######## fifo_wr_arbiter ########
==> fifo_wr_arbiter/floorplan.png <==
Pins as bars on the die edge.
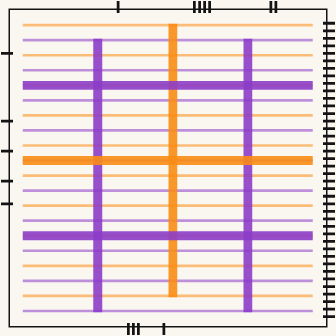
==> fifo_wr_arbiter/class_map.png <==
The bar under the picture is 20 um long.
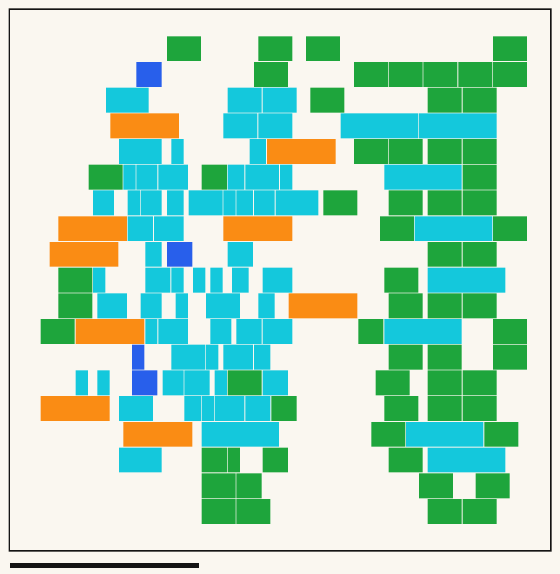
==> fifo_wr_arbiter/clock_wires.png <==
The bar under the picture is 20 um long.
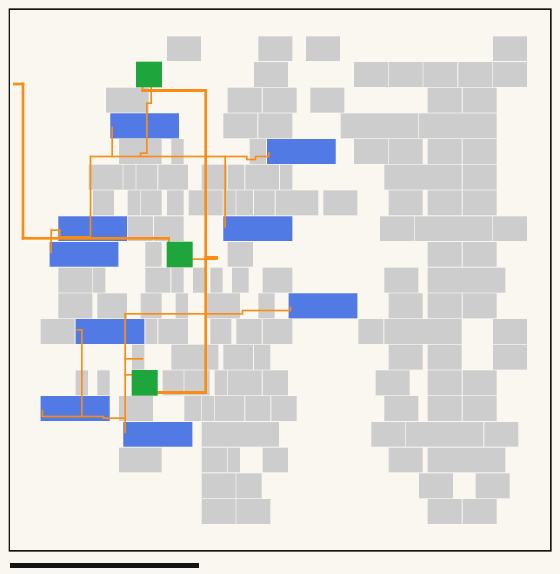
### config.mk
export PLATFORM = sky130hd
export DESIGN_NAME = fifo_wr_arbiter
export DESIGN_NICKNAME = d
export VERILOG_FILES = /design/src/rtl/fifo_arb_pkg.sv /design/src/rtl/fifo_wr_arbiter_rr_pick.sv /design/src/rtl/fifo_wr_arbiter.sv
export SDC_FILE = /design/constraint.sdc
export NUM_CORES = 1
export LEC_CHECK = 0
export CORE_MARGIN = 2
export CORE_UTILIZATION = 30
export DETAILED_ROUTE_END_ITERATION = 12
export PLACE_DENSITY_LB_ADDON = 0.25
export RECOVER_POWER = 25
export SKIP_CTS_REPAIR_TIMING = 1
export SLEW_MARGIN = 0
export SYNTH_ARGS = -nofsm -noshare
export SYNTH_HDL_FRONTEND = slang
export SYNTH_SLANG_ARGS = --single-unit
### constraint.sdc
create_clock -name clk -period 2.3 [get_ports clk]
set_input_delay 0.23 -clock clk [delete_from_list [all_inputs] [get_ports clk]]
set_output_delay 0.23 -clock clk [all_outputs]
set_load 0.005 [all_outputs]
### src/rtl/fifo_arb_pkg.sv
// ============================================================================
//  Module      : fifo_arb_pkg
//  Description : Shared FSM encodings and width helpers for fifo_wr_arbiter
//  Revision    : 1.0 - initial release
// ============================================================================
`default_nettype none

package fifo_arb_pkg;

  // Scheduler states; 2-bit encoding kept compatible with legacy consumers
  localparam logic [1:0] ST_IDLE  = 2'd0;
  localparam logic [1:0] ST_GRANT = 2'd1;
  localparam logic [1:0] ST_GAP   = 2'd2;

  // Bits needed to hold values 0..n-1, never less than one bit
  function automatic int cnt_width(input int n);
    return (n <= 2) ? 1 : $clog2(n);
  endfunction

endpackage

`default_nettype wire

### src/rtl/fifo_wr_arbiter_rr_pick.sv
// ============================================================================
//  Module      : rr_pick
//  Description : Combinational round-robin picker. Searches upward from
//                last+1 (mod N_REQ) using a double-width rotate followed by
//                a lowest-set-bit priority encoder.
//  Revision    : 1.0 - initial release
// ============================================================================
`default_nettype none

module rr_pick #(
  parameter int N_REQ = 4,
  parameter int IW    = 2
) (
  input  logic [N_REQ-1:0] req,
  input  logic [IW-1:0]    last,
  output logic [IW-1:0]    idx,
  output logic             any
);

  localparam int SW = IW + 1;

  logic [IW-1:0]      start;
  logic [2*N_REQ-1:0] dbl;
  logic [2*N_REQ-1:0] rot;
  logic [SW-1:0]      off;
  logic [SW-1:0]      sum;

  // Rotate the request vector so bit 0 is the first candidate, then encode
  always_comb begin
    start = (last == IW'(N_REQ - 1)) ? '0 : last + IW'(1);
    dbl   = {req, req};
    rot   = dbl >> start;
    off   = '0;
    for (int i = N_REQ - 1; i >= 0; i--) begin
      if (rot[i]) off = SW'(i);
    end
    sum = {1'b0, start} + off;
    idx = (sum >= SW'(N_REQ)) ? IW'(sum - SW'(N_REQ)) : sum[IW-1:0];
    any = |req;
  end

endmodule

`default_nettype wire

### src/rtl/fifo_wr_arbiter.sv
// ============================================================================
//  Module      : fifo_wr_arbiter
//  Description : Round-robin write-port scheduler in front of a synchronous
//                FIFO. Grants bounded bursts, never writes into a full FIFO
//                and optionally leaves a one-cycle write gap for readers.
//  Revision    : 1.0 - initial release
// ============================================================================
`default_nettype none

module fifo_wr_arbiter
  import fifo_arb_pkg::*;
#(
  parameter int N_REQ     = 4,
  parameter int WIDTH     = 8,
  parameter int MAX_BURST = 4
) (
  input  logic                       clk,
  input  logic                       reset,
  input  logic [N_REQ-1:0]           req_valid,
  input  logic [N_REQ*WIDTH-1:0]     req_data,
  output logic [N_REQ-1:0]           req_ready,
  input  logic                       fifo_full,
  input  logic                       rd_req,
  output logic                       fifo_wr_en,
  output logic [WIDTH-1:0]           fifo_wdata,
  output logic [$clog2(N_REQ)-1:0]   grant_id,
  output logic                       busy
);

  localparam int             IW        = cnt_width(N_REQ);
  localparam int             BW        = cnt_width(MAX_BURST + 1);
  localparam logic [BW-1:0]  LAST_BEAT = BW'(MAX_BURST - 1);

  logic [1:0]    state;
  logic [IW-1:0] last;
  logic [IW-1:0] pick_idx;
  logic          pick_any;
  logic [BW-1:0] beat_cnt;
  logic          cur_valid;
  logic          burst_end;

  rr_pick #(
    .N_REQ (N_REQ),
    .IW    (IW)
  ) u_pick (
    .req  (req_valid),
    .last (last),
    .idx  (pick_idx),
    .any  (pick_any)
  );

  // Write strobe, ready steering, data mux and burst termination
  always_comb begin
    cur_valid           = req_valid[grant_id];
    fifo_wr_en          = (state == ST_GRANT) && cur_valid && !fifo_full;
    req_ready           = '0;
    req_ready[grant_id] = fifo_wr_en;
    fifo_wdata          = req_data[int'(grant_id) * WIDTH +: WIDTH];
    // A stall on full does not end the burst; only a final beat or a
    // producer dropping valid does
    burst_end           = (state == ST_GRANT) &&
                          ((fifo_wr_en && (beat_cnt == LAST_BEAT)) || !cur_valid);
  end

  assign busy = (state != ST_IDLE);

  // Scheduler FSM with burst counter and round-robin history
  always_ff @(posedge clk) begin
    if (reset) begin
      state    <= ST_IDLE;
      grant_id <= '0;
      last     <= IW'(N_REQ - 1);
      beat_cnt <= '0;
    end else begin
      case (state)
        ST_IDLE: begin
          if (pick_any) begin
            grant_id <= pick_idx;
            beat_cnt <= '0;
            state    <= ST_GRANT;
          end
        end
        ST_GRANT: begin
          if (fifo_wr_en) beat_cnt <= beat_cnt + BW'(1);
          if (burst_end) begin
            last  <= grant_id;
            state <= rd_req ? ST_GAP : ST_IDLE;
          end
        end
        ST_GAP:  state <= ST_IDLE;
        default: state <= ST_IDLE;
      endcase
    end
  end

endmodule

`default_nettype wire
==> impl_metrics.env <==
# source this file to load flow results
export IMPL_path_max_fanout=16
export IMPL_final_area_mm2=0.001459
export IMPL_cellPowerDensity_mw_per_mm2=446.1
export IMPL_wire_per_inst_um=15.43
export IMPL_first_pass_iters=4
export IMPL_num_vias=974
export IMPL_cp_end_kind="primary output"
export IMPL_grt_usage_pct=17.26
export IMPL_outcome="finished, final reports clean"
export IMPL_dp_final_hpwl_um=2143
export IMPL_synth_cells=84
export IMPL_mux_share_pct=26.29
export IMPL_layout_drive_gt1_share_pct=15.28
export IMPL_hold_class="reg -> reg"
export IMPL_fmax_ghz=0.4726
About fifo_wr_arbiter/floorplan.png:
VDD: drawn in orange. VSS: drawn in purple.
56 signal pins sit on the boundary. The core has 19 rows. 3 straps on met4. 20 met1 rails follow the rows. 3 straps on met5.
Die Wd: 57.14 um
Die Height: 57.14 um
core area: 0.002710 mm2
peak supply drop: 357.7 uV

About fifo_wr_arbiter/class_map.png:
clock drivers and dummy loads: drawn in blue, cells 4, share of their area 1.9%. registers: drawn in orange, cells 9, share of their area 13%. remaining logic cells: drawn in cyan, cells 69, share of their area 43%. remaining buffers and delay cells: drawn in green, cells 62, share of their area 42%.

About fifo_wr_arbiter/clock_wires.png:
clock wires: drawn in orange, length 197 um. flip-flops: drawn in blue, count 9. clock-net drivers: drawn in green, count 3.
There are 4 routed clock nets.
clock-net power: 0.000138 W
clock latency on the worst-skew pair: 0.28 ns

## layer usage
layer  vias up  global-route usage [%]  share of wire, %
li1        454                       -                 -
met1       447                   20.08                41
met2        66                   29.56                46
met3         7                   4.535                11
met4         0                   7.973               1.9
met5         -                       0                 0
## kinds of logic after synthesis
logic type | Yosys count
and+or+nand+nor | 30
muxes | 11
DFF | 9
AOI/OAI and AO/OA | 19
adders and majority gates | 3
buffers and inverters | 12
## worst max-delay path, stage by stage (launching register included)
cell and delay, ns:
dfxtp_1 0.35, buf_4 0.26, mux4_2 0.53, clkdlybuf4s50_1 0.46

######## dram_miss_handler ########
==> dram_miss_handler/class_map.png <==
The bar under the picture is 100 um long.
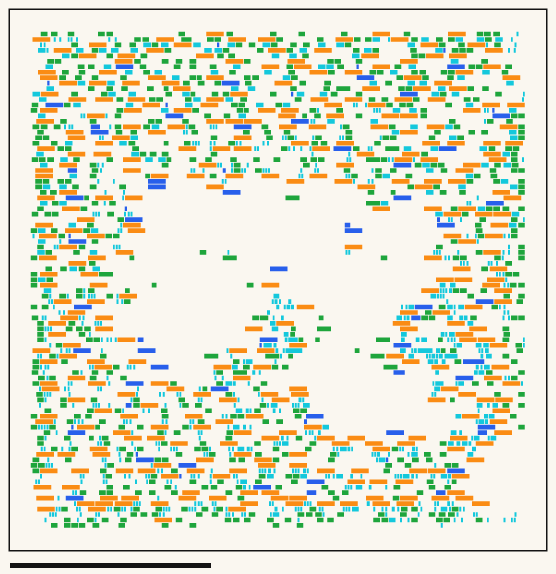
==> dram_miss_handler/floorplan.png <==
Pins as bars on the die edge.
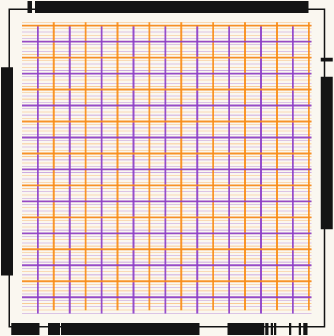
## config.mk

```make
export PLATFORM = sky130hd
export DESIGN_NAME = dram_miss_handler
export DESIGN_NICKNAME = d
export VERILOG_FILES = /design/src/rtl/dram_pkg.sv /design/src/rtl/dram_miss_handler.sv
export SDC_FILE = /design/constraint.sdc
export NUM_CORES = 1
export LEC_CHECK = 0
export CAP_MARGIN = 20
export CORE_AREA = 10 10 257 259
export CTS_BUF_LIST = sky130_fd_sc_hd__clkbuf_8 sky130_fd_sc_hd__clkbuf_16
export DETAILED_ROUTE_END_ITERATION = 7
export DIE_AREA = 0 0 267 269
export GPL_TIMING_DRIVEN = 1
export PLACE_DENSITY_LB_ADDON = 0.12
export SYNTH_ARGS = -nofsm -noshare
export SYNTH_HDL_FRONTEND = slang
export SYNTH_SLANG_ARGS = --single-unit
```

## constraint.sdc

```tcl
create_clock -name clk -period 2.6 [get_ports clk]
set_input_delay 0.52 -clock clk [delete_from_list [all_inputs] [get_ports clk]]
set_output_delay 0.52 -clock clk [all_outputs]
set_load 0.01 [all_outputs]
```

## src/rtl/dram_pkg.sv

```systemverilog
// Shared widths, line-address type and FSM states
// for the DRAM miss handler.
package dram_pkg;

    localparam int ADDR_W_DEF = 27;
    localparam int LINE_W_DEF = 128;

    typedef logic [ADDR_W_DEF-5:0] line_addr_t;

    typedef enum logic [2:0] {
        IDLE,
        WB,
        RD,
        WAIT,
        FILL
    } state_t;

endpackage

```

## src/rtl/dram_miss_handler.sv

```systemverilog
// Cache miss handler: optional victim write-back, line read, fill.
// Define MISS_WB_EN to enable dirty-victim write-back.
module dram_miss_handler
    import dram_pkg::*;
#(
    parameter int ADDR_W = ADDR_W_DEF,
    parameter int LINE_W = LINE_W_DEF
) (
    input  logic              clk,
    input  logic              rstn,
    input  logic              miss_valid,
    output logic              miss_ready,
    input  logic [ADDR_W-5:0] miss_addr,
    input  logic              miss_dirty,
    input  logic [ADDR_W-5:0] evict_addr,
    input  logic [LINE_W-1:0] evict_data,
    output logic              fill_valid,
    output logic [ADDR_W-5:0] fill_addr,
    output logic [LINE_W-1:0] fill_data,
    output logic              req_valid,
    input  logic              req_ready,
    output logic              req_we,
    output logic [ADDR_W-1:0] req_addr,
    output logic [LINE_W-1:0] req_wdata,
    input  logic              rsp_valid,
    output logic              rsp_ready,
    input  logic [LINE_W-1:0] rsp_data,
    output logic [31:0]       miss_cnt,
    output logic [31:0]       wb_cnt
);

    state_t state;
    logic   wb_take;

`ifdef MISS_WB_EN
    logic [31:0] wb_cnt_q;
    assign wb_take = miss_dirty;
    assign wb_cnt  = wb_cnt_q;
`else
    logic unused_dirty;
    assign unused_dirty = miss_dirty;
    assign wb_take      = 1'b0;
    assign wb_cnt       = '0;
`endif

    assign miss_ready = (state == IDLE);

    always_ff @(posedge clk or negedge rstn) begin
        if (!rstn) begin
            state      <= IDLE;
            req_valid  <= 1'b0;
            req_we     <= 1'b0;
            req_addr   <= '0;
            req_wdata  <= '0;
            rsp_ready  <= 1'b0;
            fill_valid <= 1'b0;
            fill_addr  <= '0;
            fill_data  <= '0;
            miss_cnt   <= '0;
`ifdef MISS_WB_EN
            wb_cnt_q   <= '0;
`endif
        end else begin
            unique case (state)
                IDLE: begin
                    if (miss_valid) begin
                        fill_addr <= miss_addr;
                        req_wdata <= evict_data;
                        req_valid <= 1'b1;
                        miss_cnt  <= miss_cnt + 32'd1;
                        if (wb_take) begin
                            state    <= WB;
                            req_we   <= 1'b1;
                            req_addr <= {evict_addr, 4'h0};
                        end else begin
                            state    <= RD;
                            req_we   <= 1'b0;
                            req_addr <= {miss_addr, 4'h0};
                        end
                    end
                end
                WB: begin
                    // request stays up; it retargets to the miss line
                    if (req_ready) begin
                        state    <= RD;
                        req_we   <= 1'b0;
                        req_addr <= {fill_addr, 4'h0};
`ifdef MISS_WB_EN
                        wb_cnt_q <= wb_cnt_q + 32'd1;
`endif
                    end
                end
                RD: begin
                    if (req_ready) begin
                        state     <= WAIT;
                        req_valid <= 1'b0;
                        rsp_ready <= 1'b1;
                    end
                end
                WAIT: begin
                    if (rsp_valid) begin
                        state      <= FILL;
                        rsp_ready  <= 1'b0;
                        fill_data  <= rsp_data;
                        fill_valid <= 1'b1;
                    end
                end
                FILL: begin
                    state      <= IDLE;
                    fill_valid <= 1'b0;
                end
                default: state <= IDLE;
            endcase
        end
    end

endmodule

```

==> impl_metrics.env <==
# source this file to load flow results
export IMPL_outcome="finished, final reports clean"
export IMPL_worst_pin_slew_ns=0.6636
export IMPL_area_delta_synth_final_pct=65.07
export IMPL_logic_area_mm2=0.004488
export IMPL_rows=91
export IMPL_min_delay_start="req_wdata[12]$_DFFE_PN0P_"
export IMPL_layout_drive_gt1_share_pct=12.64
export IMPL_ff_type="dfrtp_1"
export IMPL_pwr_share_seq_pct=34.5
export IMPL_swShare_pct=33.37
export IMPL_critPathKind="reg -> out"
export IMPL_cp_start_kind="register"
export IMPL_edf_count=0
export IMPL_nMultiInputCombCells=803
export IMPL_clock_power_w=0.00582
export IMPL_use_met3_pct=5.243
export IMPL_drt_antenna_violating_nets=0
export IMPL_finalClockSkew_ns=0.01731
export IMPL_cp_arrival_ns=1.65
export IMPL_path_max_fanout=7
export IMPL_placedCellCount=2598
export IMPL_drt_iter0_markers=503
export IMPL_p_int_w=0.01725
About dram_miss_handler/class_map.png:
registers: drawn in orange, cells 340, share of their area 40%. clock drivers and dummy loads: drawn in blue, cells 74, share of their area 6.5%. remaining buffers and delay cells: drawn in green, cells 663, share of their area 32%. remaining logic cells: drawn in cyan, cells 806, share of their area 21%.
Post-Route Utilization: 36.20%
core area: 0.06103 mm2
post-layout instance area: 0.02209 mm2

About dram_miss_handler/floorplan.png:
VSS: drawn in purple. VDD: drawn in orange.
18 straps on met4. 683 signal pins sit on the boundary. 18 straps on met5. The core has 91 rows. 92 met1 rails follow the rows.
Die Height: 269 um
Die Wd: 267 um
peak supply drop: 561.9 uV

[cell families after synthesis]
| family | count (synthesis) | share of synthesized area, % |
|---|---|---|
| AND/OR/NAND/NOR | 548 | 16.33 |
| flip-flops | 340 | 63.57 |
| multiplexers | 152 | 12.56 |
| buffers and inverters | 99 | 4.057 |
| AND-OR/OR-AND | 34 | 1.328 |
| XOR/XNOR | 31 | 2.029 |
| adder cells (fa/ha/maj) | 1 | 0.09347 |
| other | 1 | 0.02802 |
[timing repair]
item / 4_1_cts / 5_1_grt
setup endpoints to repair: 0 / 1
endpoints found under the hold margin: 59 / 0
hold buffers: 1 / 0
resized: 0 / 1

######## rnn_weight_store ########
==> rnn_weight_store/floorplan.png <==
Pins as bars on the die edge.
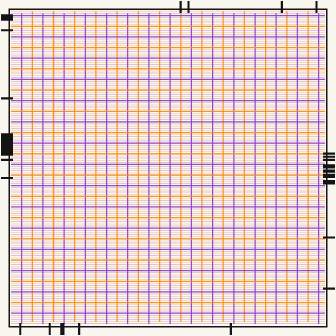
==> rnn_weight_store/class_map.png <==
The bar under the picture is 100 um long.
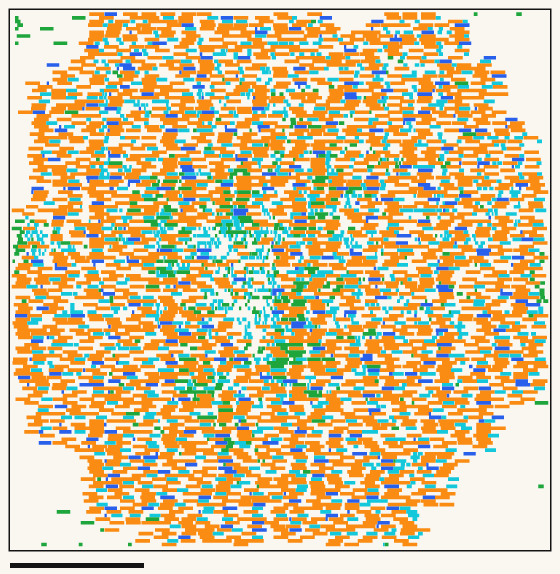
==> rnn_weight_store/clock_wires.png <==
The bar under the picture is 100 um long.
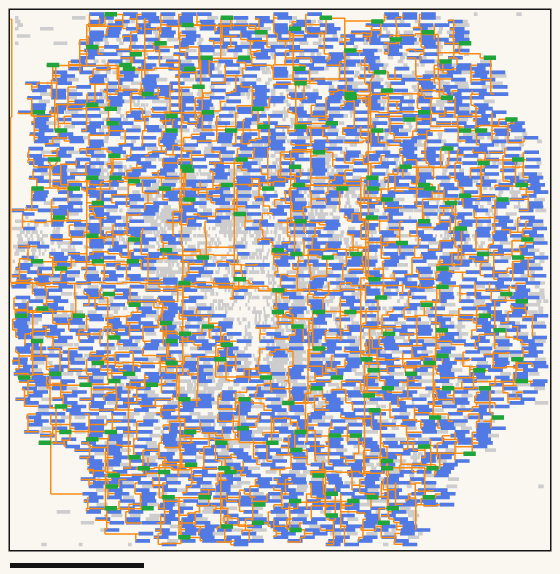
<file path="src/rtl/rnn_pkg.sv">
// Shared types and default sizing for the RNN weight store.
//   DEF_DATA_W / DEF_ROWS / DEF_COLS : default weight width and matrix shape
//   weight_t                         : one signed fixed-point weight at default width
//   ws_state_e                       : control FSM states
package rnn_pkg;

    localparam int unsigned DEF_DATA_W = 16;
    localparam int unsigned DEF_ROWS   = 4;
    localparam int unsigned DEF_COLS   = 32;

    typedef logic signed [DEF_DATA_W-1:0] weight_t;

    typedef enum logic [1:0] {
        IDLE = 2'd0,
        LOAD = 2'd1,
        READ = 2'd2
    } ws_state_e;

endpackage

</file>
<file path="src/rtl/rnn_weight_ram.sv">
// 1R1W synchronous RAM holding the weight matrix. Only the read data
// register is reset; the array contents are left untouched by reset.
//   clk, rst_n   : clock, async active-low reset (read register only)
//   we/waddr/wdata : write port
//   re/raddr     : read port; rdata updates one cycle after re, holds otherwise
module rnn_weight_ram #(
    parameter int unsigned W     = 16,
    parameter int unsigned DEPTH = 128,
    parameter int unsigned AW    = 7
) (
    input  logic          clk,
    input  logic          rst_n,
    input  logic          we,
    input  logic [AW-1:0] waddr,
    input  logic [W-1:0]  wdata,
    input  logic          re,
    input  logic [AW-1:0] raddr,
    output logic [W-1:0]  rdata
);

    logic [W-1:0] mem [DEPTH];

    // Write port
    always_ff @(posedge clk) begin
        if (we) mem[waddr] <= wdata;
    end

    // Read port; rdata doubles as the output stage, so it holds when re is low
    always_ff @(posedge clk or negedge rst_n) begin
        if (!rst_n)  rdata <= '0;
        else if (re) rdata <= mem[raddr];
    end

endmodule

</file>
<file path="src/rtl/rnn_weight_store.sv">
// Runtime-loadable RNN weight memory: a row-major load stream fills the
// matrix, then any row streams out one word per beat under valid/ready.
// Optional macro RNN_WEIGHT_PARITY_EN adds one even-parity bit per word,
// checked on every valid output beat (sticky par_err); otherwise par_err = 0.
//   load_start, wr_valid, wr_ready, wr_data : matrix load interface
//   loaded                                  : full matrix present
//   rd_start, rd_row, rd_err                : row stream request / rejection
//   busy                                    : FSM not idle
//   out_valid, out_ready, out_data, out_col, out_last : row output stream
//   par_err                                 : sticky parity error
module rnn_weight_store
    import rnn_pkg::*;
#(
    parameter  int unsigned DATA_W = DEF_DATA_W,
    parameter  int unsigned ROWS   = DEF_ROWS,
    parameter  int unsigned COLS   = DEF_COLS,
    localparam int unsigned DEPTH  = ROWS * COLS,
    localparam int unsigned AW     = $clog2(DEPTH),
    localparam int unsigned RW     = $clog2(ROWS),
    localparam int unsigned CW     = $clog2(COLS)
) (
    input  logic              clk,
    input  logic              rst_n,
    input  logic              load_start,
    input  logic              wr_valid,
    output logic              wr_ready,
    input  logic [DATA_W-1:0] wr_data,
    output logic              loaded,
    input  logic              rd_start,
    input  logic [RW-1:0]     rd_row,
    output logic              rd_err,
    output logic              busy,
    output logic              out_valid,
    input  logic              out_ready,
    output logic [DATA_W-1:0] out_data,
    output logic [CW-1:0]     out_col,
    output logic              out_last,
    output logic              par_err
);

`ifdef RNN_WEIGHT_PARITY_EN
    localparam int unsigned RAM_W = DATA_W + 1;
`else
    localparam int unsigned RAM_W = DATA_W;
`endif

    ws_state_e         state, state_nxt;
    logic [AW-1:0]     wr_ptr;
    logic [RW-1:0]     rd_base;
    logic [CW-1:0]     rd_col;
    logic              rd_issued_all;
    logic [RAM_W-1:0]  ram_wdata, ram_rdata;
    logic [AW-1:0]     ram_raddr_c;

    logic load_go_c, rd_go_c, rd_rej_c, rd_req_c, row_ok_c;
    logic wr_fire_c, wr_last_c, rd_fire_c, out_done_c;

    // Handshake and request decode
    always_comb begin
        row_ok_c    = 32'(rd_row) < ROWS;
        load_go_c   = load_start && (state != READ);
        rd_req_c    = rd_start && (state == IDLE) && !load_start;
        rd_go_c     = rd_req_c && loaded && row_ok_c;
        rd_rej_c    = rd_req_c && !(loaded && row_ok_c);
        wr_fire_c   = (state == LOAD) && wr_valid && wr_ready && !load_start;
        wr_last_c   = wr_fire_c && (wr_ptr == AW'(DEPTH - 1));
        // Issue a read whenever the output stage is empty or being drained
        rd_fire_c   = (state == READ) && !rd_issued_all && (!out_valid || out_ready);
        out_done_c  = (state == READ) && out_valid && out_ready && out_last;
        ram_raddr_c = AW'(32'(rd_base) * COLS + 32'(rd_col));
    end

    // State register
    always_ff @(posedge clk or negedge rst_n) begin
        if (!rst_n) state <= IDLE;
        else        state <= state_nxt;
    end

    // Next-state logic
    always_comb begin
        state_nxt = state;
        unique case (state)
            IDLE: begin
                if (load_go_c)    state_nxt = LOAD;
                else if (rd_go_c) state_nxt = READ;
            end
            LOAD: begin
                if (load_start)     state_nxt = LOAD;
                else if (wr_last_c) state_nxt = IDLE;
            end
            READ: begin
                if (out_done_c) state_nxt = IDLE;
            end
            default: state_nxt = IDLE;
        endcase
    end

    // Registered status, pointers and output-stage sideband
    always_ff @(posedge clk or negedge rst_n) begin
        if (!rst_n) begin
            wr_ready      <= 1'b0;
            busy          <= 1'b0;
            rd_err        <= 1'b0;
            loaded        <= 1'b0;
            wr_ptr        <= '0;
            rd_base       <= '0;
            rd_col        <= '0;
            rd_issued_all <= 1'b0;
            out_valid     <= 1'b0;
            out_col       <= '0;
            out_last      <= 1'b0;
        end else begin
            wr_ready <= (state_nxt == LOAD);
            busy     <= (state_nxt != IDLE);
            rd_err   <= rd_rej_c;

            if (load_go_c) begin
                wr_ptr <= '0;
                loaded <= 1'b0;
            end else if (wr_fire_c) begin
                wr_ptr <= wr_ptr + AW'(1);
                if (wr_last_c) loaded <= 1'b1;
            end

            if (rd_go_c) begin
                rd_base       <= rd_row;
                rd_col        <= '0;
                rd_issued_all <= 1'b0;
            end else if (rd_fire_c) begin
                rd_col        <= rd_col + CW'(1);
                rd_issued_all <= (rd_col == CW'(COLS - 1));
            end

            // Sideband moves in lockstep with the RAM read register
            if (rd_fire_c) begin
                out_valid <= 1'b1;
                out_col   <= rd_col;
                out_last  <= (rd_col == CW'(COLS - 1));
            end else if (out_ready) begin
                out_valid <= 1'b0;
                out_last  <= 1'b0;
            end
        end
    end

`ifdef RNN_WEIGHT_PARITY_EN
    assign ram_wdata = {^wr_data, wr_data};

    // Even parity over data+parity must be zero on every valid beat
    always_ff @(posedge clk or negedge rst_n) begin
        if (!rst_n)                       par_err <= 1'b0;
        else if (load_go_c)               par_err <= 1'b0;
        else if (out_valid && ^ram_rdata) par_err <= 1'b1;
    end
`else
    assign ram_wdata = wr_data;
    assign par_err   = 1'b0;
`endif

    assign out_data = ram_rdata[DATA_W-1:0];

    rnn_weight_ram #(
        .W     (RAM_W),
        .DEPTH (DEPTH),
        .AW    (AW)
    ) u_ram (
        .clk   (clk),
        .rst_n (rst_n),
        .we    (wr_fire_c),
        .waddr (wr_ptr),
        .wdata (ram_wdata),
        .re    (rd_fire_c),
        .raddr (ram_raddr_c),
        .rdata (ram_rdata)
    );

endmodule
</file>
<file path="config.mk">
export PLATFORM = sky130hd
export DESIGN_NAME = rnn_weight_store
export DESIGN_NICKNAME = d
export VERILOG_FILES = /design/src/rtl/rnn_pkg.sv /design/src/rtl/rnn_weight_ram.sv /design/src/rtl/rnn_weight_store.sv
export SDC_FILE = /design/constraint.sdc
export NUM_CORES = 2
export LEC_CHECK = 0
export CAP_MARGIN = 20
export CORE_UTILIZATION = 50
export CTS_BUF_LIST = sky130_fd_sc_hd__clkbuf_16
export CTS_CLUSTER_DIAMETER = 150
export DETAILED_ROUTE_END_ITERATION = 12
export GPL_TIMING_DRIVEN = 0
export PLACE_DENSITY = 0.61
export SYNTH_ARGS = -nofsm -noshare
export SYNTH_HDL_FRONTEND = slang
export SYNTH_SLANG_ARGS = --single-unit
export TNS_END_PERCENT = 1
</file>
<file path="constraint.sdc">
create_clock -name clk -period 7 [get_ports clk]
set_clock_uncertainty 0.1 [all_clocks]
set_input_delay 1.4 -clock clk [delete_from_list [all_inputs] [get_ports clk]]
set_output_delay 1.4 -clock clk [all_outputs]
set_load 0.03 [all_outputs]
</file>
==> impl_metrics.env <==
# source this file to load flow results
export IMPL_setup_viol=0
export IMPL_diodes=5
export IMPL_path_max_fanout=10
export IMPL_postRouteWirelength_um=241800
export IMPL_leakage_nw=31.20
export IMPL_area_delta_synth_final_pct=16.99
export IMPL_slew_violations=0
export IMPL_comb_cell_share_pct=18.23
export IMPL_grt_pass1_vias=41394
export IMPL_nets=4241
export IMPL_non_clock_buffer_count=449
export IMPL_num_fill_cells=11436
export IMPL_outcome="finished, final reports clean"
export IMPL_first_pass_iters=9
export IMPL_worstSetupStartpoint="load_start"
export IMPL_ys_warn_count=0
export IMPL_cp_depth=9
export IMPL_pwr_share_seq_pct=54.4
export IMPL_p_int_w=0.02018
export IMPL_rows=147
export IMPL_port_buffers=50
export IMPL_buffer_area_share_pct=5.476
export IMPL_clkSinkCount=2092
export IMPL_total_power_w=0.02530
export IMPL_synth_cell_types=55
export IMPL_stdcell_count=6553
export IMPL_clock_latency_ns=0.87
export IMPL_ys_flops=2092
export IMPL_reg2reg_to="u_ram.rdata[8]$_DFFE_PN0P_"
export IMPL_sh_seq_area_pct=66.11
Notes on rnn_weight_store/floorplan.png above:
VDD: drawn in orange. VSS: drawn in purple.
52 signal pins sit on the boundary. The core has 147 rows.
Die Height: 404.3 um
core area: 0.1606 mm2
Die Wd: 404.3 um
peak supply drop: 257.7 uV

Notes on rnn_weight_store/class_map.png above:
registers: drawn in orange, cells 2092, share of their area 68%. remaining logic cells: drawn in cyan, cells 1462, share of their area 19%. remaining buffers and delay cells: drawn in green, cells 449, share of their area 5.6%. clock drivers and dummy loads: drawn in blue, cells 385, share of their area 7.5%.

Notes on rnn_weight_store/clock_wires.png above:
flip-flops: drawn in blue, count 2092. clock wires: drawn in orange, length 23.7 mm. clock-net drivers: drawn in green, count 209.
There are 210 routed clock nets. Position of the flops: widely spread.

-- per-layer routing --
metal  vias up  GRT usage (%)  wire length, um
li1      16819              -                -
met1     22470          41.42            93690
met2      2666          44.56           109900
met3       532          8.279            26980
met4        10          12.55            11190
met5         -              0               67
-- logic make-up (layout without fill, tap and decap cells) --
group                      Yosys count  count (layout)  synth area share (%)
and+or+nand+nor                    376             376                 2.019
DFF                               2092            2092                 77.34
other                                1               6              0.004633
buffers and inverters              231             839                 1.731
xor gates and xnor gates             7               7               0.07575
adders and majority gates            3               3               0.04638
AOI/OAI and AO/OA                  350             350                 3.215
muxes                              720             720                 15.56

######## apb_slave_regfile ########
==> apb_slave_regfile/floorplan.png <==
Pins as bars on the die edge.
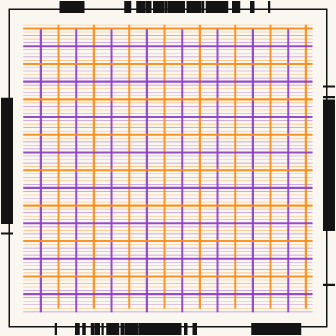
==> apb_slave_regfile/class_map.png <==
The bar under the picture is 50 um long.
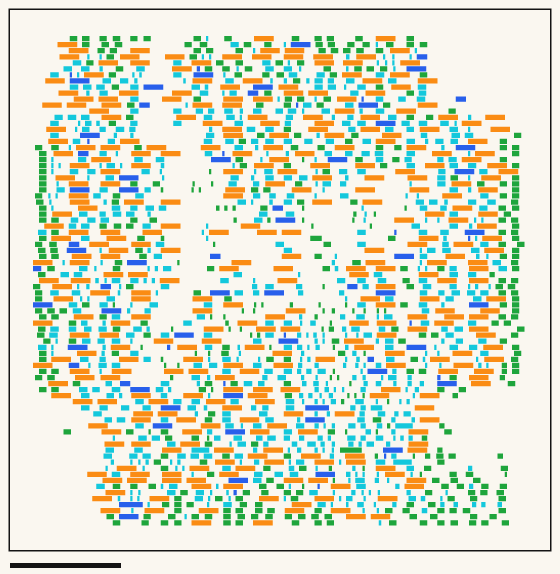
**src/rtl/apb_pkg.sv**
```systemverilog
// Shared types and constants for the APB completer register file.
// FSM state encoding, byte-offset width of one APB word, wait-counter width.
package apb_pkg;

  typedef enum logic [1:0] {
    S_IDLE = 2'd0,
    S_WAIT = 2'd1,
    S_RESP = 2'd2
  } apb_state_e;

  localparam int APB_ALIGN_BITS = 2;
  localparam int WAIT_CNT_W     = 4;

endpackage

```
**src/rtl/apb_slave_regs.sv**
```systemverilog
// Register bank behind the APB completer: per-register storage, byte-strobe
// merge and a one-cycle write strobe per register.
module apb_slave_regs #(
  parameter int NUM_REGS   = 8,
  parameter int DATA_WIDTH = 32,
  parameter int IDX_W      = 3
) (
  input  logic                           clk,
  input  logic                           rst_n,
  input  logic                           wr_en,
  input  logic [IDX_W-1:0]               wr_idx,
  input  logic [DATA_WIDTH-1:0]          wr_data,
  input  logic [DATA_WIDTH/8-1:0]        wr_strb,
  output logic [NUM_REGS*DATA_WIDTH-1:0] regs,
  output logic [NUM_REGS-1:0]            wr_pulse
);

  localparam int STRB_W = DATA_WIDTH / 8;

  for (genvar g = 0; g < NUM_REGS; g++) begin : g_reg
    logic                  hit;
    logic                  pulse_q;
    logic [DATA_WIDTH-1:0] q;
    logic [DATA_WIDTH-1:0] merged;

    assign hit = wr_en && (wr_idx == IDX_W'(g));

    // Bytes with a clear strobe keep their old contents.
    always_comb begin
      merged = q;
      for (int b = 0; b < STRB_W; b++)
        if (wr_strb[b]) merged[b*8 +: 8] = wr_data[b*8 +: 8];
    end

    always_ff @(posedge clk or negedge rst_n) begin
      if (!rst_n) begin
        q       <= '0;
        pulse_q <= 1'b0;
      end else begin
        pulse_q <= hit;
        if (hit) q <= merged;
      end
    end

    assign regs[g*DATA_WIDTH +: DATA_WIDTH] = q;
    assign wr_pulse[g]                      = pulse_q;
  end

endmodule

```
**src/rtl/apb_slave_regfile.sv**
```systemverilog
// APB completer with programmable wait states over a word-addressed register bank.
// Define APB_SLAVE_PSTRB_EN to add the PSTRB byte-strobe input.
module apb_slave_regfile
  import apb_pkg::*;
#(
  parameter int                    ADDR_WIDTH  = 32,
  parameter int                    DATA_WIDTH  = 32,
  parameter int                    NUM_REGS    = 8,
  parameter logic [ADDR_WIDTH-1:0] BASE_ADDR   = 'h1000,
  parameter int                    WAIT_CYCLES = 2,
  parameter logic [NUM_REGS-1:0]   RO_MASK     = 'h80
) (
  input  logic                           i_clk,
  input  logic                           i_reset_n,
  input  logic [ADDR_WIDTH-1:0]          PADDR,
  input  logic                           PWRITE,
  input  logic [DATA_WIDTH-1:0]          PWDATA,
`ifdef APB_SLAVE_PSTRB_EN
  input  logic [DATA_WIDTH/8-1:0]        PSTRB,
`endif
  input  logic                           PSELx,
  input  logic                           PENABLE,
  output logic [DATA_WIDTH-1:0]          PRDATA,
  output logic                           PREADY,
  output logic                           PSLVERR,
  output logic [NUM_REGS*DATA_WIDTH-1:0] o_regs,
  output logic [NUM_REGS-1:0]            o_wr_pulse
);

  localparam int STRB_W = DATA_WIDTH / 8;
  localparam int IDX_W  = (NUM_REGS > 1) ? $clog2(NUM_REGS) : 1;

  // ---- setup-phase decode ----
  logic [ADDR_WIDTH-1:0] off;
  logic [IDX_W-1:0]      dec_idx;
  logic                  dec_ro;
  logic                  dec_err;
  logic [STRB_W-1:0]     dec_strb;
  logic                  strb_err;

  assign off     = PADDR - BASE_ADDR;
  assign dec_idx = off[IDX_W+APB_ALIGN_BITS-1:APB_ALIGN_BITS];

  always_comb begin
    dec_ro = 1'b0;
    for (int i = 0; i < NUM_REGS; i++)
      if (dec_idx == IDX_W'(i)) dec_ro = RO_MASK[i];
  end

`ifdef APB_SLAVE_PSTRB_EN
  assign dec_strb = PSTRB;
  assign strb_err = PWRITE && (PSTRB == '0);
`else
  assign dec_strb = '1;
  assign strb_err = 1'b0;
`endif

  // Range test first so dec_ro is only trusted for a valid index.
  assign dec_err = (PADDR < BASE_ADDR)
                || ((off >> APB_ALIGN_BITS) >= ADDR_WIDTH'(NUM_REGS))
                || (|PADDR[APB_ALIGN_BITS-1:0])
                || (PWRITE && dec_ro)
                || strb_err;

  // ---- FSM and latched transfer ----
  apb_state_e            state, state_n;
  logic [WAIT_CNT_W-1:0] cnt, cnt_n;
  logic [IDX_W-1:0]      a_idx, a_idx_n;
  logic                  a_write, a_write_n;
  logic                  a_err, a_err_n;
  logic [DATA_WIDTH-1:0] a_wdata, a_wdata_n;
  logic [STRB_W-1:0]     a_strb, a_strb_n;
  logic [DATA_WIDTH-1:0] rdata_n;
  logic                  wr_en;

  always_comb begin
    state_n   = state;
    cnt_n     = cnt;
    a_idx_n   = a_idx;
    a_write_n = a_write;
    a_err_n   = a_err;
    a_wdata_n = a_wdata;
    a_strb_n  = a_strb;
    wr_en     = 1'b0;
    rdata_n   = '0;

    case (state)
      S_IDLE: begin
        if (PSELx && !PENABLE) begin
          a_idx_n   = dec_idx;
          a_write_n = PWRITE;
          a_err_n   = dec_err;
          a_wdata_n = PWDATA;
          a_strb_n  = dec_strb;
          cnt_n     = WAIT_CNT_W'(WAIT_CYCLES);
          state_n   = (WAIT_CYCLES == 0) ? S_RESP : S_WAIT;
        end
      end
      S_WAIT: begin
        if (!PSELx) begin
          state_n = S_IDLE;
        end else begin
          cnt_n = cnt - 1'b1;
          if (cnt == WAIT_CNT_W'(1)) state_n = S_RESP;
        end
      end
      S_RESP: begin
        state_n = S_IDLE;
        wr_en   = PSELx && a_write && !a_err;
      end
      default: state_n = S_IDLE;
    endcase

    // Read data is fetched on the edge that enters RESP so PRDATA is a flop.
    if (state_n == S_RESP && !a_err_n && !a_write_n)
      for (int i = 0; i < NUM_REGS; i++)
        if (a_idx_n == IDX_W'(i)) rdata_n = o_regs[i*DATA_WIDTH +: DATA_WIDTH];
  end

  always_ff @(posedge i_clk or negedge i_reset_n) begin
    if (!i_reset_n) begin
      state   <= S_IDLE;
      cnt     <= '0;
      a_idx   <= '0;
      a_write <= 1'b0;
      a_err   <= 1'b0;
      a_wdata <= '0;
      a_strb  <= '0;
      PREADY  <= 1'b0;
      PSLVERR <= 1'b0;
      PRDATA  <= '0;
    end else begin
      state   <= state_n;
      cnt     <= cnt_n;
      a_idx   <= a_idx_n;
      a_write <= a_write_n;
      a_err   <= a_err_n;
      a_wdata <= a_wdata_n;
      a_strb  <= a_strb_n;
      PREADY  <= (state_n == S_RESP);
      PSLVERR <= (state_n == S_RESP) && a_err_n;
      PRDATA  <= rdata_n;
    end
  end

  apb_slave_regs #(
    .NUM_REGS   (NUM_REGS),
    .DATA_WIDTH (DATA_WIDTH),
    .IDX_W      (IDX_W)
  ) u_regs (
    .clk      (i_clk),
    .rst_n    (i_reset_n),
    .wr_en    (wr_en),
    .wr_idx   (a_idx),
    .wr_data  (a_wdata),
    .wr_strb  (a_strb),
    .regs     (o_regs),
    .wr_pulse (o_wr_pulse)
  );

endmodule

```
**config.mk**
```make
export PLATFORM = sky130hd
export DESIGN_NAME = apb_slave_regfile
export DESIGN_NICKNAME = d
export VERILOG_FILES = /design/src/rtl/apb_pkg.sv /design/src/rtl/apb_slave_regs.sv /design/src/rtl/apb_slave_regfile.sv
export SDC_FILE = /design/constraint.sdc
export NUM_CORES = 1
export LEC_CHECK = 0
export CAP_MARGIN = 10
export CELL_PAD_IN_SITES_DETAIL_PLACEMENT = 2
export CELL_PAD_IN_SITES_GLOBAL_PLACEMENT = 2
export CORE_MARGIN = 10
export CORE_UTILIZATION = 30
export DETAILED_ROUTE_END_ITERATION = 8
export GPL_ROUTABILITY_DRIVEN = 0
export GPL_TIMING_DRIVEN = 0
export MAX_ROUTING_LAYER = met4
export PLACE_DENSITY = 0.81
export RECOVER_POWER = 100
export SYNTH_ARGS = -nofsm -noshare
export SYNTH_HDL_FRONTEND = slang
export SYNTH_SLANG_ARGS = --single-unit
```
**constraint.sdc**
```tcl
create_clock -name i_clk -period 4.2 [get_ports i_clk]
set_input_delay 0.84 -clock i_clk [delete_from_list [all_inputs] [get_ports i_clk]]
set_output_delay 0.84 -clock i_clk [all_outputs]
set_load 0.05 [all_outputs]
```
==> impl_metrics.env <==
# source this file to load flow results
export IMPL_finalCritPeriodShare_pct=94.62
export IMPL_whs_endpoint="u_regs.g_reg[3].q[30]$_DFFE_PN0P_"
export IMPL_num_fill_cells=4943
export IMPL_mux_share_pct=22.11
export IMPL_n_clock_buffer=67
export IMPL_worstPathRequired_ns=4.64
export IMPL_cap_violations=2
export IMPL_inv_count=6
export IMPL_simple_gate_share_pct=8.654
export IMPL_violations="capacitance limit, slew limit"
export IMPL_ys_flops=342
export IMPL_crit_buf_inv=5
export IMPL_outcome="complete, but fails checks"
export IMPL_synthArstFlopShare_pct=100.0
export IMPL_largest_cell_class="sequential cells"
export IMPL_top_cell="dfrtp_1"
export IMPL_edf_count=0
export IMPL_ys_sh_aoi_pct=8.553
export IMPL_slew_violations=223
export IMPL_post_cts_setup_buffers=0
export IMPL_finalCriticalPeriod_ns=3.974
export IMPL_total_power_w=0.008932
export IMPL_num_vias=12219
Notes on apb_slave_regfile/floorplan.png above:
VDD: drawn in orange. VSS: drawn in purple.
16 straps on met5. 82 met1 rails follow the rows.
Die Height: 242.7 um
core area: 0.04895 mm2
Die Wd: 242.7 um
peak supply drop: 286.1 uV

Notes on apb_slave_regfile/class_map.png above:
remaining logic cells: drawn in cyan, cells 747, share of their area 30%. remaining buffers and delay cells: drawn in green, cells 462, share of their area 21%. registers: drawn in orange, cells 342, share of their area 43%. clock drivers and dummy loads: drawn in blue, cells 75, share of their area 6.9%.
post-layout instance area: 0.02082 mm2
Seq/total area: 41.10%
Post-Route Utilization: 42.54%
Cell Rows: 81

[power breakdown]
group          internal (W)  switching [W]
Clock               0.00222        0.00153
Combinational      0.000413        0.00112
Sequential          0.00341       0.000248
[timing repair]
action,4_1_cts,5_1_grt
endpoints found under the setup margin,0,5
hold endpoints to repair,0,0
hold buffers,0,0
gates resized,0,3
[metal layers]
metal	wire, um	vias up	GRT usage, %
li1	-	5124	-
met1	29610	6537	28.87
met2	35860	433	41.12
met3	4263	125	5.513
met4	2463	0	8.271
met5	0	-	-

######## i2s_tx_serializer_flat ########
==> i2s_tx_serializer_flat/floorplan.png <==
Pins as bars on the die edge.
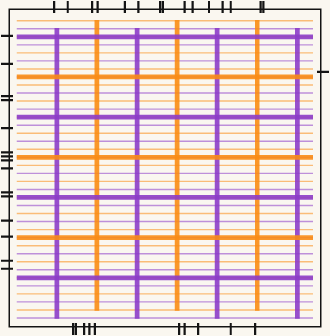
[src/rtl/i2s_tx_serializer_if.sv]
// Stereo sample handoff into the I2S serializer: one left/right pair per
// transfer, accepted on sampleValid && sampleReady.
interface i2s_tx_serializer_if #(
  parameter int SAMPLE_WIDTH = 16
);
  logic [SAMPLE_WIDTH-1:0] leftSampleIn;
  logic [SAMPLE_WIDTH-1:0] rightSampleIn;
  logic                    sampleValid;
  logic                    sampleReady;

  modport master (
    output leftSampleIn,
    output rightSampleIn,
    output sampleValid,
    input  sampleReady
  );

  modport slave (
    input  leftSampleIn,
    input  rightSampleIn,
    input  sampleValid,
    output sampleReady
  );
endinterface

[src/rtl/i2s_tx_serializer.sv]
// Serializes one stereo pair per frame onto I2S (bclk/lrclk/sdata, MSB one bclk after
// the lrclk edge), with a one-pair pending buffer and a muted frame plus underrun pulse when empty.
module i2s_tx_serializer #(
  parameter int SAMPLE_WIDTH = 16,
  parameter int SLOT_BITS    = 32,
  parameter int BCLK_DIV     = 4
) (
  input  logic                  clk,
  input  logic                  reset,
  i2s_tx_serializer_if.slave    samples,
  output logic                  bclk,
  output logic                  lrclk,
  output logic                  sdata,
  output logic                  frameStart,
  output logic                  underrun
);
  localparam int BW = $clog2(2 * SLOT_BITS);
  localparam int DW = (BCLK_DIV > 1) ? $clog2(BCLK_DIV) : 1;
  localparam logic [BW-1:0] LAST_BIT = BW'(2 * SLOT_BITS - 1);
  localparam logic [BW-1:0] SLOT_LEN = BW'(SLOT_BITS);
  localparam logic [DW-1:0] DIV_LAST = DW'(BCLK_DIV - 1);

  logic [DW-1:0]           div_cnt;
  logic [BW-1:0]           bit_cnt;
  logic [BW-1:0]           next_bit;
  logic [BW-1:0]           slot_pos;
  logic [SAMPLE_WIDTH-1:0] pend_left;
  logic [SAMPLE_WIDTH-1:0] pend_right;
  logic [SAMPLE_WIDTH-1:0] tx_left;
  logic [SAMPLE_WIDTH-1:0] tx_right;
  logic [SAMPLE_WIDTH-1:0] chan;
  logic                    pending_full;
  logic                    accept;
  logic                    fall;
  logic                    right_slot;
  logic                    serial_bit;

  assign samples.sampleReady = !pending_full && !reset;
  assign accept = samples.sampleValid && samples.sampleReady;
  assign fall   = (div_cnt == DIV_LAST) && bclk;

  // Bit for the slot position that becomes current on this falling event;
  // position 0 of each slot is the I2S delay bit and carries 0.
  always_comb begin
    next_bit   = (bit_cnt == LAST_BIT) ? '0 : bit_cnt + 1'b1;
    right_slot = (next_bit >= SLOT_LEN);
    slot_pos   = right_slot ? (next_bit - SLOT_LEN) : next_bit;
    chan       = right_slot ? tx_right : tx_left;
    serial_bit = 1'b0;
    for (int i = 1; i <= SAMPLE_WIDTH; i++) begin
      if (slot_pos == BW'(i)) serial_bit = chan[SAMPLE_WIDTH-i];
    end
  end

  always_ff @(posedge clk) begin
    if (reset) begin
      div_cnt      <= '0;
      bit_cnt      <= LAST_BIT;
      bclk         <= 1'b0;
      lrclk        <= 1'b1;
      sdata        <= 1'b0;
      frameStart   <= 1'b0;
      underrun     <= 1'b0;
      pending_full <= 1'b0;
      pend_left    <= '0;
      pend_right   <= '0;
      tx_left      <= '0;
      tx_right     <= '0;
    end else begin
      frameStart <= 1'b0;
      underrun   <= 1'b0;

      if (div_cnt == DIV_LAST) begin
        div_cnt <= '0;
        bclk    <= ~bclk;
      end else begin
        div_cnt <= div_cnt + 1'b1;
      end

      if (fall) begin
        bit_cnt <= next_bit;
        lrclk   <= right_slot;
        sdata   <= serial_bit;
        if (next_bit == '0) begin
          frameStart <= 1'b1;
          if (pending_full) begin
            tx_left      <= pend_left;
            tx_right     <= pend_right;
            pending_full <= 1'b0;
          end else begin
            tx_left  <= '0;
            tx_right <= '0;
            underrun <= 1'b1;
          end
        end
      end

      // Only reachable with pending empty, so it never races the clear above.
      if (accept) begin
        pend_left    <= samples.leftSampleIn;
        pend_right   <= samples.rightSampleIn;
        pending_full <= 1'b1;
      end
    end
  end
endmodule
[src/flat_wrapper.sv]
// flat-port wrapper written by rule: the top's interface ports become plain ports
module i2s_tx_serializer_flat 
#(
  parameter int SAMPLE_WIDTH = 16,
  parameter int SLOT_BITS    = 32,
  parameter int BCLK_DIV     = 4
)
  (clk, reset, bclk, lrclk, sdata, frameStart, underrun, samples_leftSampleIn, samples_rightSampleIn, samples_sampleValid, samples_sampleReady);
  i2s_tx_serializer_if #(.SAMPLE_WIDTH(SAMPLE_WIDTH)) samples_i ();
  input  logic clk;
  input  logic reset;
  output logic bclk;
  output logic lrclk;
  output logic sdata;
  output logic frameStart;
  output logic underrun;
  input wire logic [$bits(samples_i.leftSampleIn)-1:0] samples_leftSampleIn;
  input wire logic [$bits(samples_i.rightSampleIn)-1:0] samples_rightSampleIn;
  input wire logic [$bits(samples_i.sampleValid)-1:0] samples_sampleValid;
  output wire logic [$bits(samples_i.sampleReady)-1:0] samples_sampleReady;
  assign samples_i.leftSampleIn = samples_leftSampleIn;
  assign samples_i.rightSampleIn = samples_rightSampleIn;
  assign samples_i.sampleValid = samples_sampleValid;
  assign samples_sampleReady = samples_i.sampleReady;
  i2s_tx_serializer #(.SAMPLE_WIDTH(SAMPLE_WIDTH), .SLOT_BITS(SLOT_BITS), .BCLK_DIV(BCLK_DIV)) u_core (.clk(clk), .reset(reset), .samples(samples_i), .bclk(bclk), .lrclk(lrclk), .sdata(sdata), .frameStart(frameStart), .underrun(underrun));
endmodule
[config.mk]
export PLATFORM = sky130hd
export DESIGN_NAME = i2s_tx_serializer_flat
export DESIGN_NICKNAME = d
export VERILOG_FILES = /design/src/rtl/i2s_tx_serializer_if.sv /design/src/rtl/i2s_tx_serializer.sv /design/src/flat_wrapper.sv
export SDC_FILE = /design/constraint.sdc
export NUM_CORES = 1
export LEC_CHECK = 0
export ABC_AREA = 1
export CELL_PAD_IN_SITES_DETAIL_PLACEMENT = 2
export CELL_PAD_IN_SITES_GLOBAL_PLACEMENT = 2
export CORE_AREA = 2 2 103 105
export CTS_CLUSTER_DIAMETER = 200
export DETAILED_ROUTE_END_ITERATION = 6
export DIE_AREA = 0 0 105 107
export PLACE_DENSITY_LB_ADDON = 0.08
export RECOVER_POWER = 100
export SETUP_SLACK_MARGIN = 0.15
export SLEW_MARGIN = 30
export SYNTH_ARGS = -nofsm -noshare
export SYNTH_HDL_FRONTEND = slang
export SYNTH_SLANG_ARGS = --single-unit
[constraint.sdc]
create_clock -name clk -period 6.2 [get_ports clk]
set_input_delay 0.62 -clock clk [delete_from_list [all_inputs] [get_ports clk]]
set_output_delay 0.62 -clock clk [all_outputs]
set_load 0.01 [all_outputs]
==> impl_metrics.env <==
# source this file to load flow results
export IMPL_diodes=0
export IMPL_edf_count=0
export IMPL_grt_pass1_vias=3444
export IMPL_wire_per_inst_um=15.95
export IMPL_first_pass_iters=4
export IMPL_seq_power_w=0.000532
export IMPL_r2r_start="u_core.bit_cnt[1]$_SDFFE_PP1P_"
export IMPL_grt_usage_pct=19.59
export IMPL_nMultiInputCombCells=324
export IMPL_cap_violations=3
export IMPL_sh_seq_area_pct=38.79
export IMPL_p_int_w=0.0007228
export IMPL_path_delay_family="simple AND/OR/NAND/NOR gates"
export IMPL_dp_final_hpwl_um=7232
export IMPL_postRouteWirelength_um=10080
export IMPL_ys_sh_aoi_pct=11.11
export IMPL_area_delta_synth_final_pct=19.55
export IMPL_violations="capacitance limit, slew limit"
export IMPL_outcome="complete, but fails checks"
export IMPL_cts_clk_slew_worst_paths_ns=0.09
export IMPL_cts_tree="yes"
export IMPL_fp_util_pct=33.36
export IMPL_slew_violations=69
export IMPL_mostFrequentLayoutCells="nand2_1, dfxtp_1, nand3_1"
export IMPL_ys_warn_count=0
export IMPL_rsz0062_at_grt="no"
export IMPL_power_group_top="registers"
export IMPL_grt_max_degree=39
export IMPL_taps=136
export IMPL_num_vias=3179
## Picture notes: i2s_tx_serializer_flat/floorplan.png
VSS: drawn in purple. VDD: drawn in orange.
The core has 37 rows. 38 met1 rails follow the rows. 7 straps on met5.
peak supply drop: 104.3 uV
core area: 0.01009 mm2
Die Wd: 105 um
Die Height: 107 um

layer usage:
layer	vias to the layer above	global-route usage [%]	part of all wire, %
li1	1566	-	-
met1	1574	24.74	47
met2	33	34.04	50
met3	6	3.343	2.5
met4	0	6.190	0.87
met5	-	0	0
registers in the layout, indices dropped and copies added, names as in the netlist:
signal and flops:
u_core.pend_left 16, u_core.pend_right 16, u_core.tx_left 16, u_core.tx_right 16
u_core.bit_cnt 6, u_core.div_cnt 2, u_core.bclk 1, u_core.frameStart 1
u_core.lrclk 1, u_core.pending_full 1, u_core.sdata 1, u_core.underrun 1

######## nn_stream_loader ########
==> nn_stream_loader/floorplan.png <==
Pins as bars on the die edge.
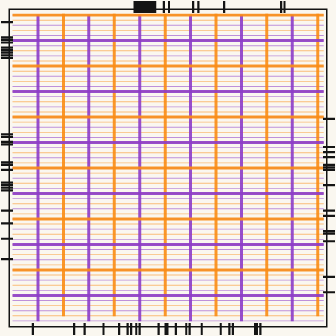
--- config.mk ---
export PLATFORM = sky130hd
export DESIGN_NAME = nn_stream_loader
export DESIGN_NICKNAME = d
export VERILOG_FILES = /design/src/rtl/nn_stream_loader_pkg.sv /design/src/rtl/nn_stream_loader_u8_to_fp32.sv /design/src/rtl/nn_stream_loader.sv
export SDC_FILE = /design/constraint.sdc
export NUM_CORES = 1
export LEC_CHECK = 0
export ABC_AREA = 1
export CAP_MARGIN = 20
export CELL_PAD_IN_SITES_DETAIL_PLACEMENT = 1
export CELL_PAD_IN_SITES_GLOBAL_PLACEMENT = 1
export CORE_UTILIZATION = 50
export CTS_CLUSTER_SIZE = 16
export DETAILED_ROUTE_END_ITERATION = 12
export GPL_TIMING_DRIVEN = 0
export PLACE_DENSITY_LB_ADDON = 0.2
export SKIP_CTS_REPAIR_TIMING = 1
export SYNTH_ARGS = -nofsm -noshare
export SYNTH_HDL_FRONTEND = slang
export SYNTH_SLANG_ARGS = --single-unit
--- constraint.sdc ---
create_clock -name clk -period 7.9 [get_ports clk]
set_input_delay 1.185 -clock clk [delete_from_list [all_inputs] [get_ports clk]]
set_output_delay 1.185 -clock clk [all_outputs]
set_load 0.05 [all_outputs]
--- src/rtl/nn_stream_loader_pkg.sv ---
// Shared definitions for the neural_net stream loader: FSM states, fp32 constants
// and the coefficient word-count helper.
package nn_stream_loader_pkg;

    localparam int FP_EXP_BIAS = 127;

    typedef enum logic [2:0] {
        LOAD_COEF = 3'd0,
        COLLECT   = 3'd1,
        KICK      = 3'd2,
        BURST_F   = 3'd3,
        BURST_C   = 3'd4
    } state_t;

    // Weights (n*m) followed by biases (m).
    function automatic int coef_words(input int n, input int m);
        return n * m + m;
    endfunction

endpackage

--- src/rtl/nn_stream_loader_u8_to_fp32.sv ---
// Exact unsigned 8-bit pixel to fp32 conversion, scaled by 2^-SCALE_SHIFT.
// Every 8-bit value fits in the 24-bit significand, so no rounding is ever needed.
module u8_to_fp32
    import nn_stream_loader_pkg::*;
#(
    parameter int SCALE_SHIFT = 8
) (
    input  logic [7:0]  pix,
    output logic [31:0] fp
);

    logic [2:0]  msb;
    logic [4:0]  shamt;
    logic [7:0]  exp_val;
    logic [22:0] frac;

    always_comb begin
        msb = 3'd0;
        for (int i = 0; i < 8; i++) begin
            if (pix[i]) begin
                msb = 3'(i);
            end
        end
        // Shifting the leading one to bit 23 drops it out of the 23-bit field (hidden bit).
        shamt   = 5'd23 - {2'b00, msb};
        frac    = {15'd0, pix} << shamt;
        exp_val = 8'(FP_EXP_BIAS + int'(msb) - SCALE_SHIFT);
        fp      = (pix == 8'd0) ? 32'd0 : {1'b0, exp_val, frac};
    end

endmodule

--- src/rtl/nn_stream_loader.sv ---
// Feeds neural_net: holds coefficients loaded once, collects N pixels per frame, then
// pulses nn_rst and streams features, weights and biases back-to-back on nn_data.
module nn_stream_loader
    import nn_stream_loader_pkg::*;
#(
    parameter int N           = 3,
    parameter int M           = 2,
    parameter int SCALE_SHIFT = 8
) (
    input  logic        clk,
    input  logic        reset,
    input  logic        coef_valid,
    output logic        coef_ready,
    input  logic [31:0] coef_data,
    input  logic        pix_valid,
    output logic        pix_ready,
    input  logic [7:0]  pix_data,
    output logic        nn_rst,
    output logic [31:0] nn_data,
    output logic        nn_valid,
    output logic        frame_done
);

    localparam int COEF_WORDS = coef_words(N, M);
    localparam int CW         = $clog2(N * M + M + 1);
    localparam int CA         = (COEF_WORDS > 1) ? $clog2(COEF_WORDS) : 1;
    localparam int FA         = (N > 1) ? $clog2(N) : 1;
    localparam logic [CW-1:0] COEF_LAST = CW'(COEF_WORDS - 1);
    localparam logic [CW-1:0] FEAT_LAST = CW'(N - 1);

    state_t        state, next_state;
    logic [CW-1:0] cidx, pidx, bcnt;
    logic [31:0]   coef_ram [COEF_WORDS];
    logic [31:0]   feat_ram [N];
    logic [31:0]   pix_fp;
    logic          coef_fire, pix_fire;
    logic          rd_en, rd_coef;
    logic [CA-1:0] c_addr;
    logic [FA-1:0] f_addr;

    assign coef_fire = coef_valid && coef_ready && (state == LOAD_COEF);
    assign pix_fire  = pix_valid && pix_ready && (state == COLLECT);

    u8_to_fp32 #(.SCALE_SHIFT(SCALE_SHIFT)) u_conv (
        .pix (pix_data),
        .fp  (pix_fp)
    );

    // The read issued in each cycle becomes next cycle's nn_data, so the fetch
    // always runs one word ahead of the output, including across the feature/coef seam.
    always_comb begin
        next_state = state;
        rd_en      = 1'b0;
        rd_coef    = 1'b0;
        c_addr     = '0;
        f_addr     = '0;
        case (state)
            LOAD_COEF: begin
                if (coef_fire && cidx == COEF_LAST) next_state = COLLECT;
            end
            COLLECT: begin
                if (pix_fire && pidx == FEAT_LAST) next_state = KICK;
            end
            KICK: begin
                next_state = BURST_F;
                rd_en      = 1'b1;
            end
            BURST_F: begin
                rd_en = 1'b1;
                if (bcnt == FEAT_LAST) begin
                    next_state = BURST_C;
                    rd_coef    = 1'b1;
                end else begin
                    f_addr = FA'(bcnt + 1'b1);
                end
            end
            BURST_C: begin
                if (bcnt == COEF_LAST) begin
                    next_state = COLLECT;
                end else begin
                    rd_en   = 1'b1;
                    rd_coef = 1'b1;
                    c_addr  = CA'(bcnt + 1'b1);
                end
            end
            default: next_state = LOAD_COEF;
        endcase
    end

    always_ff @(posedge clk) begin
        if (reset) begin
            state      <= LOAD_COEF;
            cidx       <= '0;
            pidx       <= '0;
            bcnt       <= '0;
            coef_ready <= 1'b0;
            pix_ready  <= 1'b0;
            nn_rst     <= 1'b1;
            nn_data    <= 32'd0;
            nn_valid   <= 1'b0;
            frame_done <= 1'b0;
        end else begin
            state      <= next_state;
            coef_ready <= (next_state == LOAD_COEF);
            pix_ready  <= (next_state == COLLECT);
            nn_rst     <= (next_state == KICK);
            nn_valid   <= rd_en;
            frame_done <= (state == BURST_C) && (next_state == COLLECT);
            if (!rd_en)       nn_data <= 32'd0;
            else if (rd_coef) nn_data <= coef_ram[c_addr];
            else              nn_data <= feat_ram[f_addr];

            if (coef_fire) cidx <= (cidx == COEF_LAST) ? '0 : cidx + 1'b1;
            if (pix_fire)  pidx <= (pidx == FEAT_LAST) ? '0 : pidx + 1'b1;
            if (next_state != state)                      bcnt <= '0;
            else if (state == BURST_F || state == BURST_C) bcnt <= bcnt + 1'b1;
        end
    end

    // Coefficient RAM contents deliberately survive reset; only the index is cleared.
    always_ff @(posedge clk) begin
        if (!reset && coef_fire) coef_ram[CA'(cidx)] <= coef_data;
        if (!reset && pix_fire)  feat_ram[FA'(pidx)] <= pix_fp;
    end

endmodule
==> impl_metrics.env <==
# source this file to load flow results
export IMPL_outcome="finished, final reports clean"
export IMPL_clock_latency_ns=0.53
export IMPL_cp_end_kind="register"
export IMPL_grt_ovfl_total=0
export IMPL_final_setup_tns_ns=0
export IMPL_num_fill_cells=2788
export IMPL_use_met3_pct=5.378
export IMPL_edf_count=292
export IMPL_yosysTopAreaCellShare_pct=63.14
export IMPL_r2r_cells=11
export IMPL_power_share_clock_pct=44.8
export IMPL_hold_violations=0
export IMPL_comb_cell_share_pct=21.17
export IMPL_clock_area_share_pct=7.129
export IMPL_vias_per_cell=5.649
export IMPL_irDropWorstVdd_uv=157.2
export IMPL_drt_iter0_markers=827
export IMPL_top_cell="edfxtp_1"
export IMPL_htreeDepth=2
export IMPL_ys_warn_count=0
export IMPL_reg2reg_to="nn_data[29]$_SDFF_PP0_"
export IMPL_synthXorXnorAreaFrac_pct=0.2523
export IMPL_logic_family="simple AND/OR/NAND/NOR gates"
export IMPL_sh_seq_area_pct=58.71
export IMPL_grtUsageMet1_pct=37.33
export IMPL_worstSetupStartpoint="coef_valid"
export IMPL_leakage_nw=6.057
export IMPL_clock_power_w=0.00168
export IMPL_whs_endpoint="pidx[2]$_SDFFE_PP0P_"
export IMPL_top_register="coef_ram"
Notes on nn_stream_loader/floorplan.png above:
VSS: drawn in purple. VDD: drawn in orange.
12 straps on met4. The core has 60 rows. 81 signal pins sit on the boundary.

[worst max-delay path: cells and delay by family]
kind | cells | cell delay, ns
simple gates | 5 | 1.37
buf+inv | 6 | 1.39
[stage by stage]
step	cells	setup slack, ns	utilization (%)	area [um2]
after global placement	1675	0.4672	55.91	15150
after global routing	1766	3.956	61.65	16710
after detailed placement	1697	3.699	57.22	15510
final	1766	4.166	61.65	16710
after CTS	1764	4.158	61.62	16700
after floorplan	1223	3.432	-	13890

######## sccb_master ########
$ cat src/rtl/sccb_master.sv
// SCCB/I2C register-write master: START, dev/reg-hi/reg-lo/data bytes with ACK checks, STOP.
// Define SCCB_READ_EN to build the register-read sequence (STOP, re-START, read byte, master NACK).
module sccb_master #(
  parameter int CLK_FREQ_HZ = 50000000,
  parameter int SCL_FREQ_HZ = 100000,
  parameter int QDIV        = CLK_FREQ_HZ / (4 * SCL_FREQ_HZ)
) (
  input  logic        clk_50m,
  input  logic        rst_n,
  input  logic        cmd_valid,
  output logic        cmd_ready,
  input  logic [6:0]  cmd_dev_addr,
  input  logic [15:0] cmd_reg_addr,
  input  logic [7:0]  cmd_wdata,
  input  logic        cmd_rd,
  output logic        done,
  output logic        ack_err,
  output logic [7:0]  rdata,
  output logic        scl_oe,
  output logic        sda_oe,
  input  logic        sda_i
);
  localparam int CW = $clog2(QDIV);

  typedef enum logic [3:0] {
    IDLE, START, DEV, ACK, RAH, RAL, DATA, STOP
`ifdef SCCB_READ_EN
    , RDATA, MNACK
`endif
  } state_t;

  state_t          state_q, state_d, byte_q, byte_d;
  logic [CW-1:0]   cnt_q, cnt_d;
  logic [1:0]      q_q, q_d;
  logic [2:0]      bit_q, bit_d;
  logic [6:0]      dev_q, dev_d;
  logic [15:0]     reg_q, reg_d;
  logic [7:0]      wdata_q, wdata_d;
  logic            smp_q, smp_d, nack_q, nack_d, err_q, err_d;
  logic            done_q, done_d, ready_q, ready_d, scl_q, scl_d, sda_q, sda_d;
  logic            qend, bend, rw;
  logic [7:0]      txb;
`ifdef SCCB_READ_EN
  logic            rd_q, rd_d, ph2_q, ph2_d;
  logic [7:0]      rdata_q, rdata_d;
`else
  logic            unused_cmd_rd;
  assign unused_cmd_rd = cmd_rd;
`endif

  always_comb begin
    qend    = (cnt_q == CW'(QDIV - 1));
    bend    = qend && (q_q == 2'd3);
    state_d = state_q;
    byte_d  = byte_q;
    cnt_d   = qend ? '0 : cnt_q + CW'(1);
    q_d     = qend ? q_q + 2'd1 : q_q;
    bit_d   = bit_q;
    dev_d   = dev_q;
    reg_d   = reg_q;
    wdata_d = wdata_q;
    smp_d   = (qend && q_q == 2'd2) ? sda_i : smp_q;
    nack_d  = nack_q;
    err_d   = err_q;
    done_d  = 1'b0;
    ready_d = ready_q;
`ifdef SCCB_READ_EN
    rd_d    = rd_q;
    ph2_d   = ph2_q;
    rdata_d = rdata_q;
`endif
    case (state_q)
      IDLE: begin
        cnt_d   = '0;
        q_d     = 2'd0;
        ready_d = 1'b1;
        if (cmd_valid && ready_q) begin
          dev_d   = cmd_dev_addr;
          reg_d   = cmd_reg_addr;
          wdata_d = cmd_wdata;
          ready_d = 1'b0;
          err_d   = 1'b0;
          nack_d  = 1'b0;
          state_d = START;
`ifdef SCCB_READ_EN
          rd_d    = cmd_rd;
          ph2_d   = 1'b0;
`endif
        end
      end
      START: if (bend) begin
        state_d = DEV;
        bit_d   = 3'd0;
      end
      DEV, RAH, RAL, DATA: if (bend) begin
        bit_d = bit_q + 3'd1;
        if (bit_q == 3'd7) begin
          state_d = ACK;
          byte_d  = state_q;
        end
      end
      ACK: if (bend) begin
        if (smp_q) begin
          nack_d  = 1'b1;
          state_d = STOP;
        end else begin
          case (byte_q)
`ifdef SCCB_READ_EN
            DEV:     state_d = ph2_q ? RDATA : RAH;
            RAL:     state_d = (rd_q && !ph2_q) ? STOP : DATA;
`else
            DEV:     state_d = RAH;
            RAL:     state_d = DATA;
`endif
            RAH:     state_d = RAL;
            default: state_d = STOP;
          endcase
        end
      end
      STOP: if (bend) begin
        state_d = IDLE;
        done_d  = 1'b1;
        err_d   = nack_q;
`ifdef SCCB_READ_EN
        // First half of a read ends here; restart for the read-direction address.
        if (rd_q && !ph2_q && !nack_q) begin
          state_d = START;
          done_d  = 1'b0;
          ph2_d   = 1'b1;
        end
`endif
      end
`ifdef SCCB_READ_EN
      RDATA: begin
        if (qend && q_q == 2'd2) rdata_d = {rdata_q[6:0], sda_i};
        if (bend) begin
          bit_d = bit_q + 3'd1;
          if (bit_q == 3'd7) state_d = MNACK;
        end
      end
      MNACK: if (bend) state_d = STOP;
`endif
      default: state_d = IDLE;
    endcase

`ifdef SCCB_READ_EN
    rw = ph2_d;
`else
    rw = 1'b0;
`endif
    case (state_d)
      DEV:     txb = {dev_d, rw};
      RAH:     txb = reg_d[15:8];
      RAL:     txb = reg_d[7:0];
      default: txb = wdata_d;
    endcase
    // Line levels are decoded from the next state so the pins change with the state register.
    scl_d = 1'b0;
    sda_d = 1'b0;
    case (state_d)
      IDLE: ;
      START: begin
        scl_d = (q_d == 2'd3);
        sda_d = q_d[1];
      end
      DEV, RAH, RAL, DATA: begin
        scl_d = ~q_d[1];
        sda_d = ~txb[3'd7 - bit_d];
      end
      STOP: begin
        scl_d = (q_d == 2'd0);
        sda_d = ~q_d[1];
      end
      default: scl_d = ~q_d[1];
    endcase
  end

  always_ff @(posedge clk_50m or negedge rst_n) begin
    if (!rst_n) begin
      state_q <= IDLE;
      byte_q  <= IDLE;
      cnt_q   <= '0;
      q_q     <= 2'd0;
      bit_q   <= 3'd0;
      dev_q   <= 7'd0;
      reg_q   <= 16'd0;
      wdata_q <= 8'd0;
      smp_q   <= 1'b0;
      nack_q  <= 1'b0;
      err_q   <= 1'b0;
      done_q  <= 1'b0;
      ready_q <= 1'b1;
      scl_q   <= 1'b0;
      sda_q   <= 1'b0;
`ifdef SCCB_READ_EN
      rd_q    <= 1'b0;
      ph2_q   <= 1'b0;
      rdata_q <= 8'd0;
`endif
    end else begin
      state_q <= state_d;
      byte_q  <= byte_d;
      cnt_q   <= cnt_d;
      q_q     <= q_d;
      bit_q   <= bit_d;
      dev_q   <= dev_d;
      reg_q   <= reg_d;
      wdata_q <= wdata_d;
      smp_q   <= smp_d;
      nack_q  <= nack_d;
      err_q   <= err_d;
      done_q  <= done_d;
      ready_q <= ready_d;
      scl_q   <= scl_d;
      sda_q   <= sda_d;
`ifdef SCCB_READ_EN
      rd_q    <= rd_d;
      ph2_q   <= ph2_d;
      rdata_q <= rdata_d;
`endif
    end
  end

  assign cmd_ready = ready_q;
  assign done      = done_q;
  assign ack_err   = err_q;
  assign scl_oe    = scl_q;
  assign sda_oe    = sda_q;
`ifdef SCCB_READ_EN
  assign rdata     = rdata_q;
`else
  assign rdata     = 8'h00;
`endif

endmodule

$ cat config.mk
export PLATFORM = sky130hd
export DESIGN_NAME = sccb_master
export DESIGN_NICKNAME = d
export VERILOG_FILES = /design/src/rtl/sccb_master.sv
export SDC_FILE = /design/constraint.sdc
export NUM_CORES = 1
export LEC_CHECK = 0
export CORE_MARGIN = 4
export CORE_UTILIZATION = 58
export DETAILED_ROUTE_END_ITERATION = 7
export GPL_TIMING_DRIVEN = 0
export PLACE_DENSITY = 0.85
export SLEW_MARGIN = 10
export SYNTH_ARGS = -nofsm -noshare
export SYNTH_HDL_FRONTEND = slang
export SYNTH_SLANG_ARGS = --single-unit
$ cat constraint.sdc
create_clock -name clk_50m -period 4.66 [get_ports clk_50m]
set_input_delay 0.466 -clock clk_50m [delete_from_list [all_inputs] [get_ports clk_50m]]
set_output_delay 0.466 -clock clk_50m [all_outputs]
set_load 0.03 [all_outputs]
==> sccb_master/floorplan.png <==
Pins as bars on the die edge.
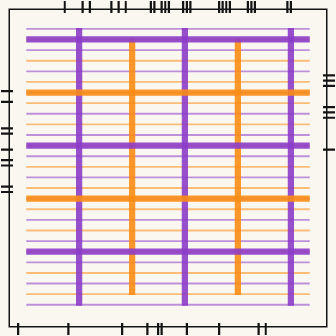
VSS: drawn in purple. VDD: drawn in orange.
The core has 26 rows. 27 met1 rails follow the rows.
core area: 0.005140 mm2
Die Height: 81.00 um

==> impl_metrics.env <==
# source this file to load flow results
export IMPL_grtUsageMet1_pct=29.86
export IMPL_cellPowerDensity_mw_per_mm2=386.8
export IMPL_finalCriticalPeriod_ns=3.317
export IMPL_topCellsByArea="dfrtp_1, mux2_2, mux2i_1"
export IMPL_synth_cell_types=59
export IMPL_cts_resized=0
export IMPL_route_met2_wl_um=3240
export IMPL_crit_chain="inv_1 > ha_1 > and3_1 > clkbuf_1 > and2_4 > inv_1 > ha_1 > and3b_1 > o21ai_0 > o211ai_2 > buf_2 > nor2b_1 > o211ai_1 > o311ai_0 > o211ai_1 > o211ai_1"
export IMPL_n_clock_buffer=14
export IMPL_first_pass_iters=4
export IMPL_worstPathRequired_ns=4.86
export IMPL_grt_max_degree=59
export IMPL_cp_arrival_ns=3.51
export IMPL_pwr_share_seq_pct=46.4
export IMPL_largest_cell_class="multi-input combinational cells"
export IMPL_wire_per_inst_um=15.55
export IMPL_outcome="finished, final reports clean"
export IMPL_rsz0062_at_grt="no"
export IMPL_mostFrequentLayoutCell="dfrtp_1"
export IMPL_use_met3_pct=3.326
export IMPL_placed_area_mm2=0.003596
==> sccb_master/class_map.png <==
The bar under the picture is 20 um long.
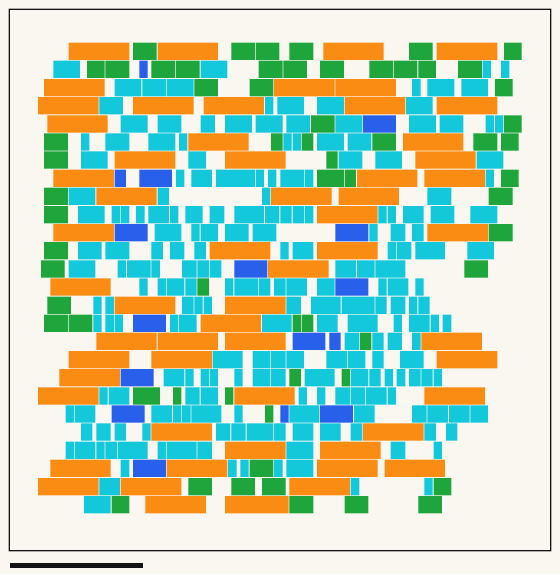
remaining logic cells: drawn in cyan, cells 218, share of their area 41%. clock drivers and dummy loads: drawn in blue, cells 16, share of their area 4.9%. remaining buffers and delay cells: drawn in green, cells 62, share of their area 14%. registers: drawn in orange, cells 58, share of their area 39%.
Cell Rows: 26
post-layout instance area: 0.003779 mm2
Seq/total area: 38.44%
Post-Route Utilization: 73.52%

==> logic make-up (layout without fill, tap and decap cells) <==
kind of cell | after synthesis | count (layout) | share of synthesized area (%)
AND-OR/OR-AND | 43 | 43 | 10.53
AND/OR/NAND/NOR | 104 | 104 | 17.81
multiplexers | 39 | 39 | 13.64
adder cells (fa/ha/maj) | 7 | 7 | 2.834
XOR/XNOR | 7 | 7 | 1.984
other | 1 | 9 | 0.1213
buffers and inverters | 32 | 87 | 6.073
flip-flops | 58 | 58 | 47.00

######## regfile_param ########
==> regfile_param/floorplan.png <==
Pins as bars on the die edge.
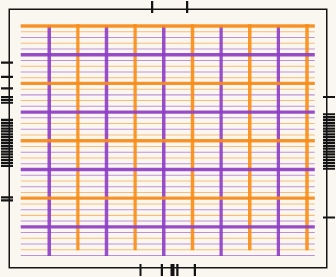
==> src/rtl/cpu_pkg.sv <==
// Shared CPU datapath definitions: clear-engine states and default register file geometry.
package cpu_pkg;

   localparam int CPU_DATA_W = 8;
   localparam int CPU_NREG   = 16;

   typedef enum logic [1:0] {
      IDLE  = 2'd0,
      CLEAR = 2'd1,
      DONE  = 2'd2
   } clr_state_e;

endpackage

==> src/rtl/regfile_param.sv <==
// Parametrised two-read/one-write register file with optional zero register,
// write-to-read bypass and a sequenced clear engine.
//
//   state | meaning
//   IDLE  | normal operation, writes accepted, waiting for clr_req
//   CLEAR | zeroing one register per cycle at ptr, writes dropped
//   DONE  | clear finished, clr_done pulses, writes still dropped
module regfile_param
   import cpu_pkg::*;
#(
   parameter int DATA_W    = CPU_DATA_W,
   parameter int NREG      = CPU_NREG,
   parameter int ZERO_REG0 = 0,
   parameter int BYPASS    = 1,
   localparam int ADDR_W   = $clog2(NREG)
) (
   input  logic              clk,
   input  logic              rst_n,
   input  logic              we,
   input  logic [ADDR_W-1:0] dst,
   input  logic [DATA_W-1:0] wdata,
   input  logic [ADDR_W-1:0] src0,
   input  logic [ADDR_W-1:0] src1,
   output logic [DATA_W-1:0] data0,
   output logic [DATA_W-1:0] data1,
   input  logic              clr_req,
   output logic              clr_busy,
   output logic              clr_done,
   output logic              wr_drop,
   input  logic [ADDR_W-1:0] dbg_addr,
   output logic [DATA_W-1:0] dbg_data
);

   clr_state_e        state_q, state_d;
   logic [ADDR_W-1:0] ptr_q, ptr_d;
   logic              wr_drop_q, wr_drop_d;
   logic [DATA_W-1:0] mem_q [NREG];
   logic [DATA_W-1:0] mem_d [NREG];
   logic              wr_zero;
   logic              wr_acc;

   always_ff @(posedge clk or negedge rst_n) begin
      if (!rst_n) begin
         state_q <= IDLE;
      end else begin
         state_q <= state_d;
      end
   end

   always_comb begin
      state_d = state_q;
      ptr_d   = ptr_q;
      case (state_q)
         IDLE: begin
            ptr_d = '0;
            if (clr_req) state_d = CLEAR;
         end
         CLEAR: begin
            // ptr wraps back to 0 on the same edge that leaves CLEAR
            ptr_d = ptr_q + ADDR_W'(1);
            if (ptr_q == ADDR_W'(NREG - 1)) state_d = DONE;
         end
         DONE:    state_d = IDLE;
         default: state_d = IDLE;
      endcase
   end

   always_comb begin
      clr_busy = 1'b0;
      clr_done = 1'b0;
      case (state_q)
         CLEAR:   clr_busy = 1'b1;
         DONE: begin
            clr_busy = 1'b1;
            clr_done = 1'b1;
         end
         default: clr_busy = 1'b0;
      endcase
   end

   always_comb begin
      wr_zero   = (ZERO_REG0 != 0) && (dst == '0);
      wr_acc    = we && !clr_busy && !wr_zero;
      wr_drop_d = we && clr_busy && !wr_zero;
   end

   always_comb begin
      mem_d = mem_q;
      if (state_q == CLEAR) begin
         mem_d[ptr_q] = '0;
      end else if (wr_acc) begin
         mem_d[dst] = wdata;
      end
   end

   always_ff @(posedge clk or negedge rst_n) begin
      if (!rst_n) begin
         ptr_q     <= '0;
         wr_drop_q <= 1'b0;
         for (int i = 0; i < NREG; i++) mem_q[i] <= '0;
      end else begin
         ptr_q     <= ptr_d;
         wr_drop_q <= wr_drop_d;
         mem_q     <= mem_d;
      end
   end

   assign wr_drop = wr_drop_q;

   // wr_acc already excludes the protected register, so bypass never leaks into address 0
   always_comb begin
      data0 = mem_q[src0];
      if ((ZERO_REG0 != 0) && (src0 == '0)) begin
         data0 = '0;
      end else if ((BYPASS != 0) && wr_acc && (dst == src0)) begin
         data0 = wdata;
      end

      data1 = mem_q[src1];
      if ((ZERO_REG0 != 0) && (src1 == '0)) begin
         data1 = '0;
      end else if ((BYPASS != 0) && wr_acc && (dst == src1)) begin
         data1 = wdata;
      end

      dbg_data = mem_q[dbg_addr];
      if ((ZERO_REG0 != 0) && (dbg_addr == '0)) dbg_data = '0;
   end

endmodule
==> config.mk <==
export PLATFORM = sky130hd
export DESIGN_NAME = regfile_param
export DESIGN_NICKNAME = d
export VERILOG_FILES = /design/src/rtl/cpu_pkg.sv /design/src/rtl/regfile_param.sv
export SDC_FILE = /design/constraint.sdc
export NUM_CORES = 1
export LEC_CHECK = 0
export CORE_ASPECT_RATIO = 0.8
export CORE_MARGIN = 5
export CORE_UTILIZATION = 55
export DETAILED_ROUTE_END_ITERATION = 6
export PLACE_DENSITY = 0.84
export SYNTH_ARGS = -nofsm -noshare
export SYNTH_HDL_FRONTEND = slang
export SYNTH_SLANG_ARGS = --single-unit
==> constraint.sdc <==
create_clock -name clk -period 3.15 [get_ports clk]
set_clock_uncertainty 0.15 [all_clocks]
set_input_delay 0.63 -clock clk [delete_from_list [all_inputs] [get_ports clk]]
set_output_delay 0.63 -clock clk [all_outputs]
set_load 0.1 [all_outputs]
==> impl_metrics.env <==
# source this file to load flow results
export IMPL_outcome="finished, final reports clean"
export IMPL_first_pass_iters=7
export IMPL_relSlewSlack_pct=4.456
export IMPL_fa_ha_area_share_pct=1.164
export IMPL_cts_clk_slew_worst_paths_ns=0.05
export IMPL_fmax_ghz=0.3196
export IMPL_synthTopCellsByCount="dfrtp_1, a22o_1, mux4_2"
export IMPL_grt_use_met2_pct=49.24
export IMPL_ys_area_mm2=0.008598
export IMPL_ys_cells=584
export IMPL_wl_met3_um=4956
export IMPL_top_register="mem_q"
export IMPL_final_setup_tns_ns=0
export IMPL_finalCriticalPeriod_ns=3.128
export IMPL_switchingPower_w=0.004041
export IMPL_ctsHoldBuffers=1
export IMPL_area_delta_synth_final_pct=27.79
export IMPL_total_power_w=0.01003
export IMPL_rsz0062_at_grt="yes"
export IMPL_seq_power_w=0.00323
export IMPL_critPathKind="in -> out"
export IMPL_slew_violations=0
export IMPL_dp_final_hpwl_um=19540
export IMPL_cellPowerDensity_mw_per_mm2=912.7
export IMPL_logic_family="multiplexers"
About regfile_param/floorplan.png:
VDD: drawn in orange. VSS: drawn in purple.
41 met1 rails follow the rows. 8 straps on met5. 55 signal pins sit on the boundary. 10 straps on met4. The core has 40 rows.

==> layout make-up <==
type | count | area [um2]
multi-input combinational | 385 | 4922
fill | 954 | 4177
sequential | 135 | 3378
timing repair buffer | 147 | 1787
clock buffer | 18 | 429.2
tap | 210 | 262.8
clock inverter | 13 | 193.9
inverter | 4 | 15.01
==> worst max-delay path: stages <==
cell and delay [ns]:
clkdlybuf4s15_2 0.29, bufbuf_16 0.35, mux4_2 0.29, mux2i_1 0.20, mux2i_1 0.11, mux2_2 0.30, buf_12 0.17

######## pc_fetch_ctrl ########
==> pc_fetch_ctrl/floorplan.png <==
Pins as bars on the die edge.
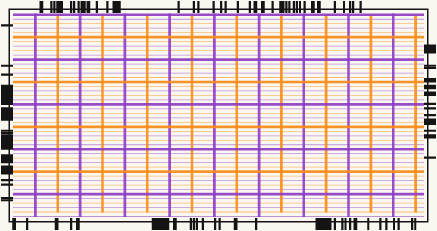
==> pc_fetch_ctrl/class_map.png <==
The bar under the picture is 100 um long.
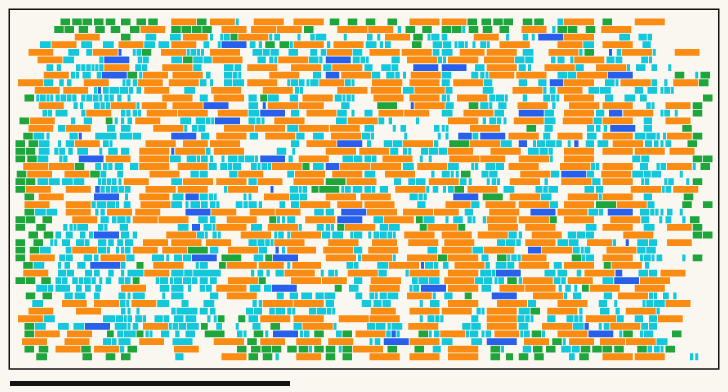
==> src/rtl/pc_fetch_ctrl_pkg.sv <==
// pc_fetch_ctrl_pkg: shared definitions for the fetch sequencer.
// Holds the datapath width, PC alignment mask, FSM state encoding and
// the {pc, instr} queue entry layout used by pc_fetch_ctrl and its queue.
package pc_fetch_ctrl_pkg;

  localparam int XLEN = 32;
  localparam logic [XLEN-1:0] PC_ALIGN_MASK = 32'hFFFF_FFFC;

  typedef enum logic [1:0] {
    IDLE  = 2'd0,
    REQ   = 2'd1,
    DRAIN = 2'd2
  } fetch_state_t;

  typedef struct packed {
    logic [XLEN-1:0] pc;
    logic [XLEN-1:0] instr;
  } queue_entry_t;

  function automatic logic [XLEN-1:0] align_pc(input logic [XLEN-1:0] addr);
    return addr & PC_ALIGN_MASK;
  endfunction

endpackage

==> src/rtl/pc_fetch_ctrl_instr_queue.sv <==
// pc_fetch_ctrl_instr_queue: synchronous FIFO for fetched {pc, instr} words.
// The head entry is held in a register so decode sees a flop-driven
// valid/data pair; a push into an empty queue shows up the next cycle.
// Flush has priority and discards any same-cycle push or pop.
module pc_fetch_ctrl_instr_queue #(
  parameter int DEPTH = 4,
  parameter int WIDTH = 64,
  localparam int PTR_W = $clog2(DEPTH),
  localparam int CNT_W = PTR_W + 1
) (
  input  logic             clk,
  input  logic             rst_n,
  input  logic             push,
  input  logic             pop,
  input  logic             flush,
  input  logic [WIDTH-1:0] din,
  output logic             full,
  output logic             empty,
  output logic [CNT_W-1:0] count,
  output logic             head_valid,
  output logic [WIDTH-1:0] head_data
);

  logic [WIDTH-1:0] mem [DEPTH];
  logic [PTR_W-1:0] rd_ptr, wr_ptr, rd_next, wr_next;
  logic [CNT_W-1:0] count_next;
  logic             do_push, do_pop;
  logic             head_valid_next;
  logic [WIDTH-1:0] head_data_next;

  assign full  = (count == CNT_W'(DEPTH));
  assign empty = (count == '0);

  // Next pointers, occupancy and the entry that will sit at the head next cycle
  always_comb begin
    do_pop          = pop & ~empty & ~flush;
    do_push         = push & (~full | do_pop) & ~flush;
    rd_next         = rd_ptr;
    wr_next         = wr_ptr;
    count_next      = count;
    head_valid_next = 1'b0;
    head_data_next  = head_data;
    if (flush) begin
      rd_next    = '0;
      wr_next    = '0;
      count_next = '0;
    end else begin
      if (do_pop) rd_next = rd_ptr + 1'b1;
      if (do_push) wr_next = wr_ptr + 1'b1;
      case ({do_push, do_pop})
        2'b10:   count_next = count + 1'b1;
        2'b01:   count_next = count - 1'b1;
        default: count_next = count;
      endcase
      if (count_next != '0) begin
        head_valid_next = 1'b1;
        head_data_next  = (do_push && (wr_ptr == rd_next)) ? din : mem[rd_next];
      end
    end
  end

  // Pointer, count and registered head state
  always_ff @(posedge clk or negedge rst_n) begin
    if (!rst_n) begin
      rd_ptr     <= '0;
      wr_ptr     <= '0;
      count      <= '0;
      head_valid <= 1'b0;
      head_data  <= '0;
    end else begin
      rd_ptr     <= rd_next;
      wr_ptr     <= wr_next;
      count      <= count_next;
      head_valid <= head_valid_next;
      head_data  <= head_data_next;
    end
  end

  // Storage array write port
  always_ff @(posedge clk) begin
    if (do_push) mem[wr_ptr] <= din;
  end

endmodule

==> src/rtl/pc_fetch_ctrl.sv <==
// pc_fetch_ctrl: PC sequencer feeding the FETCH stage.
// Issues one request at a time, queues returned words with their PC and
// handles branch redirects, including orphaned in-flight requests (DRAIN).
// Optional request watchdog enabled by defining FETCH_TIMEOUT_EN.
module pc_fetch_ctrl
  import pc_fetch_ctrl_pkg::*;
#(
  parameter logic [XLEN-1:0] RESET_PC = 32'h0000_0000,
  parameter int DEPTH   = 4,
  parameter int PC_STEP = 4,
  parameter int TIMEOUT = 255
) (
  input  logic            clk,
  input  logic            rst_n,
  output logic            f_enable,
  output logic [XLEN-1:0] f_addr,
  input  logic [XLEN-1:0] f_data,
  input  logic            f_ack,
  output logic            instr_valid,
  output logic [XLEN-1:0] instr_data,
  output logic [XLEN-1:0] instr_pc,
  input  logic            instr_ready,
  input  logic            redirect_valid,
  input  logic [XLEN-1:0] redirect_pc,
  output logic            fetch_err
);

  localparam int CNT_W = $clog2(DEPTH) + 1;

  if (DEPTH < 2 || (DEPTH & (DEPTH - 1)) != 0 || RESET_PC[1:0] != 2'b00 || TIMEOUT < 1)
  begin : g_bad_params
    $error("pc_fetch_ctrl: illegal parameter set");
  end

  fetch_state_t    state, state_next;
  logic [XLEN-1:0] pc, pc_next, f_addr_next;
  logic            f_enable_next;
  logic            q_push, q_pop, q_flush, q_full, q_empty;
  logic [CNT_W-1:0] q_count;
  queue_entry_t    push_entry, head_entry;

`ifdef FETCH_TIMEOUT_EN
  localparam int TIMER_W = ($clog2(TIMEOUT + 1) > 8) ? $clog2(TIMEOUT + 1) : 8;
  logic [TIMER_W-1:0] timer, timer_next;
  logic               gap, gap_next, err_next;
`endif

  assign push_entry  = '{pc: pc, instr: f_data};
  assign q_pop       = instr_ready & ~q_empty;
  assign q_flush     = redirect_valid;
  assign instr_pc    = head_entry.pc;
  assign instr_data  = head_entry.instr;

  pc_fetch_ctrl_instr_queue #(
    .DEPTH (DEPTH),
    .WIDTH (2 * XLEN)
  ) u_queue (
    .clk        (clk),
    .rst_n      (rst_n),
    .push       (q_push),
    .pop        (q_pop),
    .flush      (q_flush),
    .din        (push_entry),
    .full       (q_full),
    .empty      (q_empty),
    .count      (q_count),
    .head_valid (instr_valid),
    .head_data  (head_entry)
  );

  // Next-state, PC and request decode; a redirect overrides everything else
  always_comb begin
    state_next    = state;
    pc_next       = pc;
    f_enable_next = f_enable;
    f_addr_next   = f_addr;
    q_push        = 1'b0;
    case (state)
      IDLE: begin
        if (redirect_valid) begin
          pc_next = align_pc(redirect_pc);
        end else if (q_count < CNT_W'(DEPTH)) begin
          state_next    = REQ;
          f_enable_next = 1'b1;
          f_addr_next   = pc;
        end
      end
      REQ: begin
        if (redirect_valid) begin
          pc_next = align_pc(redirect_pc);
          if (f_ack) begin
            state_next    = IDLE;
            f_enable_next = 1'b0;
          end else begin
            state_next = DRAIN;
          end
        end else if (f_ack) begin
          q_push        = ~q_full;
          pc_next       = pc + XLEN'(PC_STEP);
          f_enable_next = 1'b0;
          state_next    = IDLE;
        end
      end
      DRAIN: begin
        if (redirect_valid) pc_next = align_pc(redirect_pc);
        if (f_ack) begin
          f_enable_next = 1'b0;
          state_next    = IDLE;
        end
      end
      default: begin
        state_next    = IDLE;
        f_enable_next = 1'b0;
      end
    endcase
`ifdef FETCH_TIMEOUT_EN
    timer_next = '0;
    gap_next   = 1'b0;
    err_next   = fetch_err;
    if (state != IDLE && !f_ack) begin
      if (gap) begin
        f_enable_next = 1'b1;
      end else if (timer == TIMER_W'(TIMEOUT - 1)) begin
        err_next      = 1'b1;
        f_enable_next = 1'b0;
        gap_next      = 1'b1;
      end else begin
        timer_next = timer + 1'b1;
      end
    end
`endif
  end

  // Sequencer state, PC and registered request outputs
  always_ff @(posedge clk or negedge rst_n) begin
    if (!rst_n) begin
      state    <= IDLE;
      pc       <= RESET_PC;
      f_enable <= 1'b0;
      f_addr   <= RESET_PC;
    end else begin
      state    <= state_next;
      pc       <= pc_next;
      f_enable <= f_enable_next;
      f_addr   <= f_addr_next;
    end
  end

`ifdef FETCH_TIMEOUT_EN
  // Watchdog counter, one-cycle re-issue gap and sticky error flag
  always_ff @(posedge clk or negedge rst_n) begin
    if (!rst_n) begin
      timer     <= '0;
      gap       <= 1'b0;
      fetch_err <= 1'b0;
    end else begin
      timer     <= timer_next;
      gap       <= gap_next;
      fetch_err <= err_next;
    end
  end
`else
  assign fetch_err = 1'b0;
`endif

endmodule
==> config.mk <==
export PLATFORM = sky130hd
export DESIGN_NAME = pc_fetch_ctrl
export DESIGN_NICKNAME = d
export VERILOG_FILES = /design/src/rtl/pc_fetch_ctrl_pkg.sv /design/src/rtl/pc_fetch_ctrl_instr_queue.sv /design/src/rtl/pc_fetch_ctrl.sv
export SDC_FILE = /design/constraint.sdc
export NUM_CORES = 1
export LEC_CHECK = 0
export CORE_ASPECT_RATIO = 0.5
export CORE_MARGIN = 1.5
export CORE_UTILIZATION = 58
export DETAILED_ROUTE_END_ITERATION = 6
export PLACE_DENSITY_LB_ADDON = 0.08
export SLEW_MARGIN = 20
export SYNTH_ARGS = -nofsm -noshare
export SYNTH_HDL_FRONTEND = slang
export SYNTH_HIERARCHICAL = 1
export SYNTH_SLANG_ARGS = --single-unit
==> constraint.sdc <==
create_clock -name clk -period 4.6 [get_ports clk]
set_clock_uncertainty 0.1 [all_clocks]
set_input_delay 0.46 -clock clk [delete_from_list [all_inputs] [get_ports clk]]
set_output_delay 0.46 -clock clk [all_outputs]
set_load 0.1 [all_outputs]
==> impl_metrics.env <==
# source this file to load flow results
export IMPL_route_met2_wl_um=22930
export IMPL_mostFrequentLayoutCell="edfxtp_1"
export IMPL_drt_antenna_violating_nets=0
export IMPL_use_met3_pct=4.893
export IMPL_yosysTopAreaCellShare_pct=42.41
export IMPL_syn_area_mm2=0.01812
export IMPL_wirelength_met1_um=20930
export IMPL_outcome="finished, final reports clean"
export IMPL_reg2reg_to="u_queue/head_data[26]$_DFFE_PN0P_"
export IMPL_fp_util_pct=59.39
export IMPL_cp_start_kind="register"
export IMPL_wire_per_inst_um=24.20
export IMPL_die_w_um=253
export IMPL_ctsHoldBuffers=1
export IMPL_irDropWorstVdd_uv=726.6
export IMPL_top_cell="edfxtp_1"
export IMPL_mostFrequentLayoutCells="edfxtp_1, clkdlybuf4s50_1, nor2_1"
export IMPL_antenna_found_initial=1
export IMPL_largest_cell_class="sequential cells"
export IMPL_sh_seq_area_pct=51.92
export IMPL_cp_end_kind="register"
export IMPL_ios=168
export IMPL_rrSetupSlack_ns=0.73
export IMPL_grt_pass1_wl_um=75760
export IMPL_finalCriticalPeriod_ns=3.866
export IMPL_postRouteWirelength_um=48910
export IMPL_crit_chain="or3_4 > inv_2 > nor2b_1 > or4b_1 > and3b_4 > inv_2 > ha_1 > fa_1 > xnor2_1 > or3_1 > a31oi_4 > buf_12 > nor2_1 > a31oi_1"
export IMPL_fa_ha_area_share_pct=0.8008
## Picture notes: pc_fetch_ctrl/floorplan.png
VDD: drawn in orange. VSS: drawn in purple.
168 signal pins sit on the boundary. The core has 45 rows.

## Picture notes: pc_fetch_ctrl/class_map.png
remaining logic cells: drawn in cyan, cells 943, share of their area 31%. remaining buffers and delay cells: drawn in green, cells 198, share of their area 9.7%. clock drivers and dummy loads: drawn in blue, cells 65, share of their area 5.7%. registers: drawn in orange, cells 391, share of their area 53%.
core area: 0.03052 mm2
post-layout instance area: 0.02133 mm2

power groups by stage:
| stage | clock [W] | sequential [W] | combinational [W] |
|---|---|---|---|
| finish | 0.00306 | 0.00527 | 0.00555 |
| global route | 0.00324 | 0.00535 | 0.00575 |
| CTS | 0.00309 | 0.00525 | 0.00556 |
| detailed placement | 0 | 0.00531 | 0.00554 |
| global placement | 0 | 0.00526 | 0.00548 |
| floorplan | 0 | 0.00810 | 0.00119 |

######## instruction_fifo_flat ########
==> instruction_fifo_flat/floorplan.png <==
Pins as bars on the die edge.
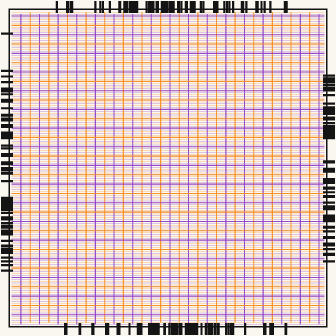
File: src/rtl/instruction_fifo_if.sv
// Handshake bundle between an instruction producer/consumer and instruction_fifo.
// data_count exists only when INSTR_FIFO_COUNT_EN is defined.
interface instruction_fifo_if #(
    parameter int DATA_W = 147,
    parameter int DEPTH  = 16
);
    localparam int ADDR_W = $clog2(DEPTH);

    logic              wr_en;
    logic [DATA_W-1:0] din;
    logic              full;
    logic              rd_en;
    logic [DATA_W-1:0] dout;
    logic              empty;
`ifdef INSTR_FIFO_COUNT_EN
    logic [ADDR_W:0]   data_count;
`endif

    modport master (
        output wr_en, din, rd_en,
        input  full, dout, empty
`ifdef INSTR_FIFO_COUNT_EN
        , input data_count
`endif
    );

    modport slave (
        input  wr_en, din, rd_en,
        output full, dout, empty
`ifdef INSTR_FIFO_COUNT_EN
        , output data_count
`endif
    );
endinterface

File: src/rtl/instruction_fifo.sv
// Single-clock standard-mode FIFO for 147-bit instruction words; dout is registered one cycle after an accepted read.
// Optional occupancy output enabled by defining INSTR_FIFO_COUNT_EN.
module instruction_fifo #(
    parameter int DATA_W = 147,
    parameter int DEPTH  = 16
) (
    input  logic                clk,
    input  logic                rst_n,
    instruction_fifo_if.slave   bus
);
    localparam int ADDR_W = $clog2(DEPTH);
    localparam logic [ADDR_W:0] PTR_ONE = 1;

    logic [DATA_W-1:0] mem_q [DEPTH];

    logic [ADDR_W:0]   wptr_q, wptr_d;
    logic [ADDR_W:0]   rptr_q, rptr_d;
    logic [DATA_W-1:0] dout_q, dout_d;

    logic empty;
    logic full;
    logic wr_accept;
    logic rd_accept;

    // The extra pointer MSB distinguishes a full buffer from an empty one when the low bits match.
    assign empty = (wptr_q == rptr_q);
    assign full  = (wptr_q[ADDR_W-1:0] == rptr_q[ADDR_W-1:0]) &&
                   (wptr_q[ADDR_W] != rptr_q[ADDR_W]);

    assign wr_accept = bus.wr_en && !full;
    assign rd_accept = bus.rd_en && !empty;

    always_comb begin
        wptr_d = wptr_q;
        rptr_d = rptr_q;
        dout_d = dout_q;
        if (wr_accept) begin
            wptr_d = wptr_q + PTR_ONE;
        end
        if (rd_accept) begin
            rptr_d = rptr_q + PTR_ONE;
            dout_d = mem_q[rptr_q[ADDR_W-1:0]];
        end
    end

    always_ff @(posedge clk or negedge rst_n) begin
        if (!rst_n) begin
            wptr_q <= '0;
            rptr_q <= '0;
            dout_q <= '0;
        end else begin
            wptr_q <= wptr_d;
            rptr_q <= rptr_d;
            dout_q <= dout_d;
        end
    end

    // Storage is not reset: the pointers alone define which entries are valid.
    always_ff @(posedge clk) begin
        if (wr_accept) begin
            mem_q[wptr_q[ADDR_W-1:0]] <= bus.din;
        end
    end

    assign bus.dout  = dout_q;
    assign bus.empty = empty;
    assign bus.full  = full;

`ifdef INSTR_FIFO_COUNT_EN
    assign bus.data_count = wptr_q - rptr_q;
`endif

endmodule

File: src/flat_wrapper.sv
// flat-port wrapper written by rule: the top's interface ports become plain ports
module instruction_fifo_flat 
#(
    parameter int DATA_W = 147,
    parameter int DEPTH  = 16
)
  (clk, rst_n, bus_wr_en, bus_din, bus_rd_en, bus_full, bus_dout, bus_empty);
  instruction_fifo_if #(.DATA_W(DATA_W), .DEPTH(DEPTH)) bus_i ();
  input  logic clk;
  input  logic rst_n;
  input wire logic [$bits(bus_i.wr_en)-1:0] bus_wr_en;
  input wire logic [$bits(bus_i.din)-1:0] bus_din;
  input wire logic [$bits(bus_i.rd_en)-1:0] bus_rd_en;
  output wire logic [$bits(bus_i.full)-1:0] bus_full;
  output wire logic [$bits(bus_i.dout)-1:0] bus_dout;
  output wire logic [$bits(bus_i.empty)-1:0] bus_empty;
  assign bus_i.wr_en = bus_wr_en;
  assign bus_i.din = bus_din;
  assign bus_i.rd_en = bus_rd_en;
  assign bus_full = bus_i.full;
  assign bus_dout = bus_i.dout;
  assign bus_empty = bus_i.empty;
  instruction_fifo #(.DATA_W(DATA_W), .DEPTH(DEPTH)) u_core (.clk(clk), .rst_n(rst_n), .bus(bus_i));
endmodule
File: config.mk
export PLATFORM = sky130hd
export DESIGN_NAME = instruction_fifo_flat
export DESIGN_NICKNAME = d
export VERILOG_FILES = /design/src/rtl/instruction_fifo_if.sv /design/src/rtl/instruction_fifo.sv /design/src/flat_wrapper.sv
export SDC_FILE = /design/constraint.sdc
export NUM_CORES = 2
export LEC_CHECK = 0
export CORE_MARGIN = 2
export CORE_UTILIZATION = 45
export CTS_CLUSTER_SIZE = 16
export DETAILED_ROUTE_END_ITERATION = 10
export GPL_TIMING_DRIVEN = 0
export PLACE_DENSITY = 0.64
export SETUP_SLACK_MARGIN = 0.4
export SLEW_MARGIN = 10
export SYNTH_ARGS = -nofsm -noshare
export SYNTH_HDL_FRONTEND = slang
export SYNTH_SLANG_ARGS = --single-unit
File: constraint.sdc
create_clock -name clk -period 14.3 [get_ports clk]
set_input_delay 2.86 -clock clk [delete_from_list [all_inputs] [get_ports clk]]
set_output_delay 2.86 -clock clk [all_outputs]
set_load 0.005 [all_outputs]
==> impl_metrics.env <==
# source this file to load flow results
export IMPL_grt_ovfl_total=0
export IMPL_logic_area_mm2=0.01818
export IMPL_highest_layer="met5"
export IMPL_post_cts_setup_buffers=0
export IMPL_utilization_pct=53.52
export IMPL_coreArea_mm2=0.2071
export IMPL_reg2reg_to="u_core.mem_q[10][126]$_DFFE_PP_"
export IMPL_wirelength_met1_um=95890
export IMPL_slew_violations=0
export IMPL_largest_cell_class="sequential cells"
export IMPL_dp_final_hpwl_um=144400
export IMPL_cts_resized=0
export IMPL_clock_latency_ns=0.93
export IMPL_comb_cell_share_pct=16.41
export IMPL_mostFrequentLayoutCells="edfxtp_1, mux4_2, clkdlybuf4s50_1"
export IMPL_drc_errors=0
export IMPL_yosysSeqAreaShare_pct=79.56
export IMPL_cp_arrival_ns=3.13
export IMPL_crit_chain="clkbuf_1 > xnor2_1 > nand4_2 > nor2_1 > clkdlybuf4s50_1"
export IMPL_non_clock_buffer_count=612
export IMPL_stdcell_count=7630
export IMPL_use_met3_pct=4.618
export IMPL_n_clock_buffer=377
export IMPL_outcome="finished, final reports clean"
export IMPL_wl_met3_um=18340
## Picture notes: instruction_fifo_flat/floorplan.png
VSS: drawn in purple. VDD: drawn in orange.
168 met1 rails follow the rows. 33 straps on met4.

[flip-flops by register name (all words and copies together), names as in the netlist]
signal	cells
u_core.mem_q	2352
u_core.bus.dout	147
u_core.rptr_q	5
u_core.wptr_q	5
[critical path: cells and delay by family, from the launching register on]
family	cells	cell delay, ns
xor gates and xnor gates	1	0.19
DFF	1	0.33
and+or+nand+nor	2	0.79
buffers and inverters	2	0.93
[power breakdown]
part           total, W  leakage, nW  internal (W)  switching, W
clock network   0.00675         4.13       0.00401       0.00274
registers       0.00929         23.1       0.00898      0.000310
logic           0.00668         8.31       0.00297       0.00371

######## fsk_frame_sequencer_flat ########
==> fsk_frame_sequencer_flat/clock_wires.png <==
The bar under the picture is 100 um long.
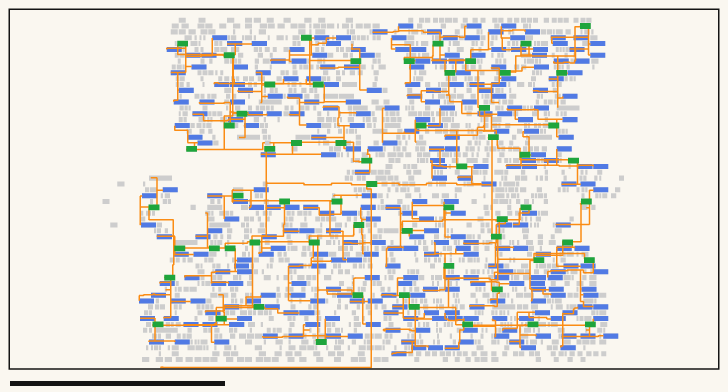
[src/rtl/fsk_tx_pkg.sv]
// Shared state encoding, frame layout constants and helpers for the FSK transmitter sequencer.
package fsk_tx_pkg;

    typedef enum logic [1:0] {
        IDLE,
        COLLECT,
        ENCRYPT,
        TRANSMIT
    } seqState_e;

    localparam int FRAME_BYTES = 19;
    localparam int BLOCK_BITS  = 128;
    localparam int IDX_SYM_MSB = 16;
    localparam int IDX_SYM_LSB = 17;
    localparam int IDX_REP     = FRAME_BYTES - 1;

    // A repetition factor of zero would never finish a bit, so it behaves as one.
    function automatic logic [7:0] effRep(input logic [7:0] rep);
        return (rep == 8'd0) ? 8'd1 : rep;
    endfunction

endpackage

[src/rtl/fsk_frame_sequencer_if.sv]
// Bundle of UART, AES and modulator signals seen by the frame sequencer.
interface fsk_frame_sequencer_if;
    import fsk_tx_pkg::*;

    logic [7:0]            rx_data;
    logic                  rx_valid;
    logic [BLOCK_BITS-1:0] aes_block;
    logic                  aes_start;
    logic                  aes_done;
    logic [BLOCK_BITS-1:0] aes_result;
    logic [15:0]           sym_time;
    logic                  bit_data;
    logic                  bit_valid;
    logic                  bit_ready;
    logic                  busy;
    logic                  overrun;

    // master is the sequencer itself, slave is the UART/AES/modulator side
    modport master (
        input  rx_data, rx_valid, aes_done, aes_result, bit_ready,
        output aes_block, aes_start, sym_time, bit_data, bit_valid, busy, overrun
    );

    modport slave (
        output rx_data, rx_valid, aes_done, aes_result, bit_ready,
        input  aes_block, aes_start, sym_time, bit_data, bit_valid, busy, overrun
    );

endinterface

[src/rtl/fsk_bit_serializer.sv]
// Shifts a ciphertext block out MSB-first over a valid/ready link, repeating each bit.
module fsk_bit_serializer
    import fsk_tx_pkg::*;
(
    input  logic                  clk,
    input  logic                  rst,
    input  logic                  i_load,
    input  logic [BLOCK_BITS-1:0] i_block,
    input  logic [7:0]            i_rep,
    input  logic                  i_ready,
    output logic                  o_bitData,
    output logic                  o_bitValid,
    output logic                  o_done
);

    logic [BLOCK_BITS-1:0] r_shreg;
    logic [7:0]            r_repCnt;
    logic [6:0]            r_bitCnt;
    logic                  r_valid;
    logic                  w_xfer;
    logic                  w_repEnd;
    logic [7:0]            w_repNext;

    assign w_xfer     = r_valid && i_ready;
    assign w_repNext  = r_repCnt + 8'd1;
    assign w_repEnd   = (w_repNext == effRep(i_rep));
    assign o_done     = w_xfer && w_repEnd && (r_bitCnt == 7'd127);
    assign o_bitData  = r_shreg[BLOCK_BITS-1];
    assign o_bitValid = r_valid;

    // The bit only advances once it has been accepted eff_rep times in a row.
    always_ff @(posedge clk) begin
        if (rst) begin
            r_shreg  <= '0;
            r_repCnt <= '0;
            r_bitCnt <= '0;
            r_valid  <= 1'b0;
        end else if (i_load) begin
            r_shreg  <= i_block;
            r_repCnt <= '0;
            r_bitCnt <= '0;
            r_valid  <= 1'b1;
        end else if (w_xfer) begin
            if (w_repEnd) begin
                r_shreg  <= {r_shreg[BLOCK_BITS-2:0], 1'b0};
                r_repCnt <= '0;
                r_bitCnt <= r_bitCnt + 7'd1;
                if (r_bitCnt == 7'd127) begin
                    r_valid <= 1'b0;
                end
            end else begin
                r_repCnt <= w_repNext;
            end
        end
    end

endmodule

[src/rtl/fsk_frame_sequencer.sv]
// Collects a 19-byte host frame, launches AES and streams the ciphertext to the FSK modulator.
// Optional inter-byte timeout during collection is enabled with FSK_SEQ_TIMEOUT_EN.
module fsk_frame_sequencer
    import fsk_tx_pkg::*;
#(
    parameter int TIMEOUT_CYCLES = 4800000
) (
    input logic                   M_CLK_OSC,
    input logic                   M_RESET,
    fsk_frame_sequencer_if.master bus
);

    seqState_e             r_state;
    logic [4:0]            r_byteCnt;
    logic [BLOCK_BITS-1:0] r_aesBlock;
    logic [15:0]           r_symTime;
    logic [7:0]            r_rep;
    logic                  r_aesStart;
    logic                  r_overrun;
    logic                  w_load;
    logic                  w_done;
    logic                  w_timeout;

    if (TIMEOUT_CYCLES < 1 || TIMEOUT_CYCLES > 8388607) begin : g_badTimeout
        $error("TIMEOUT_CYCLES must fit the 23-bit idle counter");
    end

`ifdef FSK_SEQ_TIMEOUT_EN
    logic [22:0] r_idleCnt;

    assign w_timeout = (r_state == COLLECT) && !bus.rx_valid &&
                       (r_idleCnt == 23'(TIMEOUT_CYCLES - 1));

    always_ff @(posedge M_CLK_OSC) begin
        if (M_RESET || (r_state != COLLECT) || bus.rx_valid) begin
            r_idleCnt <= '0;
        end else begin
            r_idleCnt <= r_idleCnt + 23'd1;
        end
    end
`else
    assign w_timeout = 1'b0;
`endif

    assign w_load = (r_state == ENCRYPT) && bus.aes_done;

    // Frame capture and sequencing; bytes seen outside IDLE/COLLECT only raise overrun.
    always_ff @(posedge M_CLK_OSC) begin
        if (M_RESET) begin
            r_state    <= IDLE;
            r_byteCnt  <= '0;
            r_aesBlock <= '0;
            r_symTime  <= '0;
            r_rep      <= '0;
            r_aesStart <= 1'b0;
            r_overrun  <= 1'b0;
        end else begin
            r_aesStart <= 1'b0;
            case (r_state)
                IDLE: begin
                    if (bus.rx_valid) begin
                        r_aesBlock[BLOCK_BITS-1 -: 8] <= bus.rx_data;
                        r_byteCnt <= 5'd1;
                        r_overrun <= 1'b0;
                        r_state   <= COLLECT;
                    end
                end
                COLLECT: begin
                    if (w_timeout) begin
                        r_byteCnt <= '0;
                        r_state   <= IDLE;
                    end else if (bus.rx_valid) begin
                        if (r_byteCnt == 5'(IDX_SYM_MSB)) begin
                            r_symTime[15:8] <= bus.rx_data;
                        end else if (r_byteCnt == 5'(IDX_SYM_LSB)) begin
                            r_symTime[7:0] <= bus.rx_data;
                        end else if (r_byteCnt == 5'(IDX_REP)) begin
                            r_rep <= bus.rx_data;
                        end else begin
                            r_aesBlock[{~r_byteCnt[3:0], 3'b000} +: 8] <= bus.rx_data;
                        end
                        if (r_byteCnt == 5'(IDX_REP)) begin
                            r_byteCnt  <= '0;
                            r_aesStart <= 1'b1;
                            r_state    <= ENCRYPT;
                        end else begin
                            r_byteCnt <= r_byteCnt + 5'd1;
                        end
                    end
                end
                ENCRYPT: begin
                    if (bus.rx_valid) begin
                        r_overrun <= 1'b1;
                    end
                    if (bus.aes_done) begin
                        r_state <= TRANSMIT;
                    end
                end
                TRANSMIT: begin
                    if (bus.rx_valid) begin
                        r_overrun <= 1'b1;
                    end
                    if (w_done) begin
                        r_state <= IDLE;
                    end
                end
                default: r_state <= IDLE;
            endcase
        end
    end

    fsk_bit_serializer u_serializer (
        .clk        (M_CLK_OSC),
        .rst        (M_RESET),
        .i_load     (w_load),
        .i_block    (bus.aes_result),
        .i_rep      (r_rep),
        .i_ready    (bus.bit_ready),
        .o_bitData  (bus.bit_data),
        .o_bitValid (bus.bit_valid),
        .o_done     (w_done)
    );

    assign bus.aes_block = r_aesBlock;
    assign bus.aes_start = r_aesStart;
    assign bus.sym_time  = r_symTime;
    assign bus.busy      = (r_state != IDLE);
    assign bus.overrun   = r_overrun;

endmodule

[src/flat_wrapper.sv]
// flat-port wrapper written by rule: the top's interface ports become plain ports
module fsk_frame_sequencer_flat import fsk_tx_pkg::*;
#(
    parameter int TIMEOUT_CYCLES = 4800000
)
  (M_CLK_OSC, M_RESET, bus_rx_data, bus_rx_valid, bus_aes_done, bus_aes_result, bus_bit_ready, bus_aes_block, bus_aes_start, bus_sym_time, bus_bit_data, bus_bit_valid, bus_busy, bus_overrun);
  fsk_frame_sequencer_if bus_i ();
  input logic M_CLK_OSC;
  input logic M_RESET;
  input wire logic [$bits(bus_i.rx_data)-1:0] bus_rx_data;
  input wire logic [$bits(bus_i.rx_valid)-1:0] bus_rx_valid;
  input wire logic [$bits(bus_i.aes_done)-1:0] bus_aes_done;
  input wire logic [$bits(bus_i.aes_result)-1:0] bus_aes_result;
  input wire logic [$bits(bus_i.bit_ready)-1:0] bus_bit_ready;
  output wire logic [$bits(bus_i.aes_block)-1:0] bus_aes_block;
  output wire logic [$bits(bus_i.aes_start)-1:0] bus_aes_start;
  output wire logic [$bits(bus_i.sym_time)-1:0] bus_sym_time;
  output wire logic [$bits(bus_i.bit_data)-1:0] bus_bit_data;
  output wire logic [$bits(bus_i.bit_valid)-1:0] bus_bit_valid;
  output wire logic [$bits(bus_i.busy)-1:0] bus_busy;
  output wire logic [$bits(bus_i.overrun)-1:0] bus_overrun;
  assign bus_i.rx_data = bus_rx_data;
  assign bus_i.rx_valid = bus_rx_valid;
  assign bus_i.aes_done = bus_aes_done;
  assign bus_i.aes_result = bus_aes_result;
  assign bus_i.bit_ready = bus_bit_ready;
  assign bus_aes_block = bus_i.aes_block;
  assign bus_aes_start = bus_i.aes_start;
  assign bus_sym_time = bus_i.sym_time;
  assign bus_bit_data = bus_i.bit_data;
  assign bus_bit_valid = bus_i.bit_valid;
  assign bus_busy = bus_i.busy;
  assign bus_overrun = bus_i.overrun;
  fsk_frame_sequencer #(.TIMEOUT_CYCLES(TIMEOUT_CYCLES)) u_core (.M_CLK_OSC(M_CLK_OSC), .M_RESET(M_RESET), .bus(bus_i));
endmodule
[config.mk]
export PLATFORM = sky130hd
export DESIGN_NAME = fsk_frame_sequencer_flat
export DESIGN_NICKNAME = d
export VERILOG_FILES = /design/src/rtl/fsk_tx_pkg.sv /design/src/rtl/fsk_frame_sequencer_if.sv /design/src/rtl/fsk_bit_serializer.sv /design/src/rtl/fsk_frame_sequencer.sv /design/src/flat_wrapper.sv
export SDC_FILE = /design/constraint.sdc
export NUM_CORES = 1
export LEC_CHECK = 0
export ABC_CLOCK_PERIOD_IN_PS = 3300
export CORE_ASPECT_RATIO = 0.5
export CORE_MARGIN = 2
export CORE_UTILIZATION = 25
export CTS_BUF_LIST = sky130_fd_sc_hd__clkbuf_8
export CTS_CLUSTER_DIAMETER = 30
export DETAILED_ROUTE_END_ITERATION = 7
export SYNTH_ARGS = -nofsm -noshare
export SYNTH_HDL_FRONTEND = slang
export SYNTH_SLANG_ARGS = --single-unit
[constraint.sdc]
create_clock -name M_CLK_OSC -period 3.3 [get_ports M_CLK_OSC]
set_input_delay 0.66 -clock M_CLK_OSC [delete_from_list [all_inputs] [get_ports M_CLK_OSC]]
set_output_delay 0.66 -clock M_CLK_OSC [all_outputs]
set_load 0.1 [all_outputs]
==> impl_metrics.env <==
# source this file to load flow results
export IMPL_outcome="finished, final reports clean"
export IMPL_min_delay_start="u_core.bus.aes_block[64]$_SDFFE_PP0P_"
export IMPL_slew_violations=0
export IMPL_highest_layer="met4"
export IMPL_coreArea_mm2=0.05212
export IMPL_hold_slack_ns=0.4507
export IMPL_fp_nets=1742
export IMPL_grt_use_met2_pct=25.86
export IMPL_nets=1990
export IMPL_postRouteWirelength_um=40150
export IMPL_fa_ha_area_share_pct=1.042
export IMPL_drc_errors=0
export IMPL_warnings=39
export IMPL_use_met3_pct=2.823
export IMPL_p_comb_w=0.00243
export IMPL_stdcell_count=2588
## Picture notes: fsk_frame_sequencer_flat/clock_wires.png
clock-net drivers: drawn in green, count 61. clock wires: drawn in orange, length 4510 um. flip-flops: drawn in blue, count 305.
There are 62 routed clock nets.
clock latency on the worst-skew pair: 0.62 ns
clock-net power: 0.00425 W
Clock power frac: 38.5%
worst clock skew: 0.03632 ns

[layout make-up]
cell class / count / area, um2
Antenna cell: 6 / 15.01
Clock buffer: 69 / 949.7
Clock inverter: 37 / 400.4
Fill cell: 5504 / 34350
Inverter: 12 / 45.04
Multi-Input combinational cell: 1130 / 6434
Sequential cell: 305 / 6106
Tap cell: 701 / 877.1
Timing Repair Buffer: 328 / 2937
[what timing repair did]
action,CTS,global route
endpoints found under the hold margin,0,0
setup buffers,0,0
resized,0,1
endpoints found under the setup margin,0,2

######## branch_flag_resolver ########
[config.mk]
export PLATFORM = sky130hd
export DESIGN_NAME = branch_flag_resolver
export DESIGN_NICKNAME = d
export VERILOG_FILES = /design/src/rtl/branch_flag_resolver.sv
export SDC_FILE = /design/constraint.sdc
export NUM_CORES = 1
export LEC_CHECK = 0
export ABC_AREA = 1
export CORE_UTILIZATION = 40
export CTS_CLUSTER_DIAMETER = 80
export DETAILED_ROUTE_END_ITERATION = 16
export GPL_TIMING_DRIVEN = 0
export PLACE_DENSITY_LB_ADDON = 0.15
export RECOVER_POWER = 100
export SLEW_MARGIN = 10
export SYNTH_ARGS = -nofsm -noshare
export SYNTH_HDL_FRONTEND = slang
export SYNTH_SLANG_ARGS = --single-unit
[constraint.sdc]
create_clock -name clk -period 3.3 [get_ports clk]
set_clock_uncertainty 0.15 [all_clocks]
set_input_delay 0.99 -clock clk [delete_from_list [all_inputs] [get_ports clk]]
set_output_delay 0.99 -clock clk [all_outputs]
set_load 0.01 [all_outputs]
[src/rtl/branch_flag_resolver.sv]
// Execute-stage branch resolver: turns SUB flags into a branch outcome, redirects
// fetch on a mispredict and trains a direct-mapped table of 2-bit counters.
module branch_flag_resolver #(
  parameter int BIT_COUNT      = 32,
  parameter int BHT_INDEX_BITS = 4,
  parameter int COUNT_BITS     = 16
) (
  input  logic                  clk,
  input  logic                  reset,
  input  logic [BIT_COUNT-1:0]  FetchPC,
  output logic                  PredictTaken,
  input  logic                  ResolveValid,
  input  logic [2:0]            ResolveFunct3,
  input  logic [BIT_COUNT-1:0]  ResolvePC,
  input  logic [BIT_COUNT-1:0]  ResolveTarget,
  input  logic                  ResolvePredictedTaken,
  input  logic                  Zero,
  input  logic                  oVerflow,
  input  logic                  Negative,
  input  logic                  Carry,
  output logic                  Redirect,
  output logic [BIT_COUNT-1:0]  RedirectPC,
  output logic [COUNT_BITS-1:0] MispredictCount
);

  localparam int ENTRIES = 1 << BHT_INDEX_BITS;

  logic [1:0]            bht_q [ENTRIES];
  logic [1:0]            bht_d [ENTRIES];
  logic                  redirect_q, redirect_d;
  logic [BIT_COUNT-1:0]  redirect_pc_q, redirect_pc_d;
  logic [COUNT_BITS-1:0] mispredict_count_q, mispredict_count_d;

  logic [BHT_INDEX_BITS-1:0] fetch_idx;
  logic [BHT_INDEX_BITS-1:0] resolve_idx;
  logic                      actual_taken;
  logic                      funct3_legal;
  logic                      accept;
  logic                      mispredict;
  logic                      unused_fetch_bits;

  assign fetch_idx         = FetchPC[BHT_INDEX_BITS+1:2];
  assign resolve_idx       = ResolvePC[BHT_INDEX_BITS+1:2];
  assign unused_fetch_bits = ^{FetchPC[BIT_COUNT-1:BHT_INDEX_BITS+2], FetchPC[1:0]};

  // Prediction reads the pre-update table; a same-cycle update shows up next cycle.
  assign PredictTaken = bht_q[fetch_idx][1];

  always_comb begin
    actual_taken = 1'b0;
    funct3_legal = 1'b1;
    case (ResolveFunct3)
      3'b000:  actual_taken = Zero;
      3'b001:  actual_taken = ~Zero;
      3'b100:  actual_taken = Negative ^ oVerflow;
      3'b101:  actual_taken = ~(Negative ^ oVerflow);
      3'b110:  actual_taken = Carry;
      3'b111:  actual_taken = ~Carry;
      default: funct3_legal = 1'b0;
    endcase
  end

  // ResolveValid is a single-cycle valid with no ready: each resolve is either
  // accepted or dropped in the cycle it is presented. While a redirect is
  // outstanding, the branch in execute is wrong-path and is dropped.
  assign accept     = ResolveValid & funct3_legal & ~redirect_q;
  assign mispredict = accept & (actual_taken != ResolvePredictedTaken);

  always_comb begin
    for (int i = 0; i < ENTRIES; i++) begin
      bht_d[i] = bht_q[i];
    end
    if (accept) begin
      if (actual_taken && (bht_q[resolve_idx] != 2'b11)) begin
        bht_d[resolve_idx] = bht_q[resolve_idx] + 2'b01;
      end else if (!actual_taken && (bht_q[resolve_idx] != 2'b00)) begin
        bht_d[resolve_idx] = bht_q[resolve_idx] - 2'b01;
      end
    end

    redirect_d    = mispredict;
    redirect_pc_d = redirect_pc_q;
    if (mispredict) begin
      redirect_pc_d = actual_taken ? ResolveTarget : ResolvePC + BIT_COUNT'(4);
    end

    mispredict_count_d = mispredict_count_q;
    if (mispredict && !(&mispredict_count_q)) begin
      mispredict_count_d = mispredict_count_q + COUNT_BITS'(1);
    end
  end

  always_ff @(posedge clk) begin
    if (reset) begin
      for (int i = 0; i < ENTRIES; i++) begin
        bht_q[i] <= 2'b01;
      end
      redirect_q         <= 1'b0;
      redirect_pc_q      <= '0;
      mispredict_count_q <= '0;
    end else begin
      for (int i = 0; i < ENTRIES; i++) begin
        bht_q[i] <= bht_d[i];
      end
      redirect_q         <= redirect_d;
      redirect_pc_q      <= redirect_pc_d;
      mispredict_count_q <= mispredict_count_d;
    end
  end

  assign Redirect        = redirect_q;
  assign RedirectPC      = redirect_pc_q;
  assign MispredictCount = mispredict_count_q;

endmodule

==> branch_flag_resolver/floorplan.png <==
Pins as bars on the die edge.
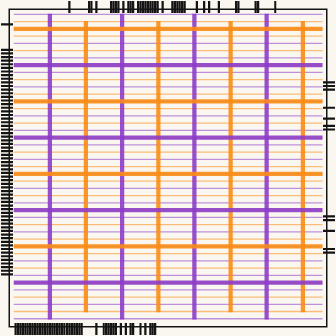
VDD: drawn in orange. VSS: drawn in purple.
43 met1 rails follow the rows. 8 straps on met4. 157 signal pins sit on the boundary. 8 straps on met5. The core has 42 rows.

==> impl_metrics.env <==
# source this file to load flow results
export IMPL_ctsHoldBuffers=0
export IMPL_grt_max_degree=16
export IMPL_num_vias=6149
export IMPL_placed_area_mm2=0.006913
export IMPL_cp_start_kind="input port"
export IMPL_outcome="finished, final reports clean"
export IMPL_rows=42
export IMPL_min_path_cells=2
export IMPL_leakage_nw=3.275
export IMPL_logic_family="simple AND/OR/NAND/NOR gates"
export IMPL_wire_per_inst_um=13.64
export IMPL_hold_violations=0
export IMPL_wirelength_met1_um=7495
export IMPL_synth_avg_cell_area_um2=5.921
export IMPL_place_congestion=0.9623
export IMPL_die_area_mm2=0.01407
export IMPL_total_power_w=0.002861
export IMPL_syn_area_mm2=0.005441
export IMPL_post_cts_setup_buffers=1
export IMPL_yosysTopAreaCellShare_pct=29.80
export IMPL_first_pass_iters=5
-- worst max-delay path: stages --
cell and delay, ns:
clkdlybuf4s15_2 0.25, clkbuf_8 0.18, o21ai_0 0.07, a21oi_1 0.18, o221ai_2 0.12, o31ai_1 0.07, clkbuf_1 0.17
-- final cells by class --
type	count	area share (%)
Tap cell	176	3.024
Clock buffer	9	3.092
Timing Repair Buffer	126	17.08
Multi-Input combinational cell	735	46.23
Clock inverter	7	1.735
Buffer	41	3.212
Antenna cell	1	0.03436
Inverter	62	3.333
Sequential cell	81	22.26


## Gallery

Clock routing.
Plate I
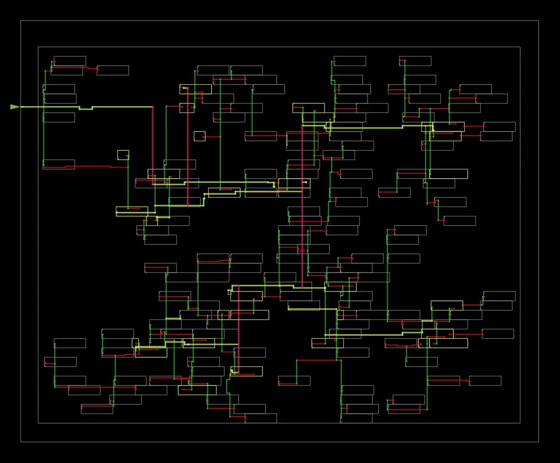
Plate II
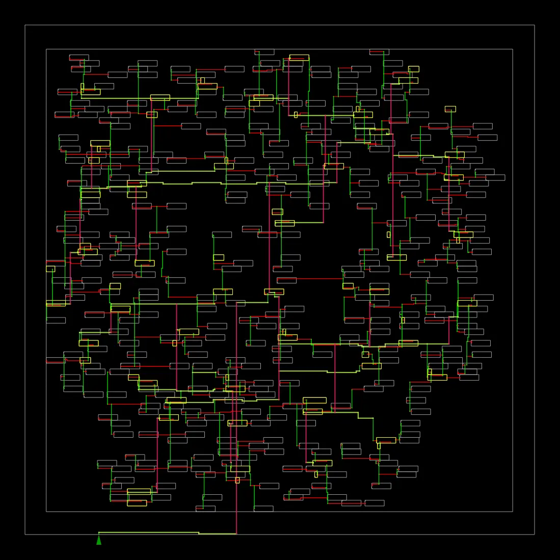
Plate III
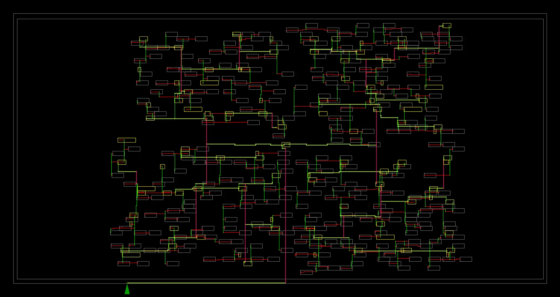
Plate IV
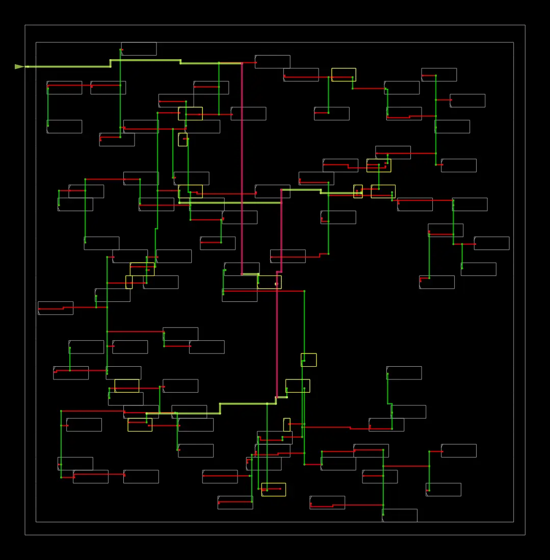
Plate V
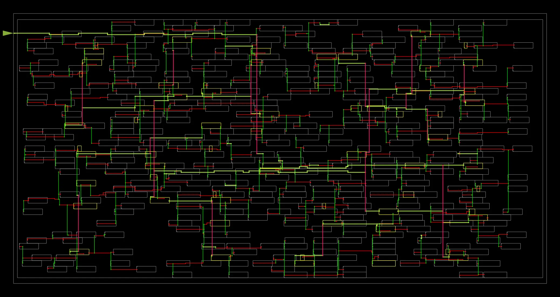
Plate VI
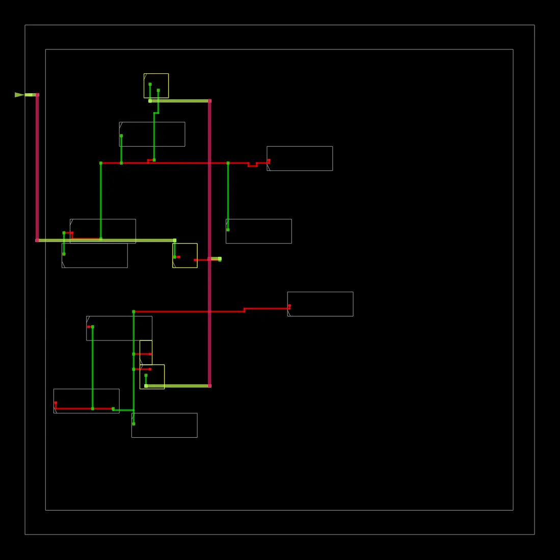
Plate II -> apb_slave_regfile
Plate IV -> i2s_tx_serializer_flat
Plate V -> pc_fetch_ctrl
Plate VI -> fifo_wr_arbiter
Plate III -> fsk_frame_sequencer_flat
Plate I -> regfile_param
The one with the fewest clock buffers is Plate VI.


## Gallery

Routed metal, one colour a layer.
Two of the layers only.
panel A
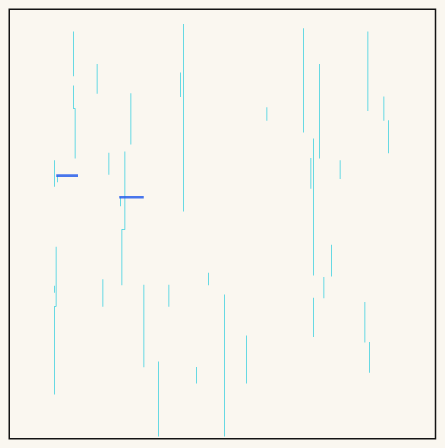
panel B
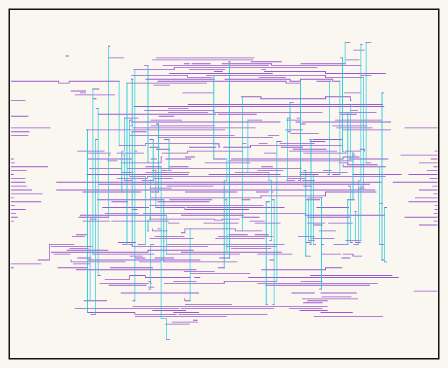
panel C
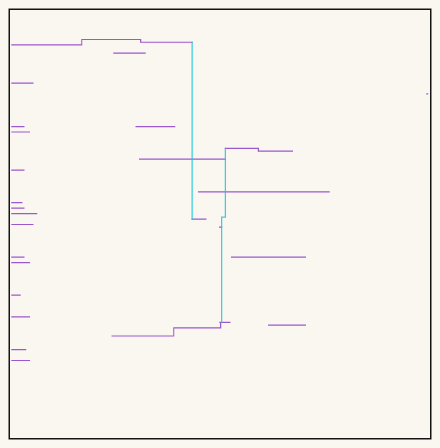
panel D
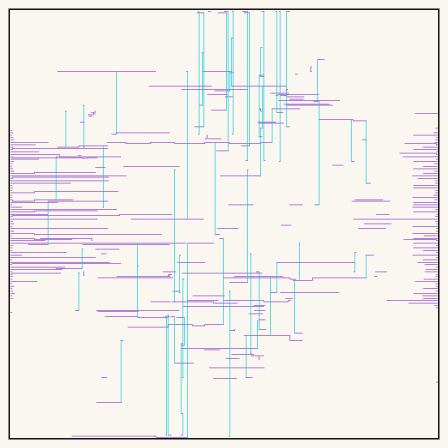
panel E
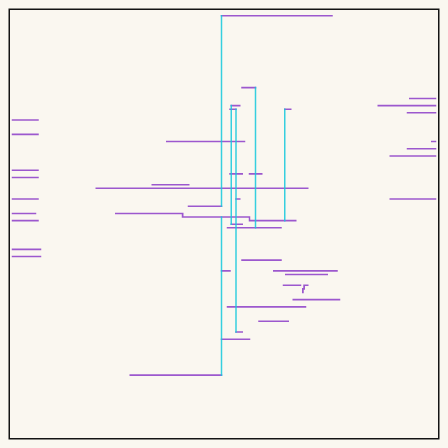
panel F
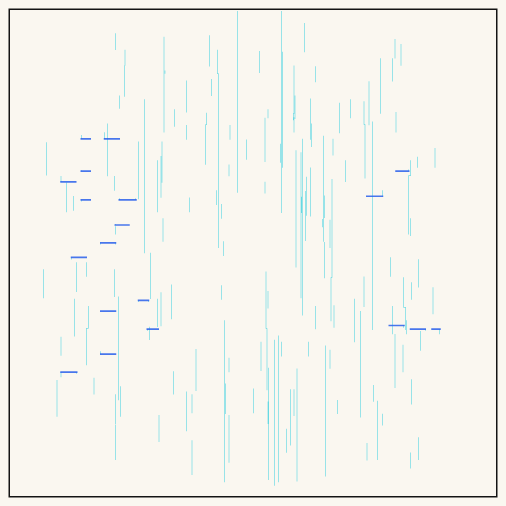
- apb_slave_regfile = panel D
- i2s_tx_serializer_flat = panel C
- regfile_param = panel B
- dram_miss_handler = panel A
- sccb_master = panel E
- instruction_fifo_flat = panel F

Key to panel D:
M4: drawn in cyan, wire length 2460 um. M3: drawn in purple, wire length 4260 um.

No activity file was given, so power comes from the tool's default toggle rates.
